######## lfsr_tick_divider ########
**lfsr_tick_divider: signal wires on met3**

Drawn at 10 px/um. Cells faint in the background.
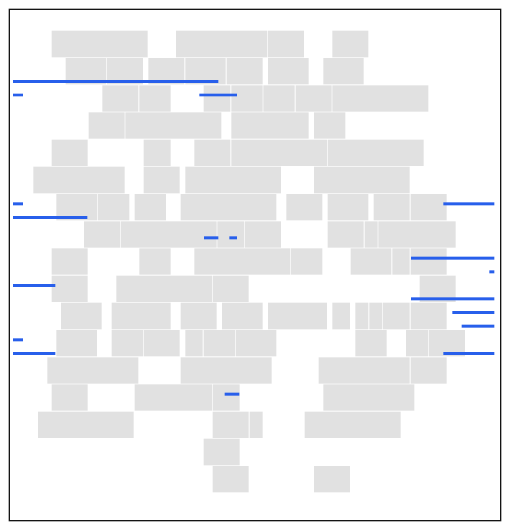

--- src/rtl/lfsr_tick_divider.sv ---
// Galois-LFSR tick prescaler: one registered pulse each time the LFSR hits the
// programmable terminal value on a qualifying tick; periodic or one-shot.
module lfsr_tick_divider #(
  parameter int               WIDTH        = 8,
  parameter logic [WIDTH-1:0] TAP_MASK     = 8'h1D,
  parameter logic [WIDTH-1:0] SEED         = '1,
  parameter logic [WIDTH-1:0] TERM_DEFAULT = 8'h5A,
  parameter bit               AUTO_START   = 1'b1
) (
  input  logic             clk,
  input  logic             rst,
  input  logic             en,
  input  logic             tick_in,
  input  logic             mode,
  input  logic             start,
  input  logic             load,
  input  logic [WIDTH-1:0] term_val,
  output logic             pulse_out,
  output logic             busy,
  output logic             done,
  output logic [WIDTH-1:0] lfsr_state
);

  typedef enum logic [1:0] {
    IDLE = 2'd0,
    RUN  = 2'd1,
    DONE = 2'd2
  } state_t;

  state_t           state, state_nxt;
  logic [WIDTH-1:0] lfsr, lfsr_nxt, lfsr_step;
  logic [WIDTH-1:0] term_reg, term_nxt;
  logic             pulse_nxt;
  logic             qual_tick;

  always_comb begin
    lfsr_step[0] = lfsr[WIDTH-1];
    for (int i = 1; i < WIDTH; i++) begin
      lfsr_step[i] = lfsr[i-1] ^ (TAP_MASK[i] & lfsr[WIDTH-1]);
    end
  end

  assign qual_tick = en && tick_in && (state == RUN);

  // load outranks start, start outranks a tick; en only gates the tick path
  always_comb begin
    state_nxt = state;
    lfsr_nxt  = lfsr;
    term_nxt  = term_reg;
    pulse_nxt = 1'b0;
    if (load) begin
      term_nxt = term_val;
      lfsr_nxt = SEED;
      if (start) begin
        state_nxt = RUN;
      end
    end else if (start) begin
      lfsr_nxt  = SEED;
      state_nxt = RUN;
    end else if (qual_tick) begin
      if (lfsr == term_reg) begin
        lfsr_nxt  = SEED;
        pulse_nxt = 1'b1;
        state_nxt = mode ? DONE : RUN;
      end else begin
        lfsr_nxt = lfsr_step;
      end
    end
  end

  always_ff @(posedge clk or posedge rst) begin
    if (rst) begin
      state     <= AUTO_START ? RUN : IDLE;
      lfsr      <= SEED;
      term_reg  <= TERM_DEFAULT;
      pulse_out <= 1'b0;
    end else begin
      state     <= state_nxt;
      lfsr      <= lfsr_nxt;
      term_reg  <= term_nxt;
      pulse_out <= pulse_nxt;
    end
  end

  assign busy       = (state == RUN);
  assign done       = (state == DONE);
  assign lfsr_state = lfsr;

endmodule

--- config.mk ---
export PLATFORM = sky130hd
export DESIGN_NAME = lfsr_tick_divider
export DESIGN_NICKNAME = d
export VERILOG_FILES = /design/src/rtl/lfsr_tick_divider.sv
export SDC_FILE = /design/constraint.sdc
export NUM_CORES = 1
export LEC_CHECK = 0
export CORE_AREA = 2 2 47 49
export CTS_CLUSTER_DIAMETER = 200
export DETAILED_ROUTE_END_ITERATION = 12
export DIE_AREA = 0 0 49 51
export HOLD_SLACK_MARGIN = 0.08
export PLACE_DENSITY = 0.86
export SKIP_CTS_REPAIR_TIMING = 1
export SYNTH_ARGS = -nofsm -noshare
export SYNTH_HDL_FRONTEND = slang
export SYNTH_SLANG_ARGS = --single-unit
--- constraint.sdc ---
create_clock -name clk -period 2.4 [get_ports clk]
set_input_delay 0.48 -clock clk [delete_from_list [all_inputs] [get_ports clk]]
set_output_delay 0.48 -clock clk [all_outputs]
set_load 0.02 [all_outputs]
######## uart_tx ########
$ cat config.mk
export PLATFORM = sky130hd
export DESIGN_NAME = uart_tx
export DESIGN_NICKNAME = d
export VERILOG_FILES = /design/src/rtl/uart_pkg.sv /design/src/rtl/uart_tx_fifo.sv /design/src/rtl/uart_tx.sv
export SDC_FILE = /design/constraint.sdc
export NUM_CORES = 1
export LEC_CHECK = 0
export ABC_AREA = 1
export CORE_MARGIN = 8
export CORE_UTILIZATION = 60
export DETAILED_ROUTE_END_ITERATION = 10
export HOLD_SLACK_MARGIN = 0.08
export PLACE_DENSITY = 0.87
export SETUP_SLACK_MARGIN = 0.3
export SLEW_MARGIN = 0
export SYNTH_ARGS = -nofsm -noshare
export SYNTH_HDL_FRONTEND = slang
export SYNTH_SLANG_ARGS = --single-unit
$ cat constraint.sdc
create_clock -name clock -period 3.45 [get_ports clock]
set_input_delay 0.69 -clock clock [delete_from_list [all_inputs] [get_ports clock]]
set_output_delay 0.69 -clock clock [all_outputs]
set_load 0.01 [all_outputs]
$ cat src/rtl/uart_pkg.sv
// Shared definitions for the UART transmitter peripheral.
//   - Register byte offsets on the Minisys IO bus and their 2-bit selects
//     (decode uses address[2:1] only, so odd addresses alias).
//   - Transmit FSM state type.
//   - STATUS / CTRL bit positions.
//   - Baud divisor clamp applied when a divisor is latched for a frame.
package uart_pkg;

  localparam logic [2:0] UART_TXDATA  = 3'd0;
  localparam logic [2:0] UART_STATUS  = 3'd2;
  localparam logic [2:0] UART_BAUDDIV = 3'd4;
  localparam logic [2:0] UART_CTRL    = 3'd6;

  localparam logic [1:0] SEL_TXDATA  = UART_TXDATA[2:1];
  localparam logic [1:0] SEL_STATUS  = UART_STATUS[2:1];
  localparam logic [1:0] SEL_BAUDDIV = UART_BAUDDIV[2:1];
  localparam logic [1:0] SEL_CTRL    = UART_CTRL[2:1];

  typedef enum logic [1:0] {
    IDLE,
    START,
    DATA,
    STOP
  } tx_state_t;

  localparam int unsigned STAT_BUSY      = 0;
  localparam int unsigned STAT_FULL      = 1;
  localparam int unsigned STAT_EMPTY     = 2;
  localparam int unsigned STAT_OVERFLOW  = 3;
  localparam int unsigned STAT_COUNT_LSB = 4;
  localparam int unsigned STAT_COUNT_W   = 4;

  localparam int unsigned CTRL_ENABLE = 0;
  localparam int unsigned CTRL_IRQ_EN = 1;
  localparam int unsigned CTRL_CLEAR  = 2;

  // Divisors below 2 cannot produce a meaningful bit period.
  function automatic logic [15:0] clamp_div(input logic [15:0] div);
    return (div < 16'd2) ? 16'd2 : div;
  endfunction

endpackage

$ cat src/rtl/uart_tx_fifo.sv
// Synchronous transmit FIFO with first-word-fall-through head.
// Ports:
//   clock, reset   : clock and synchronous active-high reset
//   push, push_data: enqueue request; ignored when full
//   pop            : dequeue request; ignored when empty
//   clear          : empty the FIFO on this edge
//   head_data      : oldest entry, valid whenever empty=0
//   full, empty    : occupancy flags
//   count          : number of entries held (0..DEPTH)
module uart_tx_fifo #(
  parameter int unsigned DEPTH = 8,
  parameter int unsigned WIDTH = 8
) (
  input  logic                     clock,
  input  logic                     reset,
  input  logic                     push,
  input  logic                     pop,
  input  logic                     clear,
  input  logic [WIDTH-1:0]         push_data,
  output logic [WIDTH-1:0]         head_data,
  output logic                     full,
  output logic                     empty,
  output logic [$clog2(DEPTH):0]   count
);

  localparam int unsigned AW = $clog2(DEPTH);
  localparam logic [AW:0]   FULL_COUNT = (AW+1)'(DEPTH);
  localparam logic [AW:0]   CNT_ONE    = (AW+1)'(1);
  localparam logic [AW-1:0] PTR_ONE    = AW'(1);

  logic [WIDTH-1:0] mem [DEPTH];
  logic [AW-1:0]    wr_ptr;
  logic [AW-1:0]    rd_ptr;
  logic             do_push;
  logic             do_pop;

  assign full      = (count == FULL_COUNT);
  assign empty     = (count == '0);
  // Full is judged before any same-cycle pop, so a push into a full FIFO
  // is dropped even when the head leaves on the same edge.
  assign do_push   = push && !full;
  assign do_pop    = pop && !empty;
  assign head_data = mem[rd_ptr];

  always_ff @(posedge clock) begin
    if (do_push) begin
      mem[wr_ptr] <= push_data;
    end
  end

  always_ff @(posedge clock) begin
    if (reset || clear) begin
      wr_ptr <= '0;
      rd_ptr <= '0;
      count  <= '0;
    end else begin
      if (do_push) begin
        wr_ptr <= wr_ptr + PTR_ONE;
      end
      if (do_pop) begin
        rd_ptr <= rd_ptr + PTR_ONE;
      end
      case ({do_push, do_pop})
        2'b10:   count <= count + CNT_ONE;
        2'b01:   count <= count - CNT_ONE;
        default: count <= count;
      endcase
    end
  end

endmodule

$ cat src/rtl/uart_tx.sv
// Memory-mapped 8N1 UART transmitter for the Minisys IO bus.
// The CPU pushes bytes into a FIFO; frames go out LSB first on tx with a
// programmable divisor (clock cycles per bit).
// Ports:
//   clock, reset   : cpu_clk and synchronous active-high reset
//   write_enable   : bus write strobe (mem_iowrite && uartctrl)
//   read_enable    : bus read strobe (mem_ioread && uartctrl)
//   address        : register byte address, decoded on [2:1]
//   write_data_in  : write data
//   read_data_out  : combinational read data, 0 when read_enable=0
//   tx             : registered serial output, idle high
//   interrupt      : registered level request (irq_en & empty & idle)
module uart_tx
  import uart_pkg::*;
#(
  parameter int unsigned FIFO_DEPTH  = 8,
  parameter logic [15:0] DEFAULT_DIV = 16'd191
) (
  input  logic        clock,
  input  logic        reset,
  input  logic        write_enable,
  input  logic        read_enable,
  input  logic [2:0]  address,
  input  logic [15:0] write_data_in,
  output logic [15:0] read_data_out,
  output logic        tx,
  output logic        interrupt
);

  localparam int unsigned CW = $clog2(FIFO_DEPTH) + 1;

  logic [1:0]    sel;
  logic          unused_addr_lsb;
  logic          wr_txdata;
  logic          wr_baud;
  logic          wr_ctrl;
  logic          rd_status;
  logic          clear_fifo;

  logic [15:0]   baud_div;
  logic          enable;
  logic          irq_en;
  logic          overflow;

  logic          fifo_full;
  logic          fifo_empty;
  logic [CW-1:0] fifo_count;
  logic [7:0]    fifo_head;

  tx_state_t     state;
  logic [7:0]    shift;
  logic [15:0]   bit_div;
  logic [15:0]   bit_cnt;
  logic [2:0]    bit_idx;
  logic          busy;
  logic          start_frame;
  logic [15:0]   latched_div;

  assign sel             = address[2:1];
  assign unused_addr_lsb = address[0];

  assign wr_txdata  = write_enable && (sel == SEL_TXDATA);
  assign wr_baud    = write_enable && (sel == SEL_BAUDDIV);
  assign wr_ctrl    = write_enable && (sel == SEL_CTRL);
  assign rd_status  = read_enable  && (sel == SEL_STATUS);
  assign clear_fifo = wr_ctrl && write_data_in[CTRL_CLEAR];

  assign busy        = (state != IDLE);
  assign latched_div = clamp_div(baud_div);

  // A frame starts from IDLE, or straight out of the last STOP cycle so
  // queued bytes go out back-to-back without an idle gap.
  assign start_frame = enable && !fifo_empty &&
                       ((state == IDLE) || ((state == STOP) && (bit_cnt == '0)));

  uart_tx_fifo #(
    .DEPTH (FIFO_DEPTH),
    .WIDTH (8)
  ) u_fifo (
    .clock     (clock),
    .reset     (reset),
    .push      (wr_txdata),
    .pop       (start_frame),
    .clear     (clear_fifo),
    .push_data (write_data_in[7:0]),
    .head_data (fifo_head),
    .full      (fifo_full),
    .empty     (fifo_empty),
    .count     (fifo_count)
  );

  // Control and status registers.
  always_ff @(posedge clock) begin
    if (reset) begin
      baud_div <= DEFAULT_DIV;
      enable   <= 1'b0;
      irq_en   <= 1'b0;
      overflow <= 1'b0;
    end else begin
      if (wr_baud) begin
        baud_div <= write_data_in;
      end
      if (wr_ctrl) begin
        enable <= write_data_in[CTRL_ENABLE];
        irq_en <= write_data_in[CTRL_IRQ_EN];
      end
      // A dropped byte outranks a same-cycle STATUS read so it is never lost.
      if (wr_txdata && fifo_full) begin
        overflow <= 1'b1;
      end else if (rd_status) begin
        overflow <= 1'b0;
      end
    end
  end

  // Transmit FSM. bit_cnt counts down the remaining cycles of the current
  // bit; the divisor is captured per frame so BAUDDIV writes take effect
  // on the next frame only.
  always_ff @(posedge clock) begin
    if (reset) begin
      state   <= IDLE;
      shift   <= '0;
      bit_div <= clamp_div(DEFAULT_DIV);
      bit_cnt <= '0;
      bit_idx <= '0;
      tx      <= 1'b1;
    end else if (start_frame) begin
      state   <= START;
      shift   <= fifo_head;
      bit_div <= latched_div;
      bit_cnt <= latched_div - 16'd1;
      bit_idx <= '0;
      tx      <= 1'b0;
    end else begin
      case (state)
        IDLE: begin
          tx <= 1'b1;
        end
        START: begin
          if (bit_cnt == '0) begin
            state   <= DATA;
            bit_idx <= '0;
            bit_cnt <= bit_div - 16'd1;
            tx      <= shift[0];
          end else begin
            bit_cnt <= bit_cnt - 16'd1;
          end
        end
        DATA: begin
          if (bit_cnt == '0) begin
            bit_cnt <= bit_div - 16'd1;
            if (bit_idx == 3'd7) begin
              state <= STOP;
              tx    <= 1'b1;
            end else begin
              // shift[0] is always the bit currently on the line.
              bit_idx <= bit_idx + 3'd1;
              shift   <= {1'b0, shift[7:1]};
              tx      <= shift[1];
            end
          end else begin
            bit_cnt <= bit_cnt - 16'd1;
          end
        end
        STOP: begin
          if (bit_cnt == '0) begin
            state <= IDLE;
          end else begin
            bit_cnt <= bit_cnt - 16'd1;
          end
        end
        default: begin
          state <= IDLE;
          tx    <= 1'b1;
        end
      endcase
    end
  end

  always_ff @(posedge clock) begin
    if (reset) begin
      interrupt <= 1'b0;
    end else begin
      interrupt <= irq_en && fifo_empty && !busy;
    end
  end

  always_comb begin
    read_data_out = '0;
    if (read_enable) begin
      case (sel)
        SEL_STATUS: begin
          read_data_out[STAT_BUSY]     = busy;
          read_data_out[STAT_FULL]     = fifo_full;
          read_data_out[STAT_EMPTY]    = fifo_empty;
          read_data_out[STAT_OVERFLOW] = overflow;
          read_data_out[STAT_COUNT_LSB +: STAT_COUNT_W] = STAT_COUNT_W'(fifo_count);
        end
        SEL_BAUDDIV: begin
          read_data_out = baud_div;
        end
        SEL_CTRL: begin
          read_data_out[CTRL_ENABLE] = enable;
          read_data_out[CTRL_IRQ_EN] = irq_en;
        end
        default: begin
          read_data_out = '0;
        end
      endcase
    end
  end

endmodule
######## max7219_ctrl_seq ########
[src/rtl/max7219_ctrl_seq.sv]
// MAX7219 frame sequencer: power-up configuration, then digit refresh
// from an 8x8 display buffer, one max7219_if frame at a time.
module max7219_ctrl_seq #(
    parameter int G_NB_DIGITS = 8,
    parameter int G_TIMEOUT   = 4096
) (
    input  logic        clk,
    input  logic        rst_n,
    input  logic        i_init,
    input  logic        i_refresh,
    input  logic [3:0]  i_intensity,
    input  logic [7:0]  i_decode_mode,
    input  logic [2:0]  i_scan_limit,
    input  logic        i_digit_wr,
    input  logic [2:0]  i_digit_addr,
    input  logic [7:0]  i_digit_data,
    output logic        o_start,
    output logic        o_en_load,
    output logic [15:0] o_data,
    input  logic        i_done,
    output logic        o_busy,
    output logic        o_init_done,
    output logic        o_seq_done,
    output logic        o_error
);

    localparam int         TW        = $clog2(G_TIMEOUT + 1);
    localparam logic [2:0] LAST_INIT = 3'd5;
    localparam logic [2:0] LAST_REF  = 3'(G_NB_DIGITS - 1);

    typedef enum logic [1:0] {
        IDLE,
        START,
        WAIT_DONE,
        NEXT
    } state_t;

    state_t        state_q, state_n;
    logic [2:0]    idx_q, idx_n;
    logic          is_init_q, is_init_n;
    logic          pend_init_q, pend_init_n;
    logic          pend_ref_q, pend_ref_n;
    logic          init_done_q, init_done_n;
    logic [TW-1:0] timer_q;
    logic [7:0]    mem_q [8];
    logic [15:0]   data_q;
    logic [15:0]   frame;
    logic [7:0]    digit_rd;
    logic          load_frame;
    logic          ref_ok;
    logic [2:0]    last_idx;

    // A refresh only makes sense once the display is (or will be) configured.
    assign ref_ok = init_done_q | pend_init_q | i_init
                  | ((state_q != IDLE) & is_init_q);

    assign last_idx    = is_init_q ? LAST_INIT : LAST_REF;
    assign o_data      = data_q;
    assign o_init_done = init_done_q;
    assign o_busy      = (state_q != IDLE);

    always_comb begin
        state_n     = state_q;
        idx_n       = idx_q;
        is_init_n   = is_init_q;
        pend_init_n = pend_init_q | i_init;
        pend_ref_n  = pend_ref_q | (i_refresh & ref_ok);
        init_done_n = init_done_q;
        load_frame  = 1'b0;
        o_start     = 1'b0;
        o_en_load   = 1'b0;
        o_seq_done  = 1'b0;
        o_error     = 1'b0;
        unique case (state_q)
            IDLE: begin
                if (pend_init_n) begin
                    state_n     = START;
                    idx_n       = '0;
                    is_init_n   = 1'b1;
                    pend_init_n = 1'b0;
                    load_frame  = 1'b1;
                end else if (pend_ref_n) begin
                    state_n    = START;
                    idx_n      = '0;
                    is_init_n  = 1'b0;
                    pend_ref_n = 1'b0;
                    load_frame = 1'b1;
                end
            end
            START: begin
                o_start   = 1'b1;
                o_en_load = 1'b1;
                state_n   = WAIT_DONE;
            end
            WAIT_DONE: begin
                o_en_load = 1'b1;
                if (i_done) begin
                    state_n = NEXT;
                end else if (timer_q == TW'(G_TIMEOUT)) begin
                    o_error     = 1'b1;
                    init_done_n = 1'b0;
                    pend_init_n = 1'b0;
                    pend_ref_n  = 1'b0;
                    state_n     = IDLE;
                end
            end
            NEXT: begin
                if (idx_q == last_idx) begin
                    o_seq_done = 1'b1;
                    if (is_init_q) init_done_n = 1'b1;
                    state_n = IDLE;
                end else begin
                    idx_n      = idx_q + 3'd1;
                    load_frame = 1'b1;
                    state_n    = START;
                end
            end
            default: state_n = IDLE;
        endcase
    end

    // Forward a same-cycle write so the frame sees the buffer as of START.
    always_comb begin
        digit_rd = mem_q[idx_n];
        if (i_digit_wr && (i_digit_addr == idx_n)) digit_rd = i_digit_data;
        frame = {8'(idx_n) + 8'd1, digit_rd};
        if (is_init_n) begin
            unique case (idx_n)
                3'd0:    frame = 16'h0C00;
                3'd1:    frame = 16'h0F00;
                3'd2:    frame = {8'h09, i_decode_mode};
                3'd3:    frame = {8'h0A, 4'h0, i_intensity};
                3'd4:    frame = {8'h0B, 5'h00, i_scan_limit};
                3'd5:    frame = 16'h0C01;
                default: frame = 16'h0000;
            endcase
        end
    end

    always_ff @(posedge clk) begin
        if (!rst_n) begin
            state_q     <= IDLE;
            idx_q       <= '0;
            is_init_q   <= 1'b0;
            pend_init_q <= 1'b0;
            pend_ref_q  <= 1'b0;
            init_done_q <= 1'b0;
            timer_q     <= '0;
            data_q      <= '0;
            for (int i = 0; i < 8; i++) mem_q[i] <= '0;
        end else begin
            state_q     <= state_n;
            idx_q       <= idx_n;
            is_init_q   <= is_init_n;
            pend_init_q <= pend_init_n;
            pend_ref_q  <= pend_ref_n;
            init_done_q <= init_done_n;
            if (state_q == START) begin
                timer_q <= TW'(1);
            end else if (state_q == WAIT_DONE) begin
                timer_q <= timer_q + TW'(1);
            end
            if (load_frame) data_q <= frame;
            if (i_digit_wr) mem_q[i_digit_addr] <= i_digit_data;
        end
    end

endmodule

[config.mk]
export PLATFORM = sky130hd
export DESIGN_NAME = max7219_ctrl_seq
export DESIGN_NICKNAME = d
export VERILOG_FILES = /design/src/rtl/max7219_ctrl_seq.sv
export SDC_FILE = /design/constraint.sdc
export NUM_CORES = 1
export LEC_CHECK = 0
export CAP_MARGIN = 20
export CORE_ASPECT_RATIO = 1.4
export CORE_UTILIZATION = 61
export DETAILED_ROUTE_END_ITERATION = 8
export GPL_ROUTABILITY_DRIVEN = 0
export PLACE_DENSITY = 0.85
export SLEW_MARGIN = 20
export SYNTH_ARGS = -nofsm -noshare
export SYNTH_HDL_FRONTEND = slang
export SYNTH_SLANG_ARGS = --single-unit
[constraint.sdc]
create_clock -name clk -period 6.6 [get_ports clk]
set_clock_uncertainty 0.15 [all_clocks]
set_input_delay 0.99 -clock clk [delete_from_list [all_inputs] [get_ports clk]]
set_output_delay 0.99 -clock clk [all_outputs]
set_load 0.05 [all_outputs]
######## step_clk_gen_flat ########
[src/rtl/step_clk_gen_pkg.sv]
// ============================================================================
// Module   : step_clk_pkg
// Purpose  : Shared types and constants for the single-step clock generator.
// Revision : 1.0  initial release
// ============================================================================
`default_nettype none

package step_clk_pkg;

    localparam int unsigned DEBOUNCE_CYCLES_DEF = 1_000_000;
    localparam int unsigned RUN_DIV_DEF         = 50_000_000;
    localparam int unsigned STEP_CNT_W          = 16;

    typedef enum logic [1:0] {
        STABLE_LO = 2'd0,
        WAIT_HI   = 2'd1,
        STABLE_HI = 2'd2,
        WAIT_LO   = 2'd3
    } db_state_e;

endpackage

`default_nettype wire

[src/rtl/step_clk_gen_if.sv]
// ============================================================================
// Module   : step_clk_gen_if
// Purpose  : Button/switch inputs and CPU-clock outputs of step_clk_gen.
// Revision : 1.0  initial release
// ============================================================================
`default_nettype none

interface step_clk_gen_if;
    import step_clk_pkg::*;

    logic                  oclk;
    logic                  run_mode;
    logic                  rclk;
    logic                  step_pulse;
    logic [STEP_CNT_W-1:0] step_count;
    logic                  btn_db;

    modport master (
        output oclk,
        output run_mode,
        input  rclk,
        input  step_pulse,
        input  step_count,
        input  btn_db
    );

    modport slave (
        input  oclk,
        input  run_mode,
        output rclk,
        output step_pulse,
        output step_count,
        output btn_db
    );

endinterface

`default_nettype wire

[src/rtl/step_clk_gen_btn_debounce.sv]
// ============================================================================
// Module   : btn_debounce
// Purpose  : 2-flop synchronizer plus four-state debounce FSM for one button.
// Revision : 1.0  initial release
// ============================================================================
`default_nettype none

module btn_debounce
    import step_clk_pkg::*;
#(
    parameter int unsigned DEBOUNCE_CYCLES = DEBOUNCE_CYCLES_DEF
) (
    input  logic clk,
    input  logic rst_n,
    input  logic btn_i,
    output logic db_o,
    output logic db_d_o
);

    localparam int unsigned   CNT_W   = $clog2(DEBOUNCE_CYCLES + 1);
    localparam logic [CNT_W-1:0] CNT_MAX = CNT_W'(DEBOUNCE_CYCLES);
    localparam logic [CNT_W-1:0] CNT_ONE = CNT_W'(1);

    logic [1:0]       sync_q;
    db_state_e        state_q, state_d;
    logic [CNT_W-1:0] cnt_q, cnt_d;
    logic             db_q, db_d;
    logic             btn_s;

    assign btn_s = sync_q[1];

    always_ff @(posedge clk or negedge rst_n) begin
        if (!rst_n) begin
            sync_q  <= 2'b00;
            state_q <= STABLE_LO;
            cnt_q   <= '0;
            db_q    <= 1'b0;
        end else begin
            sync_q  <= {sync_q[0], btn_i};
            state_q <= state_d;
            cnt_q   <= cnt_d;
            db_q    <= db_d;
        end
    end

    // Any sample disagreeing with the pending level abandons the window.
    always_comb begin
        state_d = state_q;
        cnt_d   = cnt_q;
        db_d    = db_q;
        case (state_q)
            STABLE_LO: begin
                if (btn_s) begin
                    state_d = WAIT_HI;
                    cnt_d   = CNT_ONE;
                end
            end
            WAIT_HI: begin
                if (!btn_s) begin
                    state_d = STABLE_LO;
                    cnt_d   = '0;
                end else if (cnt_q == CNT_MAX) begin
                    state_d = STABLE_HI;
                    cnt_d   = '0;
                    db_d    = 1'b1;
                end else begin
                    cnt_d   = cnt_q + CNT_ONE;
                end
            end
            STABLE_HI: begin
                if (!btn_s) begin
                    state_d = WAIT_LO;
                    cnt_d   = CNT_ONE;
                end
            end
            WAIT_LO: begin
                if (btn_s) begin
                    state_d = STABLE_HI;
                    cnt_d   = '0;
                end else if (cnt_q == CNT_MAX) begin
                    state_d = STABLE_LO;
                    cnt_d   = '0;
                    db_d    = 1'b0;
                end else begin
                    cnt_d   = cnt_q + CNT_ONE;
                end
            end
            default: begin
                state_d = STABLE_LO;
                cnt_d   = '0;
                db_d    = 1'b0;
            end
        endcase
    end

    assign db_o   = db_q;
    assign db_d_o = db_d;

endmodule

`default_nettype wire

[src/rtl/step_clk_gen.sv]
// ============================================================================
// Module   : step_clk_gen
// Purpose  : CPU clock from a debounced push-button or a free-running divider.
// Revision : 1.0  initial release
// ============================================================================
`default_nettype none

module step_clk_gen
    import step_clk_pkg::*;
#(
    parameter int unsigned DEBOUNCE_CYCLES = DEBOUNCE_CYCLES_DEF,
    parameter int unsigned RUN_DIV         = RUN_DIV_DEF
) (
    input  logic          clk_100MHz,
    input  logic          rst,
    step_clk_gen_if.slave bus
);

    localparam int unsigned      DIV_W    = (RUN_DIV > 1) ? $clog2(RUN_DIV) : 1;
    localparam logic [DIV_W-1:0] DIV_LAST = DIV_W'(RUN_DIV - 1);
    localparam logic [DIV_W-1:0] DIV_ONE  = DIV_W'(1);

    logic [1:0]            run_sync_q;
    logic                  mode_q, mode_d;
    logic                  arm_q, arm_d;
    logic [DIV_W-1:0]      div_q, div_d;
    logic                  rclk_q, rclk_d;
    logic                  step_pulse_q;
    logic [STEP_CNT_W-1:0] step_count_q;
    logic                  btn_db_q;
    logic                  btn_db_d;
    logic                  rise;

    btn_debounce #(
        .DEBOUNCE_CYCLES (DEBOUNCE_CYCLES)
    ) u_btn_debounce (
        .clk    (clk_100MHz),
        .rst_n  (rst),
        .btn_i  (bus.oclk),
        .db_o   (btn_db_q),
        .db_d_o (btn_db_d)
    );

    // Manual mode drives rclk from the debouncer's next state so the CPU
    // edge lands on the same clock edge as btn_db itself.
    always_comb begin
        mode_d = mode_q;
        arm_d  = arm_q;
        div_d  = div_q;
        rclk_d = rclk_q;
        if (!rclk_q && (run_sync_q[1] != mode_q)) begin
            mode_d = run_sync_q[1];
            div_d  = '0;
            rclk_d = 1'b0;
            if (!run_sync_q[1]) begin
                arm_d = !btn_db_q;
            end
        end else if (mode_q) begin
            if (div_q == DIV_LAST) begin
                div_d  = '0;
                rclk_d = !rclk_q;
            end else begin
                div_d  = div_q + DIV_ONE;
            end
        end else if (arm_q) begin
            rclk_d = btn_db_d;
        end else begin
            rclk_d = 1'b0;
            arm_d  = !btn_db_q;
        end
    end

    assign rise = rclk_d & ~rclk_q;

    always_ff @(posedge clk_100MHz or negedge rst) begin
        if (!rst) begin
            run_sync_q   <= 2'b00;
            mode_q       <= 1'b0;
            arm_q        <= 1'b1;
            div_q        <= '0;
            rclk_q       <= 1'b0;
            step_pulse_q <= 1'b0;
            step_count_q <= '0;
        end else begin
            run_sync_q   <= {run_sync_q[0], bus.run_mode};
            mode_q       <= mode_d;
            arm_q        <= arm_d;
            div_q        <= div_d;
            rclk_q       <= rclk_d;
            step_pulse_q <= rise;
            if (rise) begin
                step_count_q <= step_count_q + STEP_CNT_W'(1);
            end
        end
    end

    assign bus.rclk       = rclk_q;
    assign bus.step_pulse = step_pulse_q;
    assign bus.step_count = step_count_q;
    assign bus.btn_db     = btn_db_q;

endmodule

`default_nettype wire

[src/flat_wrapper.sv]
// flat-port wrapper written by rule: the top's interface ports become plain ports
module step_clk_gen_flat import step_clk_pkg::*;
#(
    parameter int unsigned DEBOUNCE_CYCLES = DEBOUNCE_CYCLES_DEF,
    parameter int unsigned RUN_DIV         = RUN_DIV_DEF
)
  (clk_100MHz, rst, bus_oclk, bus_run_mode, bus_rclk, bus_step_pulse, bus_step_count, bus_btn_db);
  step_clk_gen_if bus_i ();
  input  logic clk_100MHz;
  input  logic rst;
  input wire logic [$bits(bus_i.oclk)-1:0] bus_oclk;
  input wire logic [$bits(bus_i.run_mode)-1:0] bus_run_mode;
  output wire logic [$bits(bus_i.rclk)-1:0] bus_rclk;
  output wire logic [$bits(bus_i.step_pulse)-1:0] bus_step_pulse;
  output wire logic [$bits(bus_i.step_count)-1:0] bus_step_count;
  output wire logic [$bits(bus_i.btn_db)-1:0] bus_btn_db;
  assign bus_i.oclk = bus_oclk;
  assign bus_i.run_mode = bus_run_mode;
  assign bus_rclk = bus_i.rclk;
  assign bus_step_pulse = bus_i.step_pulse;
  assign bus_step_count = bus_i.step_count;
  assign bus_btn_db = bus_i.btn_db;
  step_clk_gen #(.DEBOUNCE_CYCLES(DEBOUNCE_CYCLES), .RUN_DIV(RUN_DIV)) u_core (.clk_100MHz(clk_100MHz), .rst(rst), .bus(bus_i));
endmodule
[config.mk]
export PLATFORM = sky130hd
export DESIGN_NAME = step_clk_gen_flat
export DESIGN_NICKNAME = d
export VERILOG_FILES = /design/src/rtl/step_clk_gen_pkg.sv /design/src/rtl/step_clk_gen_if.sv /design/src/rtl/step_clk_gen_btn_debounce.sv /design/src/rtl/step_clk_gen.sv /design/src/flat_wrapper.sv
export SDC_FILE = /design/constraint.sdc
export NUM_CORES = 1
export LEC_CHECK = 0
export CORE_AREA = 2 2 104 106
export DETAILED_ROUTE_END_ITERATION = 8
export DIE_AREA = 0 0 106 108
export PLACE_DENSITY_LB_ADDON = 0.3
export SLEW_MARGIN = 15
export SYNTH_ARGS = -nofsm -noshare
export SYNTH_HDL_FRONTEND = slang
export SYNTH_HIERARCHICAL = 1
export SYNTH_SLANG_ARGS = --single-unit
[constraint.sdc]
create_clock -name clk_100MHz -period 2.49 [get_ports clk_100MHz]
set_input_delay 0.498 -clock clk_100MHz [delete_from_list [all_inputs] [get_ports clk_100MHz]]
set_output_delay 0.498 -clock clk_100MHz [all_outputs]
set_load 0.02 [all_outputs]
**lfsr_tick_divider: clock wires, drivers and flops**

Drawn at 8 px/um.
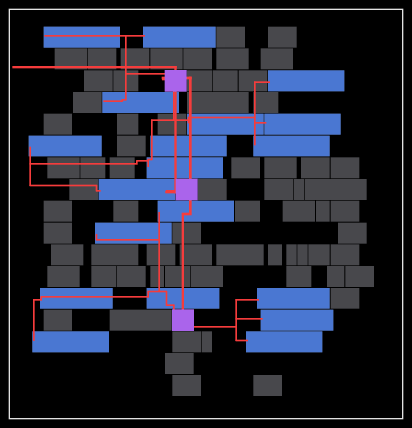
purple -> clock drivers  # count 3
red -> clock wires  # length 241 um
blue -> flip-flops  # count 19
routed clock nets = 4

About 'signal wires on met3' of lfsr_tick_divider:
wire length on this layer = 76.1 um
nets with wire on the layer = 15
main direction = horizontal
share of all routed wire = 4.6%
longest straight run = 20.2 um

==> flow_metrics.py, lfsr_tick_divider <==
# Generated from Yosys and OpenROAD reports
metrics = {
    "worst_hold_path": {
        "hold_path_class": "flip-flop to flip-flop",
    },
    "route": {
        "antenna_left": 0,
        "num_vias": 610,
        "drt_first_pass_iters": 3,
        "drc_errors": 0,
    },
    "sta": {
        "setup_viol": 0,
        "relSlewSlack_pct": 54.0,
        "hold_violations": 0,
        "fmax_ghz": 0.464,
    },
    "yosys": {
        "ys.flops": 19,
        "syn-cell-area_um2": 936,
        "syn-instance-count": 63,
        "top_cells_by_area": "dfstp_2, dfrtp_1, mux2_2, o32a_1, nand4_4",
        "yosysWarnings": 0,
        "synthDistinctLibCells": 21,
        "yosysTopAreaCellShare_pct": 36.5,
    },
    "die": {
        "num_rows": 17,
        "n_tap_cell": 28,
        "fp_util_pct": 45.4,
    },
    "clock_tree": {
        "cts_made_buffers": 3,
        "cts-root-buf": "clkbuf_4",
        "cts_tree": "done",
        "h-tree-depth": 1,
    },
    "critical_path": {
        "ff2ff_path_depth": 4,
    },
    "outcome": {
        "status": "completed",
    },
    "power": {
        "finalPower_uw": 618,
        "p_leak_uw": 0.000460,
        "power_combinational_uw": 96.5,
        "p_sw_uw": 158,
        "power_density_nw_per_um2": 499,
        "pwr-share-seq_pct": 57.5,
        "clockPowerShare_pct": 26.9,
    },
    "placement": {
        "dpl.cell_count": 115,
        "place_hpwl_um": 1280,
        "portBuffers": 25,
    },
    "finish": {
        "design_area_um2": 1240,
        "final_cells": 119,
        "sh_seq_area_pct": 39.7,
        "final-clk-cell-share_pct": 2.22,
        "nClkBuffers": 3,
        "post-route-util_pct": 60.0,
        "comb_area_um2": 418,
    },
    "global_routing": {
        "globalRouteOverflowTotal": 0,
        "top_usage_layer": "met2",
        "track_usage_pct": 15.5,
        "first_global_vias": 612,
        "grt_max_degree": 20,
        "grt_pass1_wl_um": 2760,
    },
}
## lfsr_tick_divider: worst max-delay path, stage by stage, from the launching register on
cell and delay (ns):
dfstp_2 0.55, and2b_1 0.20, clkdlybuf4s50_1 0.62
## lfsr_tick_divider: how the worst min path moves through the flow
stage / from / end / depth (start not counted)
floorplan: rst / pulse_out / 1
global placement: state[1] / state[1] / 1
detailed placement: state[1] / state[1] / 1
CTS: state[0] / state[0] / 2
global route: state[1] / state[1] / 1
finish: state[1] / state[1] / 1
## lfsr_tick_divider: synth_stat cells
library cell / n
buf_4: 1
nand4_4: 3
nand2_1: 1
nor2_1: 1
nor3_4: 1
dfstp_2: 13
mux2_2: 8
o32a_2: 1
nor2b_1: 1
nand3_1: 1
a22o_1: 1
xnor2_1: 7
a21oi_1: 1
xor2_1: 3
buf_6: 1
xnor2_2: 1
o32a_1: 7
dfrtp_1: 6
inv_1: 2
nor2_4: 2
and2b_1: 1
## lfsr_tick_divider: cell families after synthesis
family / share of synthesized area (%)
flops: 52.5
xor+xnor: 11.1
simple gates: 13.8
buf+inv: 2.81
compound gates: 10.2
mux: 9.63
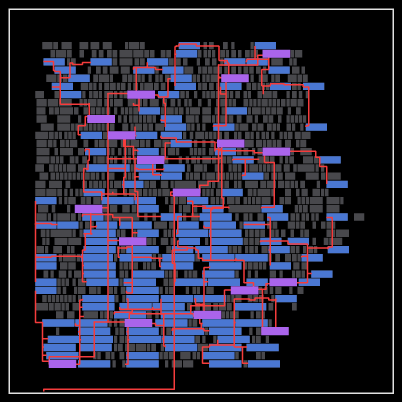
**Above:** uart_tx (clock wires, drivers and flops).
Drawn at 3 px/um.
purple -> clock drivers  # count 17
red -> clock wires  # length 1,650 um
blue -> flip-flops  # count 143
routed clock nets = 18

==> flow_metrics.py, uart_tx <==
# Generated from Yosys and OpenROAD reports
metrics = {
    "outcome": {
        "status": "completed",
    },
    "run": {
        "timing.max_cap.violations": 0,
    },
    "critical_path": {
        "worst_setup_path_end_kind": "output pin",
        "critPathMaxFanout": 8,
    },
    "worst_hold_path": {
        "holdPathStages": 2,
    },
    "clock_tree": {
        "cts-root-buf": "clkbuf_16",
        "path_clk_slew_ns": 0.06,
    },
    "sta": {
        "fin_crit_sh_pct": 85.9,
        "hold_ws_ns": 0.466,
    },
    "placement": {
        "place_hpwl_um": 12500,
    },
    "power": {
        "internal_power_uw": 3710,
    },
    "yosys": {
        "ys.flops": 143,
        "ys_seq_share_pct": 47.0,
        "logic_family": "simple AND/OR/NAND/NOR gates",
    },
    "finish": {
        "n_antenna_cell": 0,
        "final-clk-cell-share_pct": 6.84,
    },
}
uart_tx: critical path, cell delays in order:
cell	delay (ns)
clkdlybuf4s50_1	0.46
inv_1	0.12
ha_1	0.19
buf_4	0.16
nand2_1	0.06
a311oi_1	0.29
dlygate4sd2_1	0.31
uart_tx: per-layer routing:
metal	vias up	track usage (%)	share of wire, %
li1	3240	-	-
met2	303	37.4	48
met4	0	9.31	1.7
met1	3110	28.7	42
met5	-	0	0
met3	32	5.78	8.2
uart_tx: sequential cells by signal, indices dropped and copies added (netlist names), named ones only:
register / cells
u_fifo.mem: 64
baud_div: 16
bit_cnt: 16
bit_div: 16
shift: 8
u_fifo.count: 4
bit_idx: 3
u_fifo.rd_ptr: 3
u_fifo.wr_ptr: 3
state: 2
enable: 1
interrupt: 1
irq_en: 1
overflow: 1
tx: 1
uart_tx: Yosys cell counts (all sizes together), types with 4 or more instances:
cell type / instances
a211oi: 5
a21oi: 57
a31oi: 8
buf: 18
clkbuf: 19
dfxtp: 79
edfxtp: 64
ha: 22
inv: 82
nand2: 235
nand3: 108
nand4: 9
nor2: 112
nor3: 21
o211ai: 16
o21ai: 51
or2: 4
xnor2: 5
xor2: 18
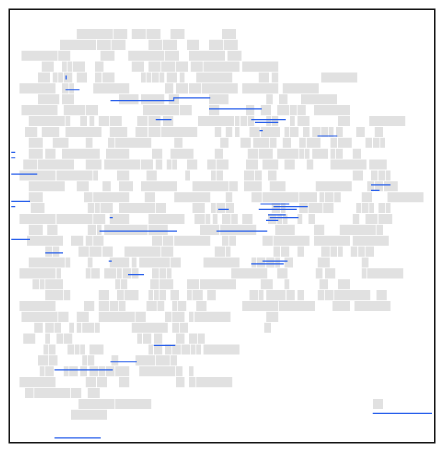
**Above:** step_clk_gen_flat (signal wires on met3).
Drawn at 4 px/um. Cells faint in the background.
longest straight run = 19.1 um
share of all routed wire = 2.7%
main direction = horizontal

==> flow_metrics.py, step_clk_gen_flat <==
# Generated from Yosys and OpenROAD reports
metrics = {
    "critical_path": {
        "crit_buf_inv": 0,
        "path_cells": "or4b_4 -> nor4_4 -> nand4_1 -> a21oi_2 -> nand2_2 -> nor3_4 -> a21oi_4 -> nor4b_2 -> xor2_1",
        "worstSetupStartpoint": "u_core/u_btn_debounce/cnt_q[10]",
        "worst_setup_path_end_kind": "flip-flop",
        "arrival_ns": 2.74,
    },
    "route": {
        "antenna_left": 0,
        "num_vias": 3288,
    },
    "finish": {
        "post-route-util_pct": 45.6,
        "largest_reg_flops": 26,
    },
    "placement": {
        "dpl.cell_count": 576,
        "routabilityCongestion": 0.852,
    },
    "global_routing": {
        "grt_pass1_wl_um": 15000,
    },
    "yosys": {
        "ys_seq_share_pct": 46.2,
        "synth-edff-count": 0,
        "common_cells": "dfrtp_1, nand2_1, a21oi_1",
        "ff_type": "dfrtp_1",
    },
    "power": {
        "power_density_nw_per_um2": 589,
    },
    "clock_tree": {
        "cts_tree": "done",
        "cts_made_buffers": 9,
        "cts-root-buf": "clkbuf_8",
    },
    "outcome": {
        "status": "completed",
    },
    "sta": {
        "min_period_ns": 2.45,
    },
}
-- step_clk_gen_flat: path summary, 6_finish.rpt --
| check | end | slack (ns) | cells after the start |
|---|---|---|---|
| max in group asynchronous | u_core/bus.step_count[14] | 1.73 | 2 |
| setup / recovery | u_core/bus.step_count[3] | 0.04 | 9 |
| setup reg to reg | u_core/bus.step_count[3] | 0.04 | 9 |
| hold / removal | u_core/u_btn_debounce/cnt_q[15] | 0.07 | 1 |
| hold reg to reg | u_core/run_sync_q[1] | 0.35 | 0 |
| min in group clk_100MHz | u_core/run_sync_q[1] | 0.35 | 0 |
-- step_clk_gen_flat: final cells by class --
class                   count  area, um2  share of cell area [%]
multi-input cells         303       1980                    42.6
flip-flops and latches     73       1830                    39.2
repair buffers             49        420                    9.02
well taps                 136        170                    3.65
clock buffers               9        124                    2.66
clock inverters             7       77.6                    1.66
inverters                  15       56.3                    1.21
-- step_clk_gen_flat: cell families after synthesis --
family,synth area share (%)
flops,46.2
mux,2.59
buf+inv,4.58
fa+ha+maj,1.26
simple gates,24.7
xor+xnor,3.76
compound gates,16.9
**max7219_ctrl_seq: the metal 4 layer**

Drawn at 3 px/um. Supply wires on this layer in grey.
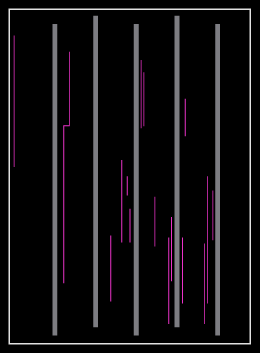
main direction = vertical
wire length on this layer = 413 um
nets with wire on the layer = 14

==> flow_metrics.py, max7219_ctrl_seq <==
# Generated from Yosys and OpenROAD reports
metrics = {
    "run": {
        "timing.max_cap.violations": 0,
    },
    "finish": {
        "nNonClkInverters": 13,
        "n_antenna_cell": 0,
        "design_area_um2": 6010,
        "drive_above_1_share_pct": 7.72,
        "non_clock_buffer_area_share_pct": 8.99,
    },
    "critical_path": {
        "critPathMaxFanout": 33,
        "worstSetupStartpoint": "i_refresh",
        "cp_num_cells": 13,
        "start_kind": "input pin",
        "worst_setup_path_end_kind": "flip-flop",
        "max_stage_delay_ns": 0.50,
    },
    "worst_hold_path": {
        "worst_hold_path.endpoint": "o_data[10]",
        "holdPathStages": 2,
        "hp-start": "o_data[10]",
    },
    "route": {
        "drt_first_pass_iters": 5,
        "drt_wl_total_um": 12400,
    },
    "sta": {
        "fin_crit_sh_pct": 62.9,
        "grt_setup_unrepaired": "no",
        "min_period_ns": 4.15,
    },
    "placement": {
        "portBuffers": 49,
    },
    "yosys": {
        "yosysWarnings": 0,
        "largest_area_cell": "edfxtp_1",
        "logic_family": "simple AND/OR/NAND/NOR gates",
        "synth-edff-count": 64,
        "ff_type": "edfxtp_1",
    },
    "clock_tree": {
        "cts-resized-gates": 0,
        "cts-root-buf": "clkbuf_16",
        "cts_tree": "done",
    },
    "power": {
        "ir_worst_vdd_mv": 0.342,
        "share_comb_of_total_power_pct": 35.7,
        "pwr-share-seq_pct": 38.2,
    },
    "die": {
        "ios": 54,
        "num_rows": 39,
    },
    "outcome": {
        "status": "completed",
    },
}
[max7219_ctrl_seq: power by group through the flow]
stage / clock [uW] / combinational, uW / sequential (uW)
6_report: 522 / 712 / 761
5_1_grt: 548 / 772 / 767
4_1_cts: 525 / 706 / 760
3_5_place_dp: 0 / 701 / 773
3_3_place_gp: 0 / 685 / 771
2_1_floorplan: 0 / 435 / 842
[max7219_ctrl_seq: metrics by stage]
stage / power (uW) / instances / setup slack [ns] / utilization [%] / hold WS [ns]
global placement: 1460 / 627 / 2.34 / 69.5 / 0.329
detailed placement: 1470 / 630 / 2.14 / 69.7 / 0.344
global route: 2090 / 646 / 2.24 / 73.3 / 0.381
finish: 1990 / 646 / 2.45 / 73.3 / 0.350
floorplan: 1280 / 499 / 2.68 / - / 0.314
CTS: 1990 / 646 / 2.49 / 73.3 / 0.354
[max7219_ctrl_seq: metal layers]
| layer | wire (um) | track usage (%) | vias up |
|---|---|---|---|
| li1 | - | - | 1906 |
| met3 | 599 | 5.19 | 37 |
| met4 | 413 | 15.5 | 0 |
| met2 | 6610 | 53.4 | 169 |
| met1 | 4730 | 33.3 | 1925 |
| met5 | 0 | 0 | - |

## Gallery

I/O nets highlighted.
panel A
Drawn at 6 px/um.
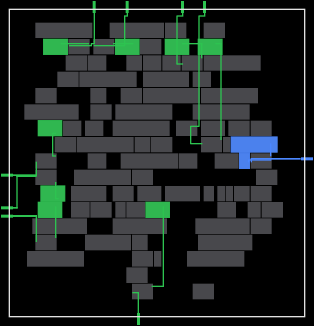
panel B
Drawn at 2 px/um.
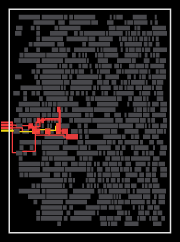
panel C
Drawn at 2 px/um.
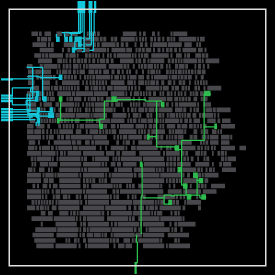
panel D
Drawn at 2 px/um.
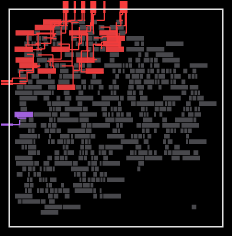
Of these, fewest cells: panel A
step_clk_gen_flat -> panel D
uart_tx -> panel C
lfsr_tick_divider -> panel A
max7219_ctrl_seq -> panel B

Key to panel C:
green -> reset  # bits 1, direction input, edge bottom, end cells 17, buffers 2, wire 305 um
cyan -> read_data_out  # bits 16, direction output, edge 9 left, 7 top, end cells 16, buffers 16, wire 391 um


######## quad_step_decoder ########
**quad_step_decoder: I/O nets highlighted**

Drawn at 3 px/um.
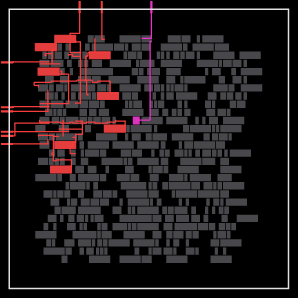

===== config.mk =====
export PLATFORM = sky130hd
export DESIGN_NAME = quad_step_decoder
export DESIGN_NICKNAME = d
export VERILOG_FILES = /design/src/rtl/quad_step_decoder.sv
export SDC_FILE = /design/constraint.sdc
export NUM_CORES = 1
export LEC_CHECK = 0
export CORE_MARGIN = 8
export CORE_UTILIZATION = 58
export DETAILED_ROUTE_END_ITERATION = 16
export GPL_ROUTABILITY_DRIVEN = 0
export PLACE_DENSITY_LB_ADDON = 0.12
export SETUP_SLACK_MARGIN = 0.2
export SYNTH_ARGS = -nofsm -noshare
export SYNTH_HDL_FRONTEND = slang
export SYNTH_SLANG_ARGS = --single-unit

===== constraint.sdc =====
create_clock -name CLK -period 5 [get_ports CLK]
set_input_delay 0.75 -clock CLK [delete_from_list [all_inputs] [get_ports CLK]]
set_output_delay 0.75 -clock CLK [all_outputs]
set_load 0.05 [all_outputs]

===== src/rtl/quad_step_decoder.sv =====
// Quadrature rotary-encoder front end: two-flop sync, per-channel stability filter,
// Gray-code decode with detent accumulation, one-cycle STEP/ERR pulses and a wrapping position.
module quad_step_decoder #(
  parameter int unsigned FILTER_CYCLES    = 16000,
  parameter int unsigned STEPS_PER_DETENT = 4,
  parameter int unsigned POS_W            = 8
) (
  input  logic             CLK,
  input  logic             RST_N,
  input  logic             ENC_A,
  input  logic             ENC_B,
  output logic             STEP,
  output logic             DIR,
  output logic [POS_W-1:0] POS,
  output logic             ERR
);

  localparam int unsigned CntW = $clog2(FILTER_CYCLES + 2);
  localparam logic [CntW-1:0] FiltLast  = CntW'(FILTER_CYCLES - 1);
  localparam logic [CntW-1:0] PrimeLast = CntW'(FILTER_CYCLES + 1);
  localparam int SpdI = int'(STEPS_PER_DETENT);

  typedef enum logic [0:0] {StPrime, StTrack} state_e;

  state_e                 state_q, state_d;
  logic [CntW-1:0]        prime_cnt_q, prime_cnt_d;
  logic [1:0]             s1_q, s1_d, s2_q, s2_d;
  logic [1:0]             filt_q, filt_d, prev_q, prev_d;
  logic [CntW-1:0]        filt_cnt_q [2];
  logic [CntW-1:0]        filt_cnt_d [2];
  logic signed [3:0]      acc_q, acc_d;
  logic [POS_W-1:0]       pos_q, pos_d;
  logic                   dir_q, dir_d;
  logic                   step_q, step_d;
  logic                   err_q, err_d;
  logic [1:0]             diff;
  int                     sum;

  // Map {A,B} Gray code onto a 0..3 ring so CW motion is +1 modulo 4.
  function automatic logic [1:0] gray2idx(input logic [1:0] g);
    return {g[1], g[1] ^ g[0]};
  endfunction

  always_ff @(posedge CLK) begin
    if (!RST_N) begin
      state_q     <= StPrime;
      prime_cnt_q <= '0;
      s1_q        <= '0;
      s2_q        <= '0;
      filt_q      <= '0;
      prev_q      <= '0;
      filt_cnt_q  <= '{default: '0};
      acc_q       <= '0;
      pos_q       <= '0;
      dir_q       <= 1'b0;
      step_q      <= 1'b0;
      err_q       <= 1'b0;
    end else begin
      state_q     <= state_d;
      prime_cnt_q <= prime_cnt_d;
      s1_q        <= s1_d;
      s2_q        <= s2_d;
      filt_q      <= filt_d;
      prev_q      <= prev_d;
      filt_cnt_q  <= filt_cnt_d;
      acc_q       <= acc_d;
      pos_q       <= pos_d;
      dir_q       <= dir_d;
      step_q      <= step_d;
      err_q       <= err_d;
    end
  end

  always_comb begin
    state_d     = state_q;
    prime_cnt_d = prime_cnt_q;
    s1_d        = {ENC_A, ENC_B};
    s2_d        = s1_q;
    filt_d      = filt_q;
    prev_d      = prev_q;
    filt_cnt_d  = filt_cnt_q;
    acc_d       = acc_q;
    pos_d       = pos_q;
    dir_d       = dir_q;
    step_d      = 1'b0;
    err_d       = 1'b0;
    diff        = 2'(gray2idx(filt_q) - gray2idx(prev_q));
    sum         = int'(acc_q);

    unique case (state_q)
      StPrime: begin
        filt_cnt_d = '{default: '0};
        // Adopt whatever level the pins rest at, so a non-00 rest produces no step.
        if (prime_cnt_q == PrimeLast) begin
          state_d     = StTrack;
          prime_cnt_d = '0;
          filt_d      = s2_q;
          prev_d      = s2_q;
          acc_d       = '0;
        end else begin
          prime_cnt_d = prime_cnt_q + 1'b1;
        end
      end

      StTrack: begin
        for (int i = 0; i < 2; i++) begin
          if (s2_q[i] == filt_q[i]) begin
            filt_cnt_d[i] = '0;
          end else if (filt_cnt_q[i] == FiltLast) begin
            filt_d[i]     = s2_q[i];
            filt_cnt_d[i] = '0;
          end else begin
            filt_cnt_d[i] = filt_cnt_q[i] + 1'b1;
          end
        end

        prev_d = filt_q;
        case (diff)
          2'd1: sum = int'(acc_q) + 1;
          2'd3: sum = int'(acc_q) - 1;
          2'd2: begin
            err_d = 1'b1;
            acc_d = '0;
          end
          default: ;
        endcase

        if (diff == 2'd1 || diff == 2'd3) begin
          if (sum == SpdI) begin
            step_d = 1'b1;
            dir_d  = 1'b1;
            pos_d  = pos_q + POS_W'(1);
            acc_d  = '0;
          end else if (sum == -SpdI) begin
            step_d = 1'b1;
            dir_d  = 1'b0;
            pos_d  = pos_q - POS_W'(1);
            acc_d  = '0;
          end else begin
            acc_d = 4'(sum);
          end
        end
      end

      default: state_d = StPrime;
    endcase
  end

  assign STEP = step_q;
  assign DIR  = dir_q;
  assign POS  = pos_q;
  assign ERR  = err_q;

endmodule


######## hazard_scoreboard ########
### src/rtl/hazard_scoreboard.sv
// ID-stage hazard scoreboard: RAW/WAW/structural stall detection, forwarding selects,
// and a shift-register model of the fixed-latency multiplier pipeline.
`timescale 1ns/1ps
module hazard_scoreboard #(
   parameter int NUM_RD_PORTS = 2,
   parameter int MULT_LAT     = 4
) (
   input  logic                            i_clk,
   input  logic                            i_rst_n,
   input  logic [5*NUM_RD_PORTS-1:0]       id_rd_addr,
   input  logic                            id_wr_valid,
   input  logic [4:0]                      id_wr_addr,
   input  logic                            id_mult,
   input  logic                            ex_wr_valid,
   input  logic [4:0]                      ex_wr_addr,
   input  logic                            mem_wr_valid,
   input  logic [4:0]                      mem_wr_addr,
   input  logic                            wb_wr_valid,
   input  logic [4:0]                      wb_wr_addr,
   output logic [2*NUM_RD_PORTS-1:0]       fwd_sel,
   output logic                            stall,
   output logic                            mult_wb_valid,
   output logic [4:0]                      mult_wb_addr,
   output logic [$clog2(MULT_LAT+1)-1:0]   mult_inflight
);

   localparam int CNT_W = $clog2(MULT_LAT+1);
   // Entry whose retirement would coincide with an ALU writeback issued now.
   localparam int STRUCT_IDX = (MULT_LAT >= 3) ? MULT_LAT-3 : 0;

   logic [MULT_LAT-1:0]     vld_reg;
   logic [MULT_LAT-1:0]     vld_next;
   logic [4:0]              addr_reg  [MULT_LAT];
   logic [4:0]              addr_next [MULT_LAT];
   logic [CNT_W-1:0]        cnt_reg;
   logic [CNT_W-1:0]        cnt_next;

   logic [NUM_RD_PORTS-1:0] raw_ex;
   logic [NUM_RD_PORTS-1:0] raw_mult;
   logic                    waw_hit;
   logic                    struct_mult;
   logic                    struct_alu;

   genvar gi;
   generate
      for (gi = 0; gi < NUM_RD_PORTS; gi++) begin : g_port
         logic [4:0] rd;
         logic       rd_nz;
         logic       pend_hit;
         logic [1:0] sel;

         assign rd    = id_rd_addr[5*gi +: 5];
         assign rd_nz = (rd != 5'd0);
         assign raw_ex[gi] = rd_nz && ex_wr_valid && (ex_wr_addr == rd);

         // The last entry is excluded: it retires this cycle and is forwarded instead.
         always_comb begin
            pend_hit = 1'b0;
            for (int j = 0; j < MULT_LAT-1; j++) begin
               if (vld_reg[j] && (addr_reg[j] == rd)) begin
                  pend_hit = 1'b1;
               end
            end
         end
         assign raw_mult[gi] = rd_nz && pend_hit;

         always_comb begin
            sel = 2'b00;
            if (rd_nz && mem_wr_valid && (mem_wr_addr == rd)) begin
               sel = 2'b10;
            end else if (rd_nz && vld_reg[MULT_LAT-1] && (addr_reg[MULT_LAT-1] == rd)) begin
               sel = 2'b11;
            end else if (rd_nz && wb_wr_valid && (wb_wr_addr == rd)) begin
               sel = 2'b01;
            end
         end
         assign fwd_sel[2*gi +: 2] = sel;
      end
   endgenerate

   always_comb begin
      waw_hit = 1'b0;
      for (int j = 0; j < MULT_LAT-1; j++) begin
         if (vld_reg[j] && (addr_reg[j] == id_wr_addr)) begin
            waw_hit = 1'b1;
         end
      end
   end

   assign struct_mult = id_mult && vld_reg[MULT_LAT-2] && wb_wr_valid;
   assign struct_alu  = !id_mult && id_wr_valid && vld_reg[STRUCT_IDX];

   assign stall = (|raw_ex) || (|raw_mult) ||
                  (id_wr_valid && (id_wr_addr != 5'd0) && waw_hit) ||
                  struct_mult || struct_alu;

   // Shift advances every cycle; a stalled issue inserts a bubble.
   always_comb begin
      vld_next[0]  = id_mult && !stall;
      addr_next[0] = (id_mult && !stall) ? id_wr_addr : 5'd0;
      for (int j = 1; j < MULT_LAT; j++) begin
         vld_next[j]  = vld_reg[j-1];
         addr_next[j] = addr_reg[j-1];
      end
      cnt_next = '0;
      for (int j = 0; j < MULT_LAT; j++) begin
         cnt_next = cnt_next + CNT_W'(vld_next[j]);
      end
   end

   always_ff @(posedge i_clk or negedge i_rst_n) begin
      if (!i_rst_n) begin
         vld_reg <= '0;
         for (int j = 0; j < MULT_LAT; j++) begin
            addr_reg[j] <= 5'd0;
         end
         cnt_reg <= '0;
      end else begin
         vld_reg <= vld_next;
         for (int j = 0; j < MULT_LAT; j++) begin
            addr_reg[j] <= addr_next[j];
         end
         cnt_reg <= cnt_next;
      end
   end

   assign mult_wb_valid = vld_reg[MULT_LAT-1];
   assign mult_wb_addr  = addr_reg[MULT_LAT-1];
   assign mult_inflight = cnt_reg;

endmodule

### config.mk
export PLATFORM = sky130hd
export DESIGN_NAME = hazard_scoreboard
export DESIGN_NICKNAME = d
export VERILOG_FILES = /design/src/rtl/hazard_scoreboard.sv
export SDC_FILE = /design/constraint.sdc
export NUM_CORES = 1
export LEC_CHECK = 0
export ABC_AREA = 1
export CORE_MARGIN = 5
export CORE_UTILIZATION = 35
export DETAILED_ROUTE_END_ITERATION = 10
export PLACE_DENSITY = 0.57
export RECOVER_POWER = 100
export SLEW_MARGIN = 15
export SYNTH_ARGS = -nofsm -noshare
export SYNTH_HDL_FRONTEND = slang
export SYNTH_SLANG_ARGS = --single-unit
### constraint.sdc
create_clock -name i_clk -period 5.1 [get_ports i_clk]
set_clock_uncertainty 0.05 [all_clocks]
set_input_delay 0.765 -clock i_clk [delete_from_list [all_inputs] [get_ports i_clk]]
set_output_delay 0.765 -clock i_clk [all_outputs]
set_load 0.03 [all_outputs]
**hazard_scoreboard: local utilization**

Drawn at 4 px/um. 9 x 9 tiles, from dark blue (low) to red (high), 0 to 100% covered.
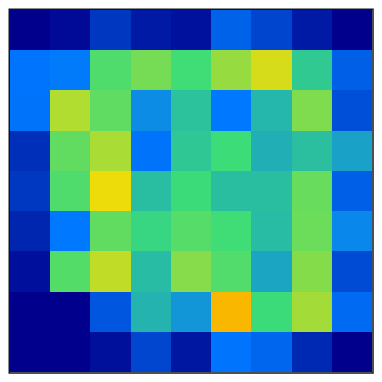
emptiest ninth of the die = bottom left
fullest tile = 79%
mean over tiles = 34%
nearly empty tiles = 8.6%
densest ninth of the die = middle

==> flow_metrics.py, hazard_scoreboard <==
# Generated from Yosys and OpenROAD reports
metrics = {
    "finish": {
        "seq_area_um2": 676,
        "design_area_um2": 2850,
        "largest_reg_flops": 15,
        "final_cell_mix": "nand2_1, nor2_1, clkdlybuf4s50_1, inv_1, dfrtp_1",
        "final-clk-cell-share_pct": 1.63,
        "fillers": 675,
        "area_growth_pct": 25.3,
        "nets": 439,
        "non_clock_buffer_area_share_pct": 17.7,
    },
    "yosys": {
        "fp_nets": 390,
        "largest_area_cell": "dfrtp_1",
        "ys.flops": 27,
        "top_cells_by_area": "dfrtp_1, nand2_1, nor2_1, xnor2_1, inv_1",
        "syn_area_per_cell_um2": 6.49,
        "xor_share_pct": 8.87,
        "synth_stat.cells": 350,
        "yosysTopAreaCellShare_pct": 29.7,
        "syn-cell-area_um2": 2270,
        "most_common_cell": "nand2_1",
        "syn-instance-count": 350,
        "yosysWarnings": 0,
    },
    "route": {
        "dr_wl_met2_um": 3540,
        "via_per_inst": 4.94,
        "wl_met3_um": 359,
        "met1Wirelength_um": 3330,
        "highest_layer": "met4",
        "antenna_left": 0,
    },
    "global_routing": {
        "antenna_found_initial": 0,
        "top_usage_layer": "met2",
    },
    "sta": {
        "slew_violations": 0,
        "fmax_ghz": 0.249,
        "fin_setup_tns_ns": 0,
    },
    "critical_path": {
        "crit_family": "buffers and inverters",
        "reg2reg_slack_ns": 2.30,
        "r2r-end": "mult_inflight[1]",
        "start_kind": "input pin",
        "arrival_ns": 3.21,
        "crit_path_top_delay_cell": "dlygate4sd3_1",
        "cp_common_cell": "dlygate4sd3_1",
    },
    "die": {
        "dieHeight_um": 90.6,
        "n_tap_cell": 77,
    },
    "power": {
        "clockPowerShare_pct": 18.8,
        "finalPower_uw": 657,
        "internal_power_uw": 400,
        "p_leak_uw": 0.00146,
    },
    "outcome": {
        "status": "completed",
    },
    "placement": {
        "routabilityCongestion": 0.937,
    },
    "clock_tree": {
        "cts_buffer_depth": 2,
    },
}
[hazard_scoreboard: power groups by stage]
stage          combinational [uW]  sequential (uW)  clock [uW]
3_3_place_gp                  272              280           0
5_1_grt                       287              280         136
4_1_cts                       271              275         125
6_report                      259              274         124
3_5_place_dp                  270              280           0
2_1_floorplan                 137              295           0
[hazard_scoreboard: stage by stage]
stage	instances	util [%]
finish	475	44.8
global route	475	44.8
CTS	475	45.1
detailed placement	471	44.4
global placement	471	44.4
floorplan	350	-
[hazard_scoreboard: how the worst max path moves through the flow]
stage	endpoint	slack, ns	from	cells after the start
after floorplan	fwd_sel[0]	2.26	id_rd_addr[4]	6
after detailed placement	fwd_sel[0]	1.19	id_rd_addr[2]	8
after CTS	fwd_sel[0]	1.18	id_rd_addr[2]	8
final	fwd_sel[0]	1.08	id_rd_addr[2]	8
after global placement	fwd_sel[0]	1.14	id_rd_addr[2]	8
after global routing	fwd_sel[0]	0.98	id_rd_addr[2]	8
**quad_step_decoder: the metal 4 layer**

Drawn at 4 px/um. Supply wires on this layer in grey.
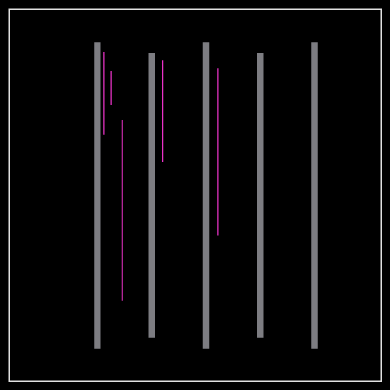
wire length on this layer = 140 um
nets with wire on the layer = 4
longest straight run = 44.9 um
share of all routed wire = 2.2%

## Picture notes: 'I/O nets highlighted' of quad_step_decoder
magenta -> ENC_A  # bits 1, direction input, edge top, end cells 1, buffers 1, wire 43.5 um
red -> POS  # bits 8, direction output, edge 6 left, 2 top, end cells 8, buffers 8, wire 353 um

==> flow_metrics.py, quad_step_decoder <==
# Generated from Yosys and OpenROAD reports
metrics = {
    "finish": {
        "final_cells": 478,
        "area_growth_pct": 11.4,
        "largestClassByArea": "combinational gates",
        "seq_area_um2": 1320,
        "n_antenna_cell": 0,
        "design_area_um2": 3790,
    },
    "power": {
        "p_leak_uw": 0.00141,
    },
    "die": {
        "dieHeight_um": 92.6,
        "core_um2": 5780,
    },
    "sta": {
        "setup_viol": 0,
        "slew_violations": 0,
        "hold_ws_ns": 0.442,
        "fin_crit_sh_pct": 88.5,
    },
    "yosys": {
        "yosys_area_um2": 3400,
        "xor_share_pct": 12.3,
        "ff_type": "dfxtp_1",
        "syn-instance-count": 383,
        "syn_area_per_cell_um2": 8.89,
        "most_common_cell": "dfxtp_1",
        "synthDistinctLibCells": 59,
        "yosys-mux-area-fraction_pct": 1.76,
    },
    "global_routing": {
        "grt_max_degree": 22,
        "use_met3_pct": 4.45,
    },
    "outcome": {
        "status": "completed",
    },
    "critical_path": {
        "crit_buf_inv": 3,
        "critPathMaxFanout": 8,
        "arrival_ns": 4.70,
        "max_stage_delay_ns": 0.44,
    },
    "route": {
        "antenna_left": 0,
        "drt_first_pass_iters": 4,
    },
    "placement": {
        "postPlaceCellArea_um2": 3560,
        "pre_cts_slack_ns": 0.477,
        "dpl.cell_count": 462,
    },
    "clock_tree": {
        "path_clk_slew_ns": 0.08,
    },
}
==> quad_step_decoder: sequential cells by signal, summed over array words and instances (netlist names) <==
name	count
s2_q	2
POS	8
DIR	1
filt_q	2
prime_cnt_q	14
filt_cnt_q	28
STEP	1
ERR	1
acc_q	4
state_q	1
s1_q	2
prev_q	2
==> quad_step_decoder: path summary, 6_finish.rpt <==
kind                                start       to  slack, ns  depth (start not counted)
worst max register to register  filt_q[1]   POS[7]       0.58                         17
worst min-delay path              s1_q[0]  s2_q[0]       0.44                          1
worst max-delay path            filt_q[1]   POS[7]       0.58                         17
worst min register to register    s1_q[0]  s2_q[0]       0.44                          1
==> quad_step_decoder: logic make-up after synthesis <==
family | after synthesis
AND/OR/NAND/NOR | 166
adder cells (fa/ha/maj) | 14
flip-flops | 66
AND-OR/OR-AND | 57
XOR/XNOR | 46
buffers and inverters | 28
multiplexers | 6
==> quad_step_decoder: where the power goes <==
group	total (uW)	switching (uW)	internal (uW)
combinational	16.6	9.46	7.10
clock	505	210	295
sequential	533	4.04	529
total	1050	223	831
==> quad_step_decoder: timing repair <==
item	CTS	global route
gates resized	0	1
endpoints found under the setup margin	0	1
hold endpoints to repair	0	0

==> notes/layouts.md <==
Pictures saved along the way, in no particular order.

Clock wires, drivers and flops.
Drawn at 4 px/um.
Plate I
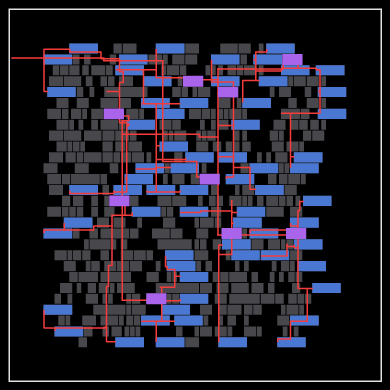
Plate II
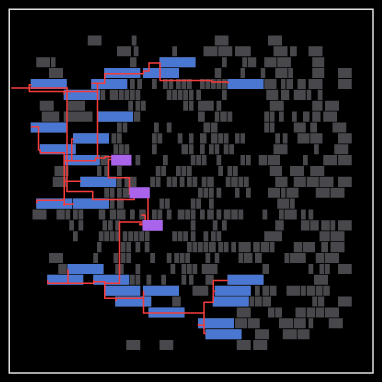
quad_step_decoder -> Plate I
hazard_scoreboard -> Plate II
- most sequential cells: Plate I


######## max_scan_ctrl ########
**max_scan_ctrl: clock wires, drivers and flops**

Drawn at 6 px/um.
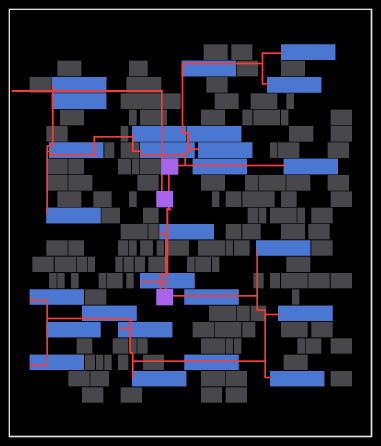

--- src/rtl/max_scan_pkg.sv ---
// Shared types and default widths for the burst-maximum sequencer.
package max_scan_pkg;

  localparam int DATA_W = 8;
  localparam int LEN_W  = 4;

  typedef enum logic [1:0] {
    IDLE = 2'd0,
    SCAN = 2'd1,
    DONE = 2'd2
  } state_e;

endpackage

--- src/rtl/max_cmp.sv ---
// Unsigned strict greater-than comparator shared by the scan sequencer.
module max_cmp #(
  parameter int DATA_W = 8
) (
  input  logic [DATA_W-1:0] a,
  input  logic [DATA_W-1:0] b,
  output logic              gt
);

  assign gt = (a > b);

endmodule

--- src/rtl/max_scan_ctrl.sv ---
// Sequences a burst of operands through one comparator, tracking the maximum
// and the index of its first occurrence, then holds the result until accepted.
module max_scan_ctrl
  import max_scan_pkg::*;
#(
  parameter int DATA_W = max_scan_pkg::DATA_W,
  parameter int LEN_W  = max_scan_pkg::LEN_W
) (
  input  logic              clk,
  input  logic              rst_n,
  input  logic              start,
  input  logic [LEN_W-1:0]  len,
  input  logic              in_valid,
  output logic              in_ready,
  input  logic [DATA_W-1:0] in_data,
  output logic              out_valid,
  input  logic              out_ready,
  output logic [DATA_W-1:0] out_max,
  output logic [LEN_W-1:0]  out_idx,
  output logic              busy,
  output logic              err
);

  state_e             state;
  logic [LEN_W-1:0]   cnt;
  logic [LEN_W-1:0]   len_q;
  logic               gt;
  logic               last_beat;

  max_cmp #(.DATA_W(DATA_W)) u_cmp (
    .a  (in_data),
    .b  (out_max),
    .gt (gt)
  );

  assign last_beat = (cnt == len_q - LEN_W'(1));

  // NOTE: state and outputs use non-blocking assignments so every register
  // updates from the same pre-edge values; blocking here would race.
  always_ff @(posedge clk or negedge rst_n) begin
    if (!rst_n) begin
      state     <= IDLE;
      cnt       <= '0;
      len_q     <= '0;
      in_ready  <= 1'b0;
      out_valid <= 1'b0;
      out_max   <= '0;
      out_idx   <= '0;
      busy      <= 1'b0;
      err       <= 1'b0;
    end else begin
      err <= 1'b0;
      case (state)
        IDLE: begin
          if (start) begin
            if (len != '0) begin
              len_q    <= len;
              cnt      <= '0;
              in_ready <= 1'b1;
              busy     <= 1'b1;
              state    <= SCAN;
            end else begin
              err <= 1'b1;
            end
          end
        end
        SCAN: begin
          if (in_valid) begin
            // The first beat seeds the maximum; later beats replace it only on a strict win.
            if (cnt == '0 || gt) begin
              out_max <= in_data;
              out_idx <= cnt;
            end
            if (last_beat) begin
              in_ready  <= 1'b0;
              out_valid <= 1'b1;
              state     <= DONE;
            end else begin
              cnt <= cnt + LEN_W'(1);
            end
          end
        end
        DONE: begin
          if (out_ready) begin
            out_valid <= 1'b0;
            busy      <= 1'b0;
            state     <= IDLE;
          end
        end
        default: state <= IDLE;
      endcase
    end
  end

endmodule

--- config.mk ---
export PLATFORM = sky130hd
export DESIGN_NAME = max_scan_ctrl
export DESIGN_NICKNAME = d
export VERILOG_FILES = /design/src/rtl/max_scan_pkg.sv /design/src/rtl/max_cmp.sv /design/src/rtl/max_scan_ctrl.sv
export SDC_FILE = /design/constraint.sdc
export NUM_CORES = 1
export LEC_CHECK = 0
export CAP_MARGIN = 20
export CORE_ASPECT_RATIO = 1.2
export CORE_MARGIN = 3
export CORE_UTILIZATION = 40
export DETAILED_ROUTE_END_ITERATION = 6
export PLACE_DENSITY_LB_ADDON = 0.1
export SYNTH_ARGS = -nofsm -noshare
export SYNTH_HDL_FRONTEND = slang
export SYNTH_SLANG_ARGS = --single-unit
--- constraint.sdc ---
create_clock -name clk -period 2.15 [get_ports clk]
set_input_delay 0.215 -clock clk [delete_from_list [all_inputs] [get_ports clk]]
set_output_delay 0.215 -clock clk [all_outputs]
set_load 0.005 [all_outputs]
######## axi_burst_read_master ########
**config.mk**
```make
export PLATFORM = sky130hd
export DESIGN_NAME = axi_burst_read_master
export DESIGN_NICKNAME = d
export VERILOG_FILES = /design/src/rtl/axi_rd_pkg.sv /design/src/rtl/sync_fifo.sv /design/src/rtl/axi_burst_read_master.sv
export SDC_FILE = /design/constraint.sdc
export NUM_CORES = 1
export LEC_CHECK = 0
export CORE_MARGIN = 5
export CORE_UTILIZATION = 48
export CTS_BUF_LIST = sky130_fd_sc_hd__clkbuf_4 sky130_fd_sc_hd__clkbuf_8
export DETAILED_ROUTE_END_ITERATION = 8
export GPL_TIMING_DRIVEN = 0
export PLACE_DENSITY = 0.68
export SYNTH_ARGS = -nofsm -noshare
export SYNTH_HDL_FRONTEND = slang
export SYNTH_SLANG_ARGS = --single-unit
```
**constraint.sdc**
```tcl
create_clock -name clk -period 3.86 [get_ports clk]
set_input_delay 0.579 -clock clk [delete_from_list [all_inputs] [get_ports clk]]
set_output_delay 0.579 -clock clk [all_outputs]
set_load 0.03 [all_outputs]
```
**src/rtl/axi_rd_pkg.sv**
```systemverilog
// Shared definitions for the AXI burst read master.
//   state_t     : FSM state encoding (IDLE, ADDR, DATA, DRAIN, DONE)
//   AXI_MAX_LEN : largest burst an AXI4 INCR request can describe
//   min_beats() : burst length for the next request
package axi_rd_pkg;

    typedef enum logic [2:0] {
        IDLE  = 3'd0,
        ADDR  = 3'd1,
        DATA  = 3'd2,
        DRAIN = 3'd3,
        DONE  = 3'd4
    } state_t;

    localparam int unsigned AXI_MAX_LEN = 256;

    // Beats for the next burst: whatever is left, capped at the burst limit.
    function automatic int unsigned min_beats(input int unsigned remaining,
                                              input int unsigned max_beats);
        return (remaining < max_beats) ? remaining : max_beats;
    endfunction

endpackage

```
**src/rtl/sync_fifo.sv**
```systemverilog
// Single-clock FIFO, first-word-fall-through (dout shows the head entry).
// Ports:
//   clk, rst_n : clock, asynchronous active-low reset (flushes the FIFO)
//   push, din  : write request and data; accepted when not full, or when
//                full and a pop happens in the same cycle
//   pop        : read request; ignored when empty
//   dout       : head entry, 0 while empty
//   full, empty, count : occupancy status
// DEPTH must be a power of two so the pointers wrap naturally.
module sync_fifo #(
    parameter int DATA_WIDTH = 32,
    parameter int DEPTH      = 32
) (
    input  logic                        clk,
    input  logic                        rst_n,
    input  logic                        push,
    input  logic [DATA_WIDTH-1:0]       din,
    input  logic                        pop,
    output logic [DATA_WIDTH-1:0]       dout,
    output logic                        full,
    output logic                        empty,
    output logic [$clog2(DEPTH):0]      count
);
    localparam int AW = $clog2(DEPTH);

    logic [DATA_WIDTH-1:0] mem [DEPTH];
    logic [AW-1:0]         wr_ptr_q, rd_ptr_q;
    logic [AW:0]           count_q;
    logic                  do_push, do_pop;

    assign empty   = (count_q == '0);
    assign full    = (count_q == (AW+1)'(DEPTH));
    assign count   = count_q;
    // A pop on a full FIFO frees the slot the simultaneous push uses.
    assign do_pop  = pop && !empty;
    assign do_push = push && (!full || do_pop);
    assign dout    = empty ? '0 : mem[rd_ptr_q];

    // Storage is not reset; the pointers define what is valid.
    always_ff @(posedge clk) begin
        if (do_push) begin
            mem[wr_ptr_q] <= din;
        end
    end

    always_ff @(posedge clk or negedge rst_n) begin
        if (!rst_n) begin
            wr_ptr_q <= '0;
            rd_ptr_q <= '0;
            count_q  <= '0;
        end else begin
            if (do_push) wr_ptr_q <= wr_ptr_q + 1'b1;
            if (do_pop)  rd_ptr_q <= rd_ptr_q + 1'b1;
            count_q <= count_q + (AW+1)'(do_push) - (AW+1)'(do_pop);
        end
    end

endmodule

```
**src/rtl/axi_burst_read_master.sv**
```systemverilog
// AXI4-style read master. Splits a word-addressed request (base_addr,
// num_words) into INCR bursts of at most MAX_BURST beats, one outstanding
// at a time, buffers returned beats and streams them out.
// Ports:
//   clk, rst_n                 : clock, asynchronous active-low reset
//   start, base_addr, num_words: request (sampled only while idle)
//   busy, done                 : status; done is a one-cycle pulse
//   araddr, arlen, arvalid, arready : AR channel (araddr in words)
//   rdata, rvalid, rready, rlast    : R channel
//   m_data, m_valid, m_ready        : output stream (FIFO head)
//   rlast_err (only with AXI_RD_RLAST_CHECK_EN): sticky rlast mismatch flag
// Handshakes: a transfer happens on any rising clk edge where valid and
// ready are both 1; valid never depends on ready, and a raised valid
// holds its payload until that transfer.
// Build option: define AXI_RD_RLAST_CHECK_EN to add the rlast checker.
module axi_burst_read_master
    import axi_rd_pkg::*;
#(
    parameter int ADDR_WIDTH = 32,
    parameter int DATA_WIDTH = 32,
    parameter int MAX_BURST  = 16,
    parameter int FIFO_DEPTH = 32,
    parameter int CNT_WIDTH  = 16
) (
    input  logic                  clk,
    input  logic                  rst_n,
    input  logic                  start,
    input  logic [ADDR_WIDTH-1:0] base_addr,
    input  logic [CNT_WIDTH-1:0]  num_words,
    output logic                  busy,
    output logic                  done,
    output logic [ADDR_WIDTH-1:0] araddr,
    output logic [7:0]            arlen,
    output logic                  arvalid,
    input  logic                  arready,
    input  logic [DATA_WIDTH-1:0] rdata,
    input  logic                  rvalid,
    output logic                  rready,
    input  logic                  rlast,
    output logic [DATA_WIDTH-1:0] m_data,
    output logic                  m_valid,
    input  logic                  m_ready
`ifdef AXI_RD_RLAST_CHECK_EN
    ,
    output logic                  rlast_err
`endif
);
    localparam int CW = $clog2(FIFO_DEPTH) + 1;

    state_t                state_q, state_d;
    logic [ADDR_WIDTH-1:0] cur_addr_q, cur_addr_d;
    logic [CNT_WIDTH-1:0]  remaining_q, remaining_d;
    logic [8:0]            beat_cnt_q, beat_cnt_d;
    logic                  arvalid_q, arvalid_d;
    logic [ADDR_WIDTH-1:0] araddr_q, araddr_d;
    logic [7:0]            arlen_q, arlen_d;
    logic                  done_q, done_d;

    logic [8:0]            beats;
    logic                  space_ok;
    logic                  fifo_push;
    logic                  fifo_empty;
    logic                  fifo_full_unused;
    logic [CW-1:0]         fifo_count;

    sync_fifo #(
        .DATA_WIDTH (DATA_WIDTH),
        .DEPTH      (FIFO_DEPTH)
    ) u_fifo (
        .clk   (clk),
        .rst_n (rst_n),
        .push  (fifo_push),
        .din   (rdata),
        .pop   (m_ready),
        .dout  (m_data),
        .full  (fifo_full_unused),
        .empty (fifo_empty),
        .count (fifo_count)
    );

    assign m_valid = !fifo_empty;
    assign busy    = (state_q == ADDR) || (state_q == DATA) || (state_q == DRAIN);
    assign done    = done_q;
    assign araddr  = araddr_q;
    assign arlen   = arlen_q;
    assign arvalid = arvalid_q;
    // Room for the whole burst was reserved before the AR went out.
    assign rready  = (state_q == DATA);

    always_comb begin
        state_d     = state_q;
        cur_addr_d  = cur_addr_q;
        remaining_d = remaining_q;
        beat_cnt_d  = beat_cnt_q;
        arvalid_d   = arvalid_q;
        araddr_d    = araddr_q;
        arlen_d     = arlen_q;
        fifo_push   = 1'b0;

        beats    = 9'(min_beats(32'(remaining_q), 32'(MAX_BURST)));
        // Only pops happen while waiting here, so free space never shrinks
        // between admitting a burst and receiving its beats.
        space_ok = (32'(FIFO_DEPTH) - 32'(fifo_count)) >= 32'(beats);
        done_d   = (state_q == DONE);

        case (state_q)
            IDLE: begin
                if (start) begin
                    if (num_words != '0) begin
                        cur_addr_d  = base_addr;
                        remaining_d = num_words;
                        state_d     = ADDR;
                    end else begin
                        state_d = DONE;
                    end
                end
            end
            ADDR: begin
                if (!arvalid_q) begin
                    if (space_ok) begin
                        arvalid_d = 1'b1;
                        araddr_d  = cur_addr_q;
                        arlen_d   = 8'(beats - 9'd1);
                    end
                end else if (arready) begin
                    arvalid_d  = 1'b0;
                    beat_cnt_d = beats;
                    state_d    = DATA;
                end
            end
            DATA: begin
                // Beat count, not rlast, decides where the burst ends.
                if (rvalid) begin
                    fifo_push  = 1'b1;
                    beat_cnt_d = beat_cnt_q - 9'd1;
                    if (beat_cnt_q == 9'd1) begin
                        cur_addr_d  = cur_addr_q + ADDR_WIDTH'(beats);
                        remaining_d = remaining_q - CNT_WIDTH'(beats);
                        state_d     = (remaining_q == CNT_WIDTH'(beats)) ? DRAIN : ADDR;
                    end
                end
            end
            DRAIN: begin
                if (fifo_empty) state_d = DONE;
            end
            DONE: begin
                state_d = IDLE;
            end
            default: begin
                state_d = IDLE;
            end
        endcase
    end

    always_ff @(posedge clk or negedge rst_n) begin
        if (!rst_n) begin
            state_q     <= IDLE;
            cur_addr_q  <= '0;
            remaining_q <= '0;
            beat_cnt_q  <= '0;
            arvalid_q   <= 1'b0;
            araddr_q    <= '0;
            arlen_q     <= '0;
            done_q      <= 1'b0;
        end else begin
            state_q     <= state_d;
            cur_addr_q  <= cur_addr_d;
            remaining_q <= remaining_d;
            beat_cnt_q  <= beat_cnt_d;
            arvalid_q   <= arvalid_d;
            araddr_q    <= araddr_d;
            arlen_q     <= arlen_d;
            done_q      <= done_d;
        end
    end

`ifdef AXI_RD_RLAST_CHECK_EN
    logic rlast_err_q;

    // rlast must be high exactly on the beat that brings beat_cnt to zero.
    always_ff @(posedge clk or negedge rst_n) begin
        if (!rst_n) begin
            rlast_err_q <= 1'b0;
        end else if (state_q == IDLE && start) begin
            rlast_err_q <= 1'b0;
        end else if (state_q == DATA && rvalid && (rlast != (beat_cnt_q == 9'd1))) begin
            rlast_err_q <= 1'b1;
        end
    end

    assign rlast_err = rlast_err_q;
`else
    logic unused_rlast;
    assign unused_rlast = rlast;
`endif

endmodule

```
######## lcd_frame_scheduler ########
<file path="src/rtl/lcd_frame_scheduler.sv">
// lcd_frame_scheduler
//
// Walks the LCD raster one pixel at a time and hands each rendered pixel to
// the LCD writer over a valid/ready handshake. The cube state used by the
// renderer is frozen for a whole frame so the picture never tears.
//
// Ports:
//   clock         sole clock, all state updates on the rising edge
//   reset         synchronous, active-high reset
//   cube_state    live 144-bit cube state from the input logic
//   state_valid   one-cycle strobe: cube_state holds a new value
//   start         request one frame (honoured only while idle)
//   auto_refresh  when high, a new frame begins as soon as one completes
//   x, y          pixel coordinate presented to the square renderer
//   render_state  frame-stable cube state presented to the renderer
//   pixel_in      RGB565 from the renderer (combinational in x, y, render_state)
//   pixel_data    registered pixel towards the LCD writer
//   pixel_valid   pixel_data is valid
//   pixel_ready   LCD writer accepts pixel_data
//   pixel_first   qualifies pixel (0,0)
//   pixel_eol     qualifies the last pixel of a line
//   busy          high whenever a frame is in progress
//   frame_done    one-cycle pulse when a frame has been fully accepted
//   frame_count   completed frames, wraps 255 -> 0
module lcd_frame_scheduler #(
    parameter int WIDTH  = 320,
    parameter int HEIGHT = 240
) (
    input  logic         clock,
    input  logic         reset,
    input  logic [143:0] cube_state,
    input  logic         state_valid,
    input  logic         start,
    input  logic         auto_refresh,
    output logic [8:0]   x,
    output logic [7:0]   y,
    output logic [143:0] render_state,
    input  logic [15:0]  pixel_in,
    output logic [15:0]  pixel_data,
    output logic         pixel_valid,
    input  logic         pixel_ready,
    output logic         pixel_first,
    output logic         pixel_eol,
    output logic         busy,
    output logic         frame_done,
    output logic [7:0]   frame_count
);

    localparam logic [8:0] X_LAST = 9'(WIDTH - 1);
    localparam logic [7:0] Y_LAST = 8'(HEIGHT - 1);

    typedef enum logic [1:0] {
        IDLE   = 2'd0,
        STREAM = 2'd1,
        DRAIN  = 2'd2
    } state_t;

    state_t       state;
    state_t       next_state;
    logic [143:0] shadow;
    logic         frame_start;
    logic         pixel_load;
    logic         drain_ack;
    logic         last_pixel;

    assign last_pixel = (x == X_LAST) && (y == Y_LAST);
    assign busy       = (state != IDLE);

    // State register.
    always_ff @(posedge clock) begin
        if (reset) begin
            state <= IDLE;
        end else begin
            state <= next_state;
        end
    end

    // Next-state decode. Besides the next state this produces three strobes
    // that steer the datapath: frame_start (restart the raster and latch a
    // new render_state), pixel_load (capture the renderer output) and
    // drain_ack (the final pixel has been accepted).
    // In DRAIN pixel_valid is always high, so pixel_ready alone is the
    // handshake for the last pixel.
    always_comb begin
        next_state  = state;
        frame_start = 1'b0;
        pixel_load  = 1'b0;
        drain_ack   = 1'b0;
        case (state)
            IDLE: begin
                if (start || auto_refresh) begin
                    frame_start = 1'b1;
                    next_state  = STREAM;
                end
            end
            STREAM: begin
                if (!pixel_valid || pixel_ready) begin
                    pixel_load = 1'b1;
                    if (last_pixel) begin
                        next_state = DRAIN;
                    end
                end
            end
            DRAIN: begin
                if (pixel_ready) begin
                    drain_ack = 1'b1;
                    if (auto_refresh) begin
                        frame_start = 1'b1;
                        next_state  = STREAM;
                    end else begin
                        next_state = IDLE;
                    end
                end
            end
            default: begin
                next_state = IDLE;
            end
        endcase
    end

    // Datapath. The shadow register tracks every state_valid strobe, but
    // render_state only moves at a frame start; a strobe arriving in the very
    // cycle a frame starts wins over the older shadow copy. The raster
    // counters freeze on the last pixel so x and y never leave the screen.
    always_ff @(posedge clock) begin
        if (reset) begin
            x            <= '0;
            y            <= '0;
            render_state <= '0;
            shadow       <= '0;
            pixel_data   <= '0;
            pixel_valid  <= 1'b0;
            pixel_first  <= 1'b0;
            pixel_eol    <= 1'b0;
            frame_done   <= 1'b0;
            frame_count  <= '0;
        end else begin
            frame_done <= 1'b0;

            if (state_valid) begin
                shadow <= cube_state;
            end

            if (frame_start) begin
                x            <= '0;
                y            <= '0;
                render_state <= state_valid ? cube_state : shadow;
            end

            if (pixel_load) begin
                pixel_data  <= pixel_in;
                pixel_valid <= 1'b1;
                pixel_first <= (x == 9'd0) && (y == 8'd0);
                pixel_eol   <= (x == X_LAST);
                if (!last_pixel) begin
                    if (x == X_LAST) begin
                        x <= '0;
                        y <= y + 8'd1;
                    end else begin
                        x <= x + 9'd1;
                    end
                end
            end

            if (drain_ack) begin
                pixel_valid <= 1'b0;
                frame_done  <= 1'b1;
                frame_count <= frame_count + 8'd1;
            end
        end
    end

endmodule

</file>
<file path="config.mk">
export PLATFORM = sky130hd
export DESIGN_NAME = lcd_frame_scheduler
export DESIGN_NICKNAME = d
export VERILOG_FILES = /design/src/rtl/lcd_frame_scheduler.sv
export SDC_FILE = /design/constraint.sdc
export NUM_CORES = 1
export LEC_CHECK = 0
export CORE_MARGIN = 2
export CORE_UTILIZATION = 47
export DETAILED_ROUTE_END_ITERATION = 10
export HOLD_SLACK_MARGIN = 0.08
export MAX_ROUTING_LAYER = met4
export PLACE_DENSITY = 0.88
export SETUP_SLACK_MARGIN = 0.2
export SLEW_MARGIN = 20
export SYNTH_ARGS = -nofsm -noshare
export SYNTH_HDL_FRONTEND = slang
export SYNTH_SLANG_ARGS = --single-unit
</file>
<file path="constraint.sdc">
create_clock -name clock -period 2.4 [get_ports clock]
set_input_delay 0.48 -clock clock [delete_from_list [all_inputs] [get_ports clock]]
set_output_delay 0.48 -clock clock [all_outputs]
set_load 0.05 [all_outputs]
</file>
######## spike_train_monitor ########
<file path="src/rtl/spike_train_monitor.sv">
// Spike train monitor: turns a level spike into edge-detected, refractory-gated events,
// reporting a per-window spike count over valid/ready and inter-spike intervals.
module spike_train_monitor #(
  parameter int WIN_W = 16,
  parameter int CNT_W = 8,
  parameter int ISI_W = 16
) (
  input  logic             clock,
  input  logic             reset_n,
  input  logic             spike,
  input  logic             enable,
  input  logic [WIN_W-1:0] window_len,
  input  logic [7:0]       refractory,
  output logic             event_pulse,
  output logic [CNT_W-1:0] rate_count,
  output logic             rate_valid,
  input  logic             rate_ready,
  output logic [ISI_W-1:0] isi,
  output logic             isi_valid,
  output logic             sat_flag,
  output logic             drop_flag
);

  localparam logic [0:0] S_IDLE  = 1'b0;
  localparam logic [0:0] S_COUNT = 1'b1;

  localparam logic [WIN_W-1:0] WIN_ZERO = {WIN_W{1'b0}};
  localparam logic [WIN_W-1:0] WIN_ONE  = {{(WIN_W-1){1'b0}}, 1'b1};
  localparam logic [CNT_W-1:0] CNT_ZERO = {CNT_W{1'b0}};
  localparam logic [CNT_W-1:0] CNT_ONE  = {{(CNT_W-1){1'b0}}, 1'b1};
  localparam logic [CNT_W-1:0] CNT_MAX  = {CNT_W{1'b1}};
  localparam logic [ISI_W-1:0] ISI_ZERO = {ISI_W{1'b0}};
  localparam logic [ISI_W-1:0] ISI_ONE  = {{(ISI_W-1){1'b0}}, 1'b1};
  localparam logic [ISI_W-1:0] ISI_MAX  = {ISI_W{1'b1}};

  logic [0:0]       r_state;
  logic             r_spike_d;
  logic [7:0]       r_refr_cnt;
  logic             r_event_pulse;
  logic [WIN_W-1:0] r_win_cnt;
  logic [CNT_W-1:0] r_spike_cnt;
  logic [CNT_W-1:0] r_rate_count;
  logic             r_rate_valid;
  logic [ISI_W-1:0] r_isi_tmr;
  logic [ISI_W-1:0] r_isi;
  logic             r_isi_valid;
  logic             r_first_seen;
  logic             r_sat_flag;
  logic             r_drop_flag;

  logic             w_accept;
  logic             w_counting;
  logic             w_close;
  logic             w_handshake;
  logic             w_tmr_sat;
  logic             w_cnt_ovf;
  logic [CNT_W-1:0] w_cnt_next;
  logic [WIN_W-1:0] w_win_load;

  assign w_accept    = spike & ~r_spike_d & enable & (r_refr_cnt == 8'd0);
  assign w_counting  = (r_state == S_COUNT) & enable;
  assign w_close     = w_counting & (r_win_cnt == WIN_ZERO);
  assign w_handshake = r_rate_valid & rate_ready;
  assign w_tmr_sat   = (r_isi_tmr == ISI_MAX);

  // Saturating window count including any event accepted this cycle, plus reload value
  always_comb begin
    w_cnt_next = r_spike_cnt;
    w_cnt_ovf  = 1'b0;
    w_win_load = WIN_ZERO;
    if (w_accept) begin
      if (r_spike_cnt == CNT_MAX) begin
        w_cnt_ovf = w_counting;
      end else begin
        w_cnt_next = r_spike_cnt + CNT_ONE;
      end
    end else begin
      w_cnt_next = r_spike_cnt;
    end
    if (window_len == WIN_ZERO) begin
      w_win_load = WIN_ZERO;
    end else begin
      w_win_load = window_len - WIN_ONE;
    end
  end

  // Edge detection, refractory lockout and the registered event pulse
  always_ff @(posedge clock or negedge reset_n) begin
    if (!reset_n) begin
      r_spike_d     <= 1'b0;
      r_refr_cnt    <= 8'd0;
      r_event_pulse <= 1'b0;
    end else begin
      r_spike_d     <= spike;
      r_event_pulse <= w_accept;
      if (w_accept) begin
        r_refr_cnt <= refractory;
      end else if (r_refr_cnt != 8'd0) begin
        r_refr_cnt <= r_refr_cnt - 8'd1;
      end
    end
  end

  // Window FSM: back-to-back windows while enabled, partial window dropped on disable
  always_ff @(posedge clock or negedge reset_n) begin
    if (!reset_n) begin
      r_state     <= S_IDLE;
      r_win_cnt   <= WIN_ZERO;
      r_spike_cnt <= CNT_ZERO;
    end else begin
      case (r_state)
        S_IDLE: begin
          if (enable) begin
            r_state     <= S_COUNT;
            r_win_cnt   <= w_win_load;
            r_spike_cnt <= CNT_ZERO;
          end
        end
        S_COUNT: begin
          if (!enable) begin
            r_state     <= S_IDLE;
            r_win_cnt   <= WIN_ZERO;
            r_spike_cnt <= CNT_ZERO;
          end else if (r_win_cnt == WIN_ZERO) begin
            r_win_cnt   <= w_win_load;
            r_spike_cnt <= CNT_ZERO;
          end else begin
            r_win_cnt   <= r_win_cnt - WIN_ONE;
            r_spike_cnt <= w_cnt_next;
          end
        end
        default: begin
          r_state     <= S_IDLE;
          r_win_cnt   <= WIN_ZERO;
          r_spike_cnt <= CNT_ZERO;
        end
      endcase
    end
  end

  // Rate output holding register; a closing window may reuse the slot being consumed
  always_ff @(posedge clock or negedge reset_n) begin
    if (!reset_n) begin
      r_rate_count <= CNT_ZERO;
      r_rate_valid <= 1'b0;
    end else if (w_close && (!r_rate_valid || rate_ready)) begin
      r_rate_count <= w_cnt_next;
      r_rate_valid <= 1'b1;
    end else if (w_handshake) begin
      r_rate_valid <= 1'b0;
    end
  end

  // Inter-spike interval timer and reporting
  always_ff @(posedge clock or negedge reset_n) begin
    if (!reset_n) begin
      r_isi_tmr    <= ISI_ZERO;
      r_isi        <= ISI_ZERO;
      r_isi_valid  <= 1'b0;
      r_first_seen <= 1'b0;
    end else if (w_accept) begin
      r_isi_tmr    <= ISI_ONE;
      r_first_seen <= 1'b1;
      r_isi_valid  <= r_first_seen;
      if (r_first_seen) begin
        r_isi <= r_isi_tmr;
      end
    end else begin
      r_isi_valid <= 1'b0;
      if (!w_tmr_sat) begin
        r_isi_tmr <= r_isi_tmr + ISI_ONE;
      end
      if (!enable) begin
        r_first_seen <= 1'b0;
      end
    end
  end

  // Sticky saturation and drop indicators
  always_ff @(posedge clock or negedge reset_n) begin
    if (!reset_n) begin
      r_sat_flag  <= 1'b0;
      r_drop_flag <= 1'b0;
    end else begin
      if (w_cnt_ovf || (w_tmr_sat && !w_accept)) begin
        r_sat_flag <= 1'b1;
      end
      if (w_close && r_rate_valid && !rate_ready) begin
        r_drop_flag <= 1'b1;
      end
    end
  end

  assign event_pulse = r_event_pulse;
  assign rate_count  = r_rate_count;
  assign rate_valid  = r_rate_valid;
  assign isi         = r_isi;
  assign isi_valid   = r_isi_valid;
  assign sat_flag    = r_sat_flag;
  assign drop_flag   = r_drop_flag;

endmodule
</file>
<file path="config.mk">
export PLATFORM = sky130hd
export DESIGN_NAME = spike_train_monitor
export DESIGN_NICKNAME = d
export VERILOG_FILES = /design/src/rtl/spike_train_monitor.sv
export SDC_FILE = /design/constraint.sdc
export NUM_CORES = 1
export LEC_CHECK = 0
export CAP_MARGIN = 20
export CORE_MARGIN = 2
export CORE_UTILIZATION = 39
export CTS_BUF_LIST = sky130_fd_sc_hd__clkbuf_8
export DETAILED_ROUTE_END_ITERATION = 10
export GPL_TIMING_DRIVEN = 0
export HOLD_SLACK_MARGIN = 0.03
export MAX_ROUTING_LAYER = met4
export PLACE_DENSITY = 0.58
export SLEW_MARGIN = 20
export SYNTH_ARGS = -nofsm -noshare
export SYNTH_HDL_FRONTEND = slang
export SYNTH_SLANG_ARGS = --single-unit
export TNS_END_PERCENT = 1
</file>
<file path="constraint.sdc">
create_clock -name clock -period 3.8 [get_ports clock]
set_clock_uncertainty 0.2 [all_clocks]
set_input_delay 0.76 -clock clock [delete_from_list [all_inputs] [get_ports clock]]
set_output_delay 0.76 -clock clock [all_outputs]
set_load 0.05 [all_outputs]
</file>
**spike_train_monitor: clock wires, drivers and flops**

Drawn at 3 px/um.
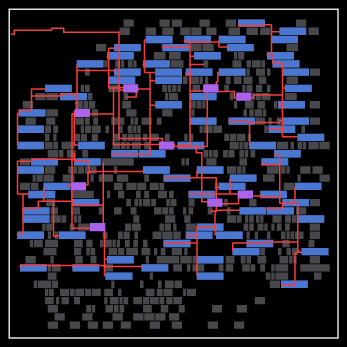
purple -> clock drivers  # count 9
red -> clock wires  # length 1,110 um
blue -> flip-flops  # count 80
routed clock nets = 10
flops lie = spread over the die

==> flow_metrics.py, spike_train_monitor <==
# Generated from Yosys and OpenROAD reports
metrics = {
    "placement": {
        "pre_cts_slack_ns": 0.193,
    },
    "critical_path": {
        "crit_path_top_delay_cell": "nor4b_1",
        "cp_num_cells": 8,
        "worst_setup_path_end_kind": "flip-flop",
    },
    "clock_tree": {
        "path_clk_slew_ns": 0.09,
        "hold_buffers": 0,
    },
    "finish": {
        "sh_seq_area_pct": 38.0,
        "non_clock_buffer_area_share_pct": 12.7,
        "nets": 548,
        "comb_cells": 332,
        "mostFrequentLayoutCell": "dfrtp_1",
    },
    "global_routing": {
        "grt_max_degree": 48,
        "track_usage_pct": 18.6,
        "antenna_found_initial": 0,
    },
    "route": {
        "antenna_left": 0,
        "drt_first_pass_iters": 5,
        "drc_errors": 0,
    },
    "outcome": {
        "status": "completed",
    },
}
spike_train_monitor: where the power goes:
part	total (uW)	internal, uW	switching, uW
clock	613	297	315
sequential	1160	987	177
combinational	531	247	285
total	2310	1530	777
spike_train_monitor: cells by family after synthesis:
kind of cell | synth area share, %
buffers and inverters | 3.14
and+or+nand+nor | 22.7
adders and majority gates | 2.03
DFF | 46.5
muxes | 5.14
AOI/OAI and AO/OA | 15.0
xor gates and xnor gates | 5.49
spike_train_monitor: stage by stage:
stage	utilization [%]	instance area [um2]	hold slack, ns
finish	48.8	5260	0.144
global route	48.8	5260	0.182
CTS	48.8	5260	0.152
detailed placement	47.1	5080	0.270
global placement	46.8	5050	0.260
floorplan	-	4310	0.250
spike_train_monitor: per-layer routing:
metal	up-vias	global-route usage [%]	wire length (um)
li1	1786	-	-
met1	1736	24.9	4810
met2	77	28.9	4660
met3	14	3.35	424
met4	0	5.40	129
met5	-	-	0
spike_train_monitor: flip-flops by register name, indices dropped and copies added (netlist names), 8 cells and up:
signal	flops
isi	16
r_isi_tmr	16
r_win_cnt	16
r_refr_cnt	8
r_spike_cnt	8
rate_count	8
**max_scan_ctrl: local utilization**

Drawn at 6 px/um. 6 x 7 tiles, from dark blue (low) to red (high), 0 to 100% covered.
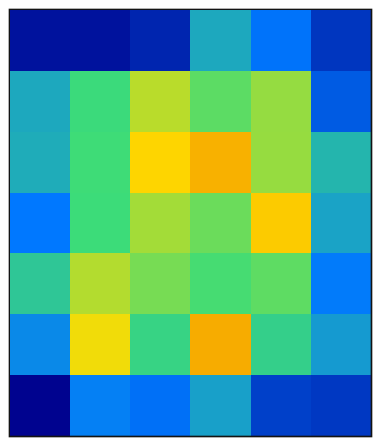
densest ninth of the die = middle
tiles over 75% full = 9.5%
fullest tile = 80%
mean over tiles = 42%
nearly empty tiles = 2.4%

**max_scan_ctrl: signal wires on met3**

Drawn at 6 px/um. Cells faint in the background.
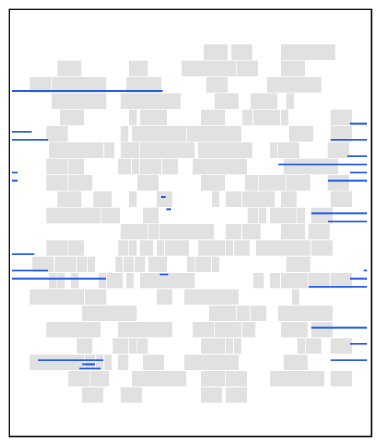
share of all routed wire = 5.9%
longest straight run = 24.8 um
nets with wire on the layer = 26
main direction = horizontal

## Picture notes: 'clock wires, drivers and flops' of max_scan_ctrl
purple -> clock drivers  # count 3
red -> clock wires  # length 304 um
blue -> flip-flops  # count 26
flops lie = spread over the die
routed clock nets = 4

==> flow_metrics.py, max_scan_ctrl <==
# Generated from Yosys and OpenROAD reports
metrics = {
    "route": {
        "via_per_inst": 5.23,
        "drt_first_pass_iters": 4,
        "met1Wirelength_um": 1070,
        "drt_wl_total_um": 2620,
    },
    "global_routing": {
        "use_met3_pct": 2.19,
        "globalRouteOverflowTotal": 0,
    },
    "finish": {
        "nonClockBufferCount": 37,
        "final_cells": 198,
        "final_cell_mix": "clkdlybuf4s50_1, dfrtp_1, mux2_2, nand2_1, inv_1",
        "seq_cell_count": 26,
        "nets": 192,
        "mostFrequentLayoutCell": "clkdlybuf4s50_1",
        "comb_cells": 84,
        "post-route-util_pct": 56.5,
        "comb_area_um2": 699,
        "nClkBuffers": 3,
    },
    "sta": {
        "slew_violations": 0,
        "fin_crit_sh_pct": 88.5,
        "setup_viol": 0,
    },
    "die": {
        "dieHeight_um": 71.0,
        "fp_util_pct": 43.7,
    },
    "outcome": {
        "status": "completed",
    },
    "critical_path": {
        "start_kind": "flip-flop",
        "ff2ff_path_depth": 7,
    },
    "clock_tree": {
        "clock_latency_ns": 0.31,
    },
    "yosys": {
        "syn-instance-count": 123,
    },
}
-- max_scan_ctrl: through the flow --
step           setup WS [ns]  total power, uW  area, um2
2_1_floorplan          0.296             1840       1410
3_3_place_gp          0.0260             2340       1800
3_5_place_dp         -0.0180             2390       1800
4_1_cts                0.227             2600       1820
5_1_grt                0.105             2800       1820
6_report               0.247             2550       1820
-- max_scan_ctrl: where the power goes --
group          switching (uW)  internal [uW]  total (uW)
clock                     133           65.4         199
combinational             593            852        1450
sequential                190            720         910
-- max_scan_ctrl: critical path, stage by stage, from the launching register on --
cell,delay [ns]
dfrtp_1,0.44
inv_1,0.07
ha_1,0.14
xor3_4,0.49
nor3_4,0.21
nand3_1,0.15
nand4_1,0.15
mux2i_1,0.19
-- max_scan_ctrl: cells by family (layout without fill, tap and decap cells) --
group / Yosys count / after routing / synth area share, %
fa+ha+maj: 11 / 11 / 9.79
mux: 19 / 19 / 15.0
simple gates: 33 / 33 / 12.8
compound gates: 16 / 16 / 7.65
buf+inv: 13 / 52 / 4.00
xor+xnor: 5 / 5 / 4.45
flops: 26 / 26 / 46.3
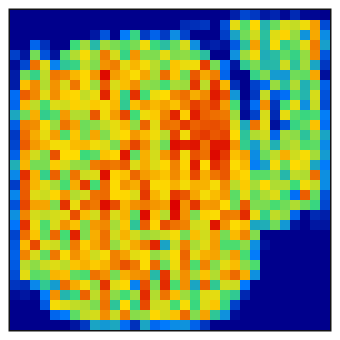
**Above:** axi_burst_read_master (local utilization).
Drawn at 1 px/um. 32 x 32 tiles, from dark blue (low) to red (high), 0 to 100% covered.
tiles over 75% full = 32%
densest ninth of the die = middle
fullest tile = 100%
mean over tiles = 53%

==> flow_metrics.py, axi_burst_read_master <==
# Generated from Yosys and OpenROAD reports
metrics = {
    "route": {
        "drc_errors": 2,
        "via_per_inst": 6.07,
        "met1Wirelength_um": 47300,
        "antenna_left": 0,
    },
    "global_routing": {
        "antenna_found_initial": 3,
        "track_usage_pct": 23.7,
    },
    "finish": {
        "sh_seq_area_pct": 60.2,
        "comb_cells": 983,
        "area_growth_pct": 21.4,
        "design_area_um2": 56000,
        "nClkBuffers": 252,
        "post-route-util_pct": 58.8,
        "final_cells": 4157,
    },
    "outcome": {
        "status": "complete, but fails checks",
        "violations": "DRC, setup timing",
    },
    "power": {
        "internal_power_uw": 27100,
        "p_leak_uw": 0.0186,
        "seq_cell_power_uw": 14900,
        "power_combinational_uw": 16000,
        "switching_share_pct": 33.8,
        "finalPower_uw": 41000,
    },
    "die": {
        "ios": 164,
    },
    "yosys": {
        "simple_gate_area_share_pct": 3.38,
        "largest_area_cell": "edfxtp_1",
        "synth_stat.cells": 2281,
        "ff_type": "edfxtp_1",
        "synthDistinctLibCells": 89,
        "syn-cell-area_um2": 46100,
        "yosys-mux-area-fraction_pct": 17.3,
    },
    "critical_path": {
        "path_cells": "buf_12 -> clkbuf_16 -> buf_16 -> buf_12 -> mux4_2 -> mux4_2 -> mux2i_1 -> nor2_1 -> buf_4",
        "worst_setup_path_end_kind": "output pin",
    },
    "sta": {
        "fin_ws_ns": -0.0923,
        "setup_viol": 22,
        "grt_setup_unrepaired": "yes",
        "min_period_ns": 3.95,
    },
    "clock_tree": {
        "path_clk_slew_ns": 0.06,
    },
}
==> axi_burst_read_master: metal layers <==
layer,vias to the layer above,GRT usage [%]
li1,10411,-
met1,13366,31.7
met2,1257,40.1
met3,202,4.78
met4,2,6.88
met5,-,0
==> axi_burst_read_master: flip-flops by register name, indices dropped and copies added (netlist names) <==
signal and cells:
remaining_q 16, state_q 3, arlen 8, u_fifo.rd_ptr_q 5, arvalid 1, cur_addr_q 32
u_fifo.count 6, u_fifo.wr_ptr_q 5, beat_cnt_q 9, araddr 32, u_fifo.mem 1024, done 1
==> axi_burst_read_master: timing repair <==
item,CTS,global route
buffers inserted,48,39
cloned,5,3
hold buffers,1,0
pin swaps,35,15
resized,446,54
endpoints found under the setup margin,1126,1023
hold endpoints to repair,61,0
==> axi_burst_read_master: worst paths after layout <==
path / from / end / slack, ns / cells past startpoint
max: u_fifo.rd_ptr_q[0] / m_data[23] / -0.09 / 9
min reg2reg: arlen[0] / arlen[0] / 0.49 / 1
min in group clk: base_addr[5] / cur_addr_q[5] / 0.32 / 3
max in group asynchronous: rst_n / araddr[20] / 2.83 / 3
max reg2reg: remaining_q[5] / araddr[23] / 0.07 / 11
min: rst_n / u_fifo.rd_ptr_q[3] / 0.30 / 2
**lcd_frame_scheduler: I/O nets highlighted**

Drawn at 1.5 px/um.
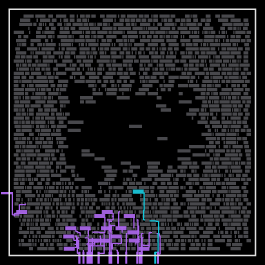
purple -> pixel_data  # bits 16, direction output, edge 15 bottom, 1 left, end cells 16, buffers 16, wire 423 um
cyan -> frame_done  # bits 1, direction output, edge bottom, end cells 1, buffers 1, wire 50.4 um

==> flow_metrics.py, lcd_frame_scheduler <==
# Generated from Yosys and OpenROAD reports
metrics = {
    "global_routing": {
        "antenna_found_initial": 1,
        "first_global_vias": 9893,
        "globalRouteOverflowTotal": 0,
        "track_usage_pct": 23.4,
        "met1_usage_pct": 26.3,
        "use_met3_pct": 5.49,
    },
    "yosys": {
        "ys.flops": 335,
        "fp_nets": 1389,
        "yosys_area_um2": 11900,
        "synth-edff-count": 0,
        "yosysWarnings": 0,
    },
    "clock_tree": {
        "clock_latency_ns": 0.51,
        "cts_tree": "done",
        "cts-resized-gates": 29,
        "h-tree-depth": 2,
        "path_clk_slew_ns": 0.06,
    },
    "critical_path": {
        "critPathMaxFanout": 2,
        "crit_path_top_delay_cell": "clkdlybuf4s50_1",
        "max_stage_delay_ns": 0.84,
    },
    "finish": {
        "sh_comb_area_pct": 27.6,
        "design_area_um2": 17300,
        "nets": 1719,
        "nNonClkInverters": 15,
        "nonClockBufferCount": 385,
        "drive_above_1_share_pct": 6.16,
    },
    "sta": {
        "fin_setup_tns_ns": 0,
        "setup_viol": 0,
        "relSlewSlack_pct": 57.6,
        "fmax_ghz": 0.463,
        "grt_setup_unrepaired": "yes",
    },
    "power": {
        "power_density_nw_per_um2": 848,
        "p_leak_uw": 0.00764,
        "ir_worst_vdd_mv": 0.668,
    },
    "route": {
        "wl_met3_um": 2260,
    },
    "placement": {
        "portBuffers": 355,
    },
    "die": {
        "core_um2": 25000,
    },
    "outcome": {
        "status": "completed",
    },
}
==> lcd_frame_scheduler: logic make-up after synthesis <==
family	synth area share, %
simple gates	14.7
flops	56.3
compound gates	11.8
mux	12.5
buf+inv	3.72
xor+xnor	0.441
fa+ha+maj	0.525
==> lcd_frame_scheduler: path summary, 6_finish.rpt <==
| path | from | endpoint | slack, ns | cells past startpoint |
|---|---|---|---|---|
| worst max-delay path | render_state[57] | render_state[57] | 0.24 | 1 |
| worst max register to register | y[0] | x[3] | 0.34 | 5 |
| worst min-delay path | reset | frame_count[7] | 0.37 | 2 |
| worst min register to register | pixel_data[1] | pixel_data[1] | 0.45 | 2 |
==> lcd_frame_scheduler: flip-flops by register name (all words and copies together), names as in the netlist <==
signal / count
state: 2
pixel_valid: 1
pixel_eol: 1
pixel_first: 1
frame_done: 1
frame_count: 8
shadow: 144
x: 9
y: 8
pixel_data: 16
render_state: 144
==> lcd_frame_scheduler: power by group <==
| part | internal, uW | total (uW) | leakage, uW | switching (uW) |
|---|---|---|---|---|
| registers | 5960 | 6140 | 0.00277 | 179 |
| clock network | 3600 | 5770 | 0.000619 | 2170 |
| logic | 1050 | 2750 | 0.00426 | 1700 |
| total | 10600 | 14700 | 0.00764 | 4050 |


==> screenshots <==
I/O nets highlighted.
(a)
Drawn at 1 px/um.
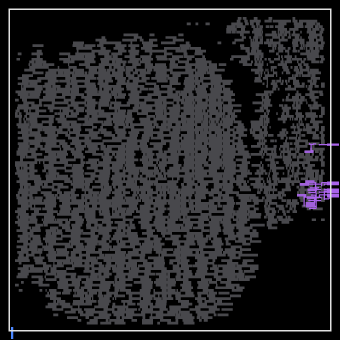
(b)
Drawn at 4 px/um.
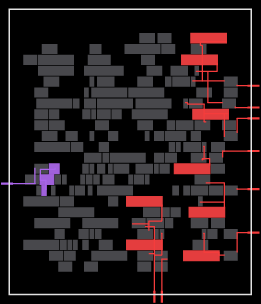
(c)
Drawn at 2 px/um.
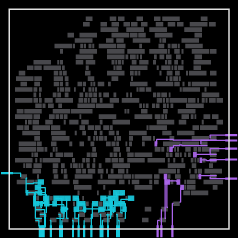
(d)
Drawn at 3 px/um.
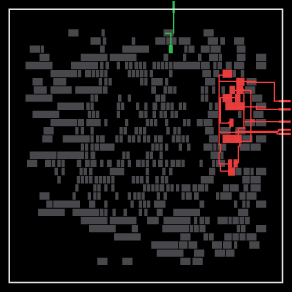
spike_train_monitor: (c)
max_scan_ctrl: (b)
hazard_scoreboard: (d)
axi_burst_read_master: (a)

Key to (d):
red -> wb_wr_addr  # bits 5, direction input, edge right, end cells 14, buffers 5, wire 227 um
green -> stall  # bits 1, direction output, edge top, end cells 1, buffers 1, wire 13.6 um


==> screenshots <==
Routing congestion.
image #1
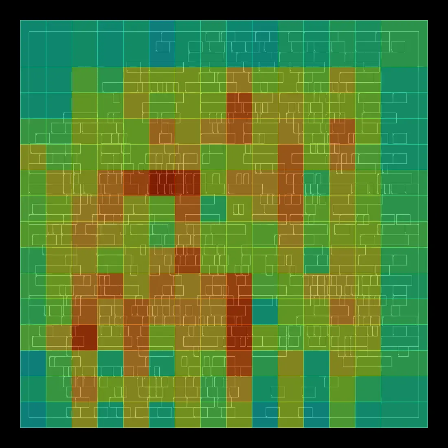
image #2
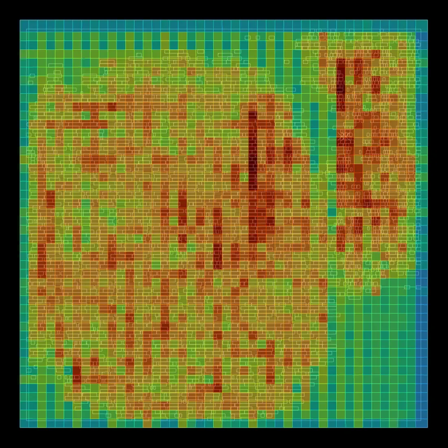
image #3
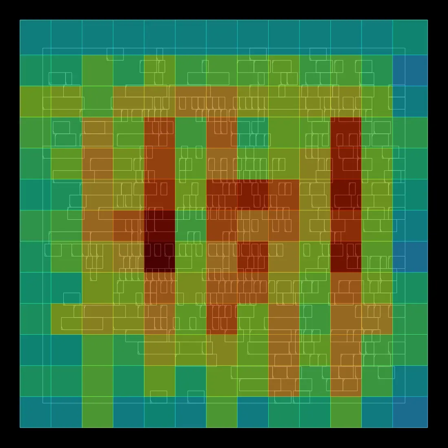
image #4
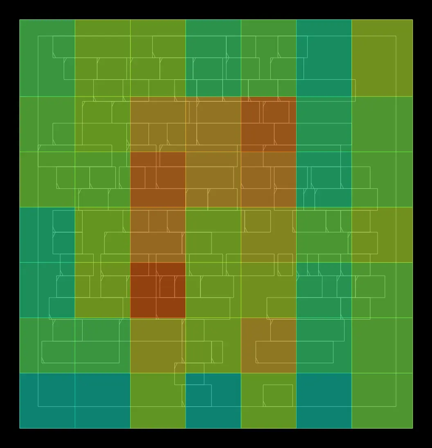
image #5
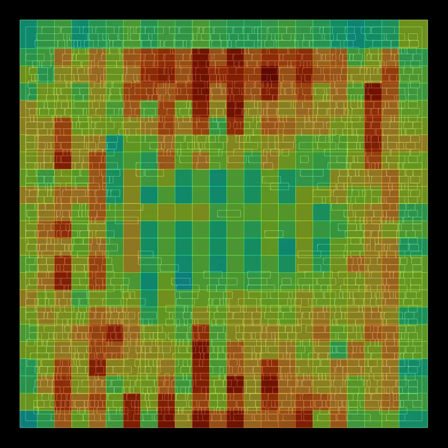
image #6
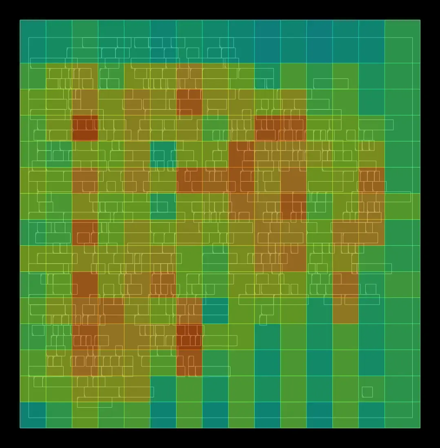
lfsr_tick_divider -> image #4
axi_burst_read_master -> image #2
spike_train_monitor -> image #1
lcd_frame_scheduler -> image #5
hazard_scoreboard -> image #3
step_clk_gen_flat -> image #6

Power figures rest on the tool's default switching activity, not on a simulated workload.
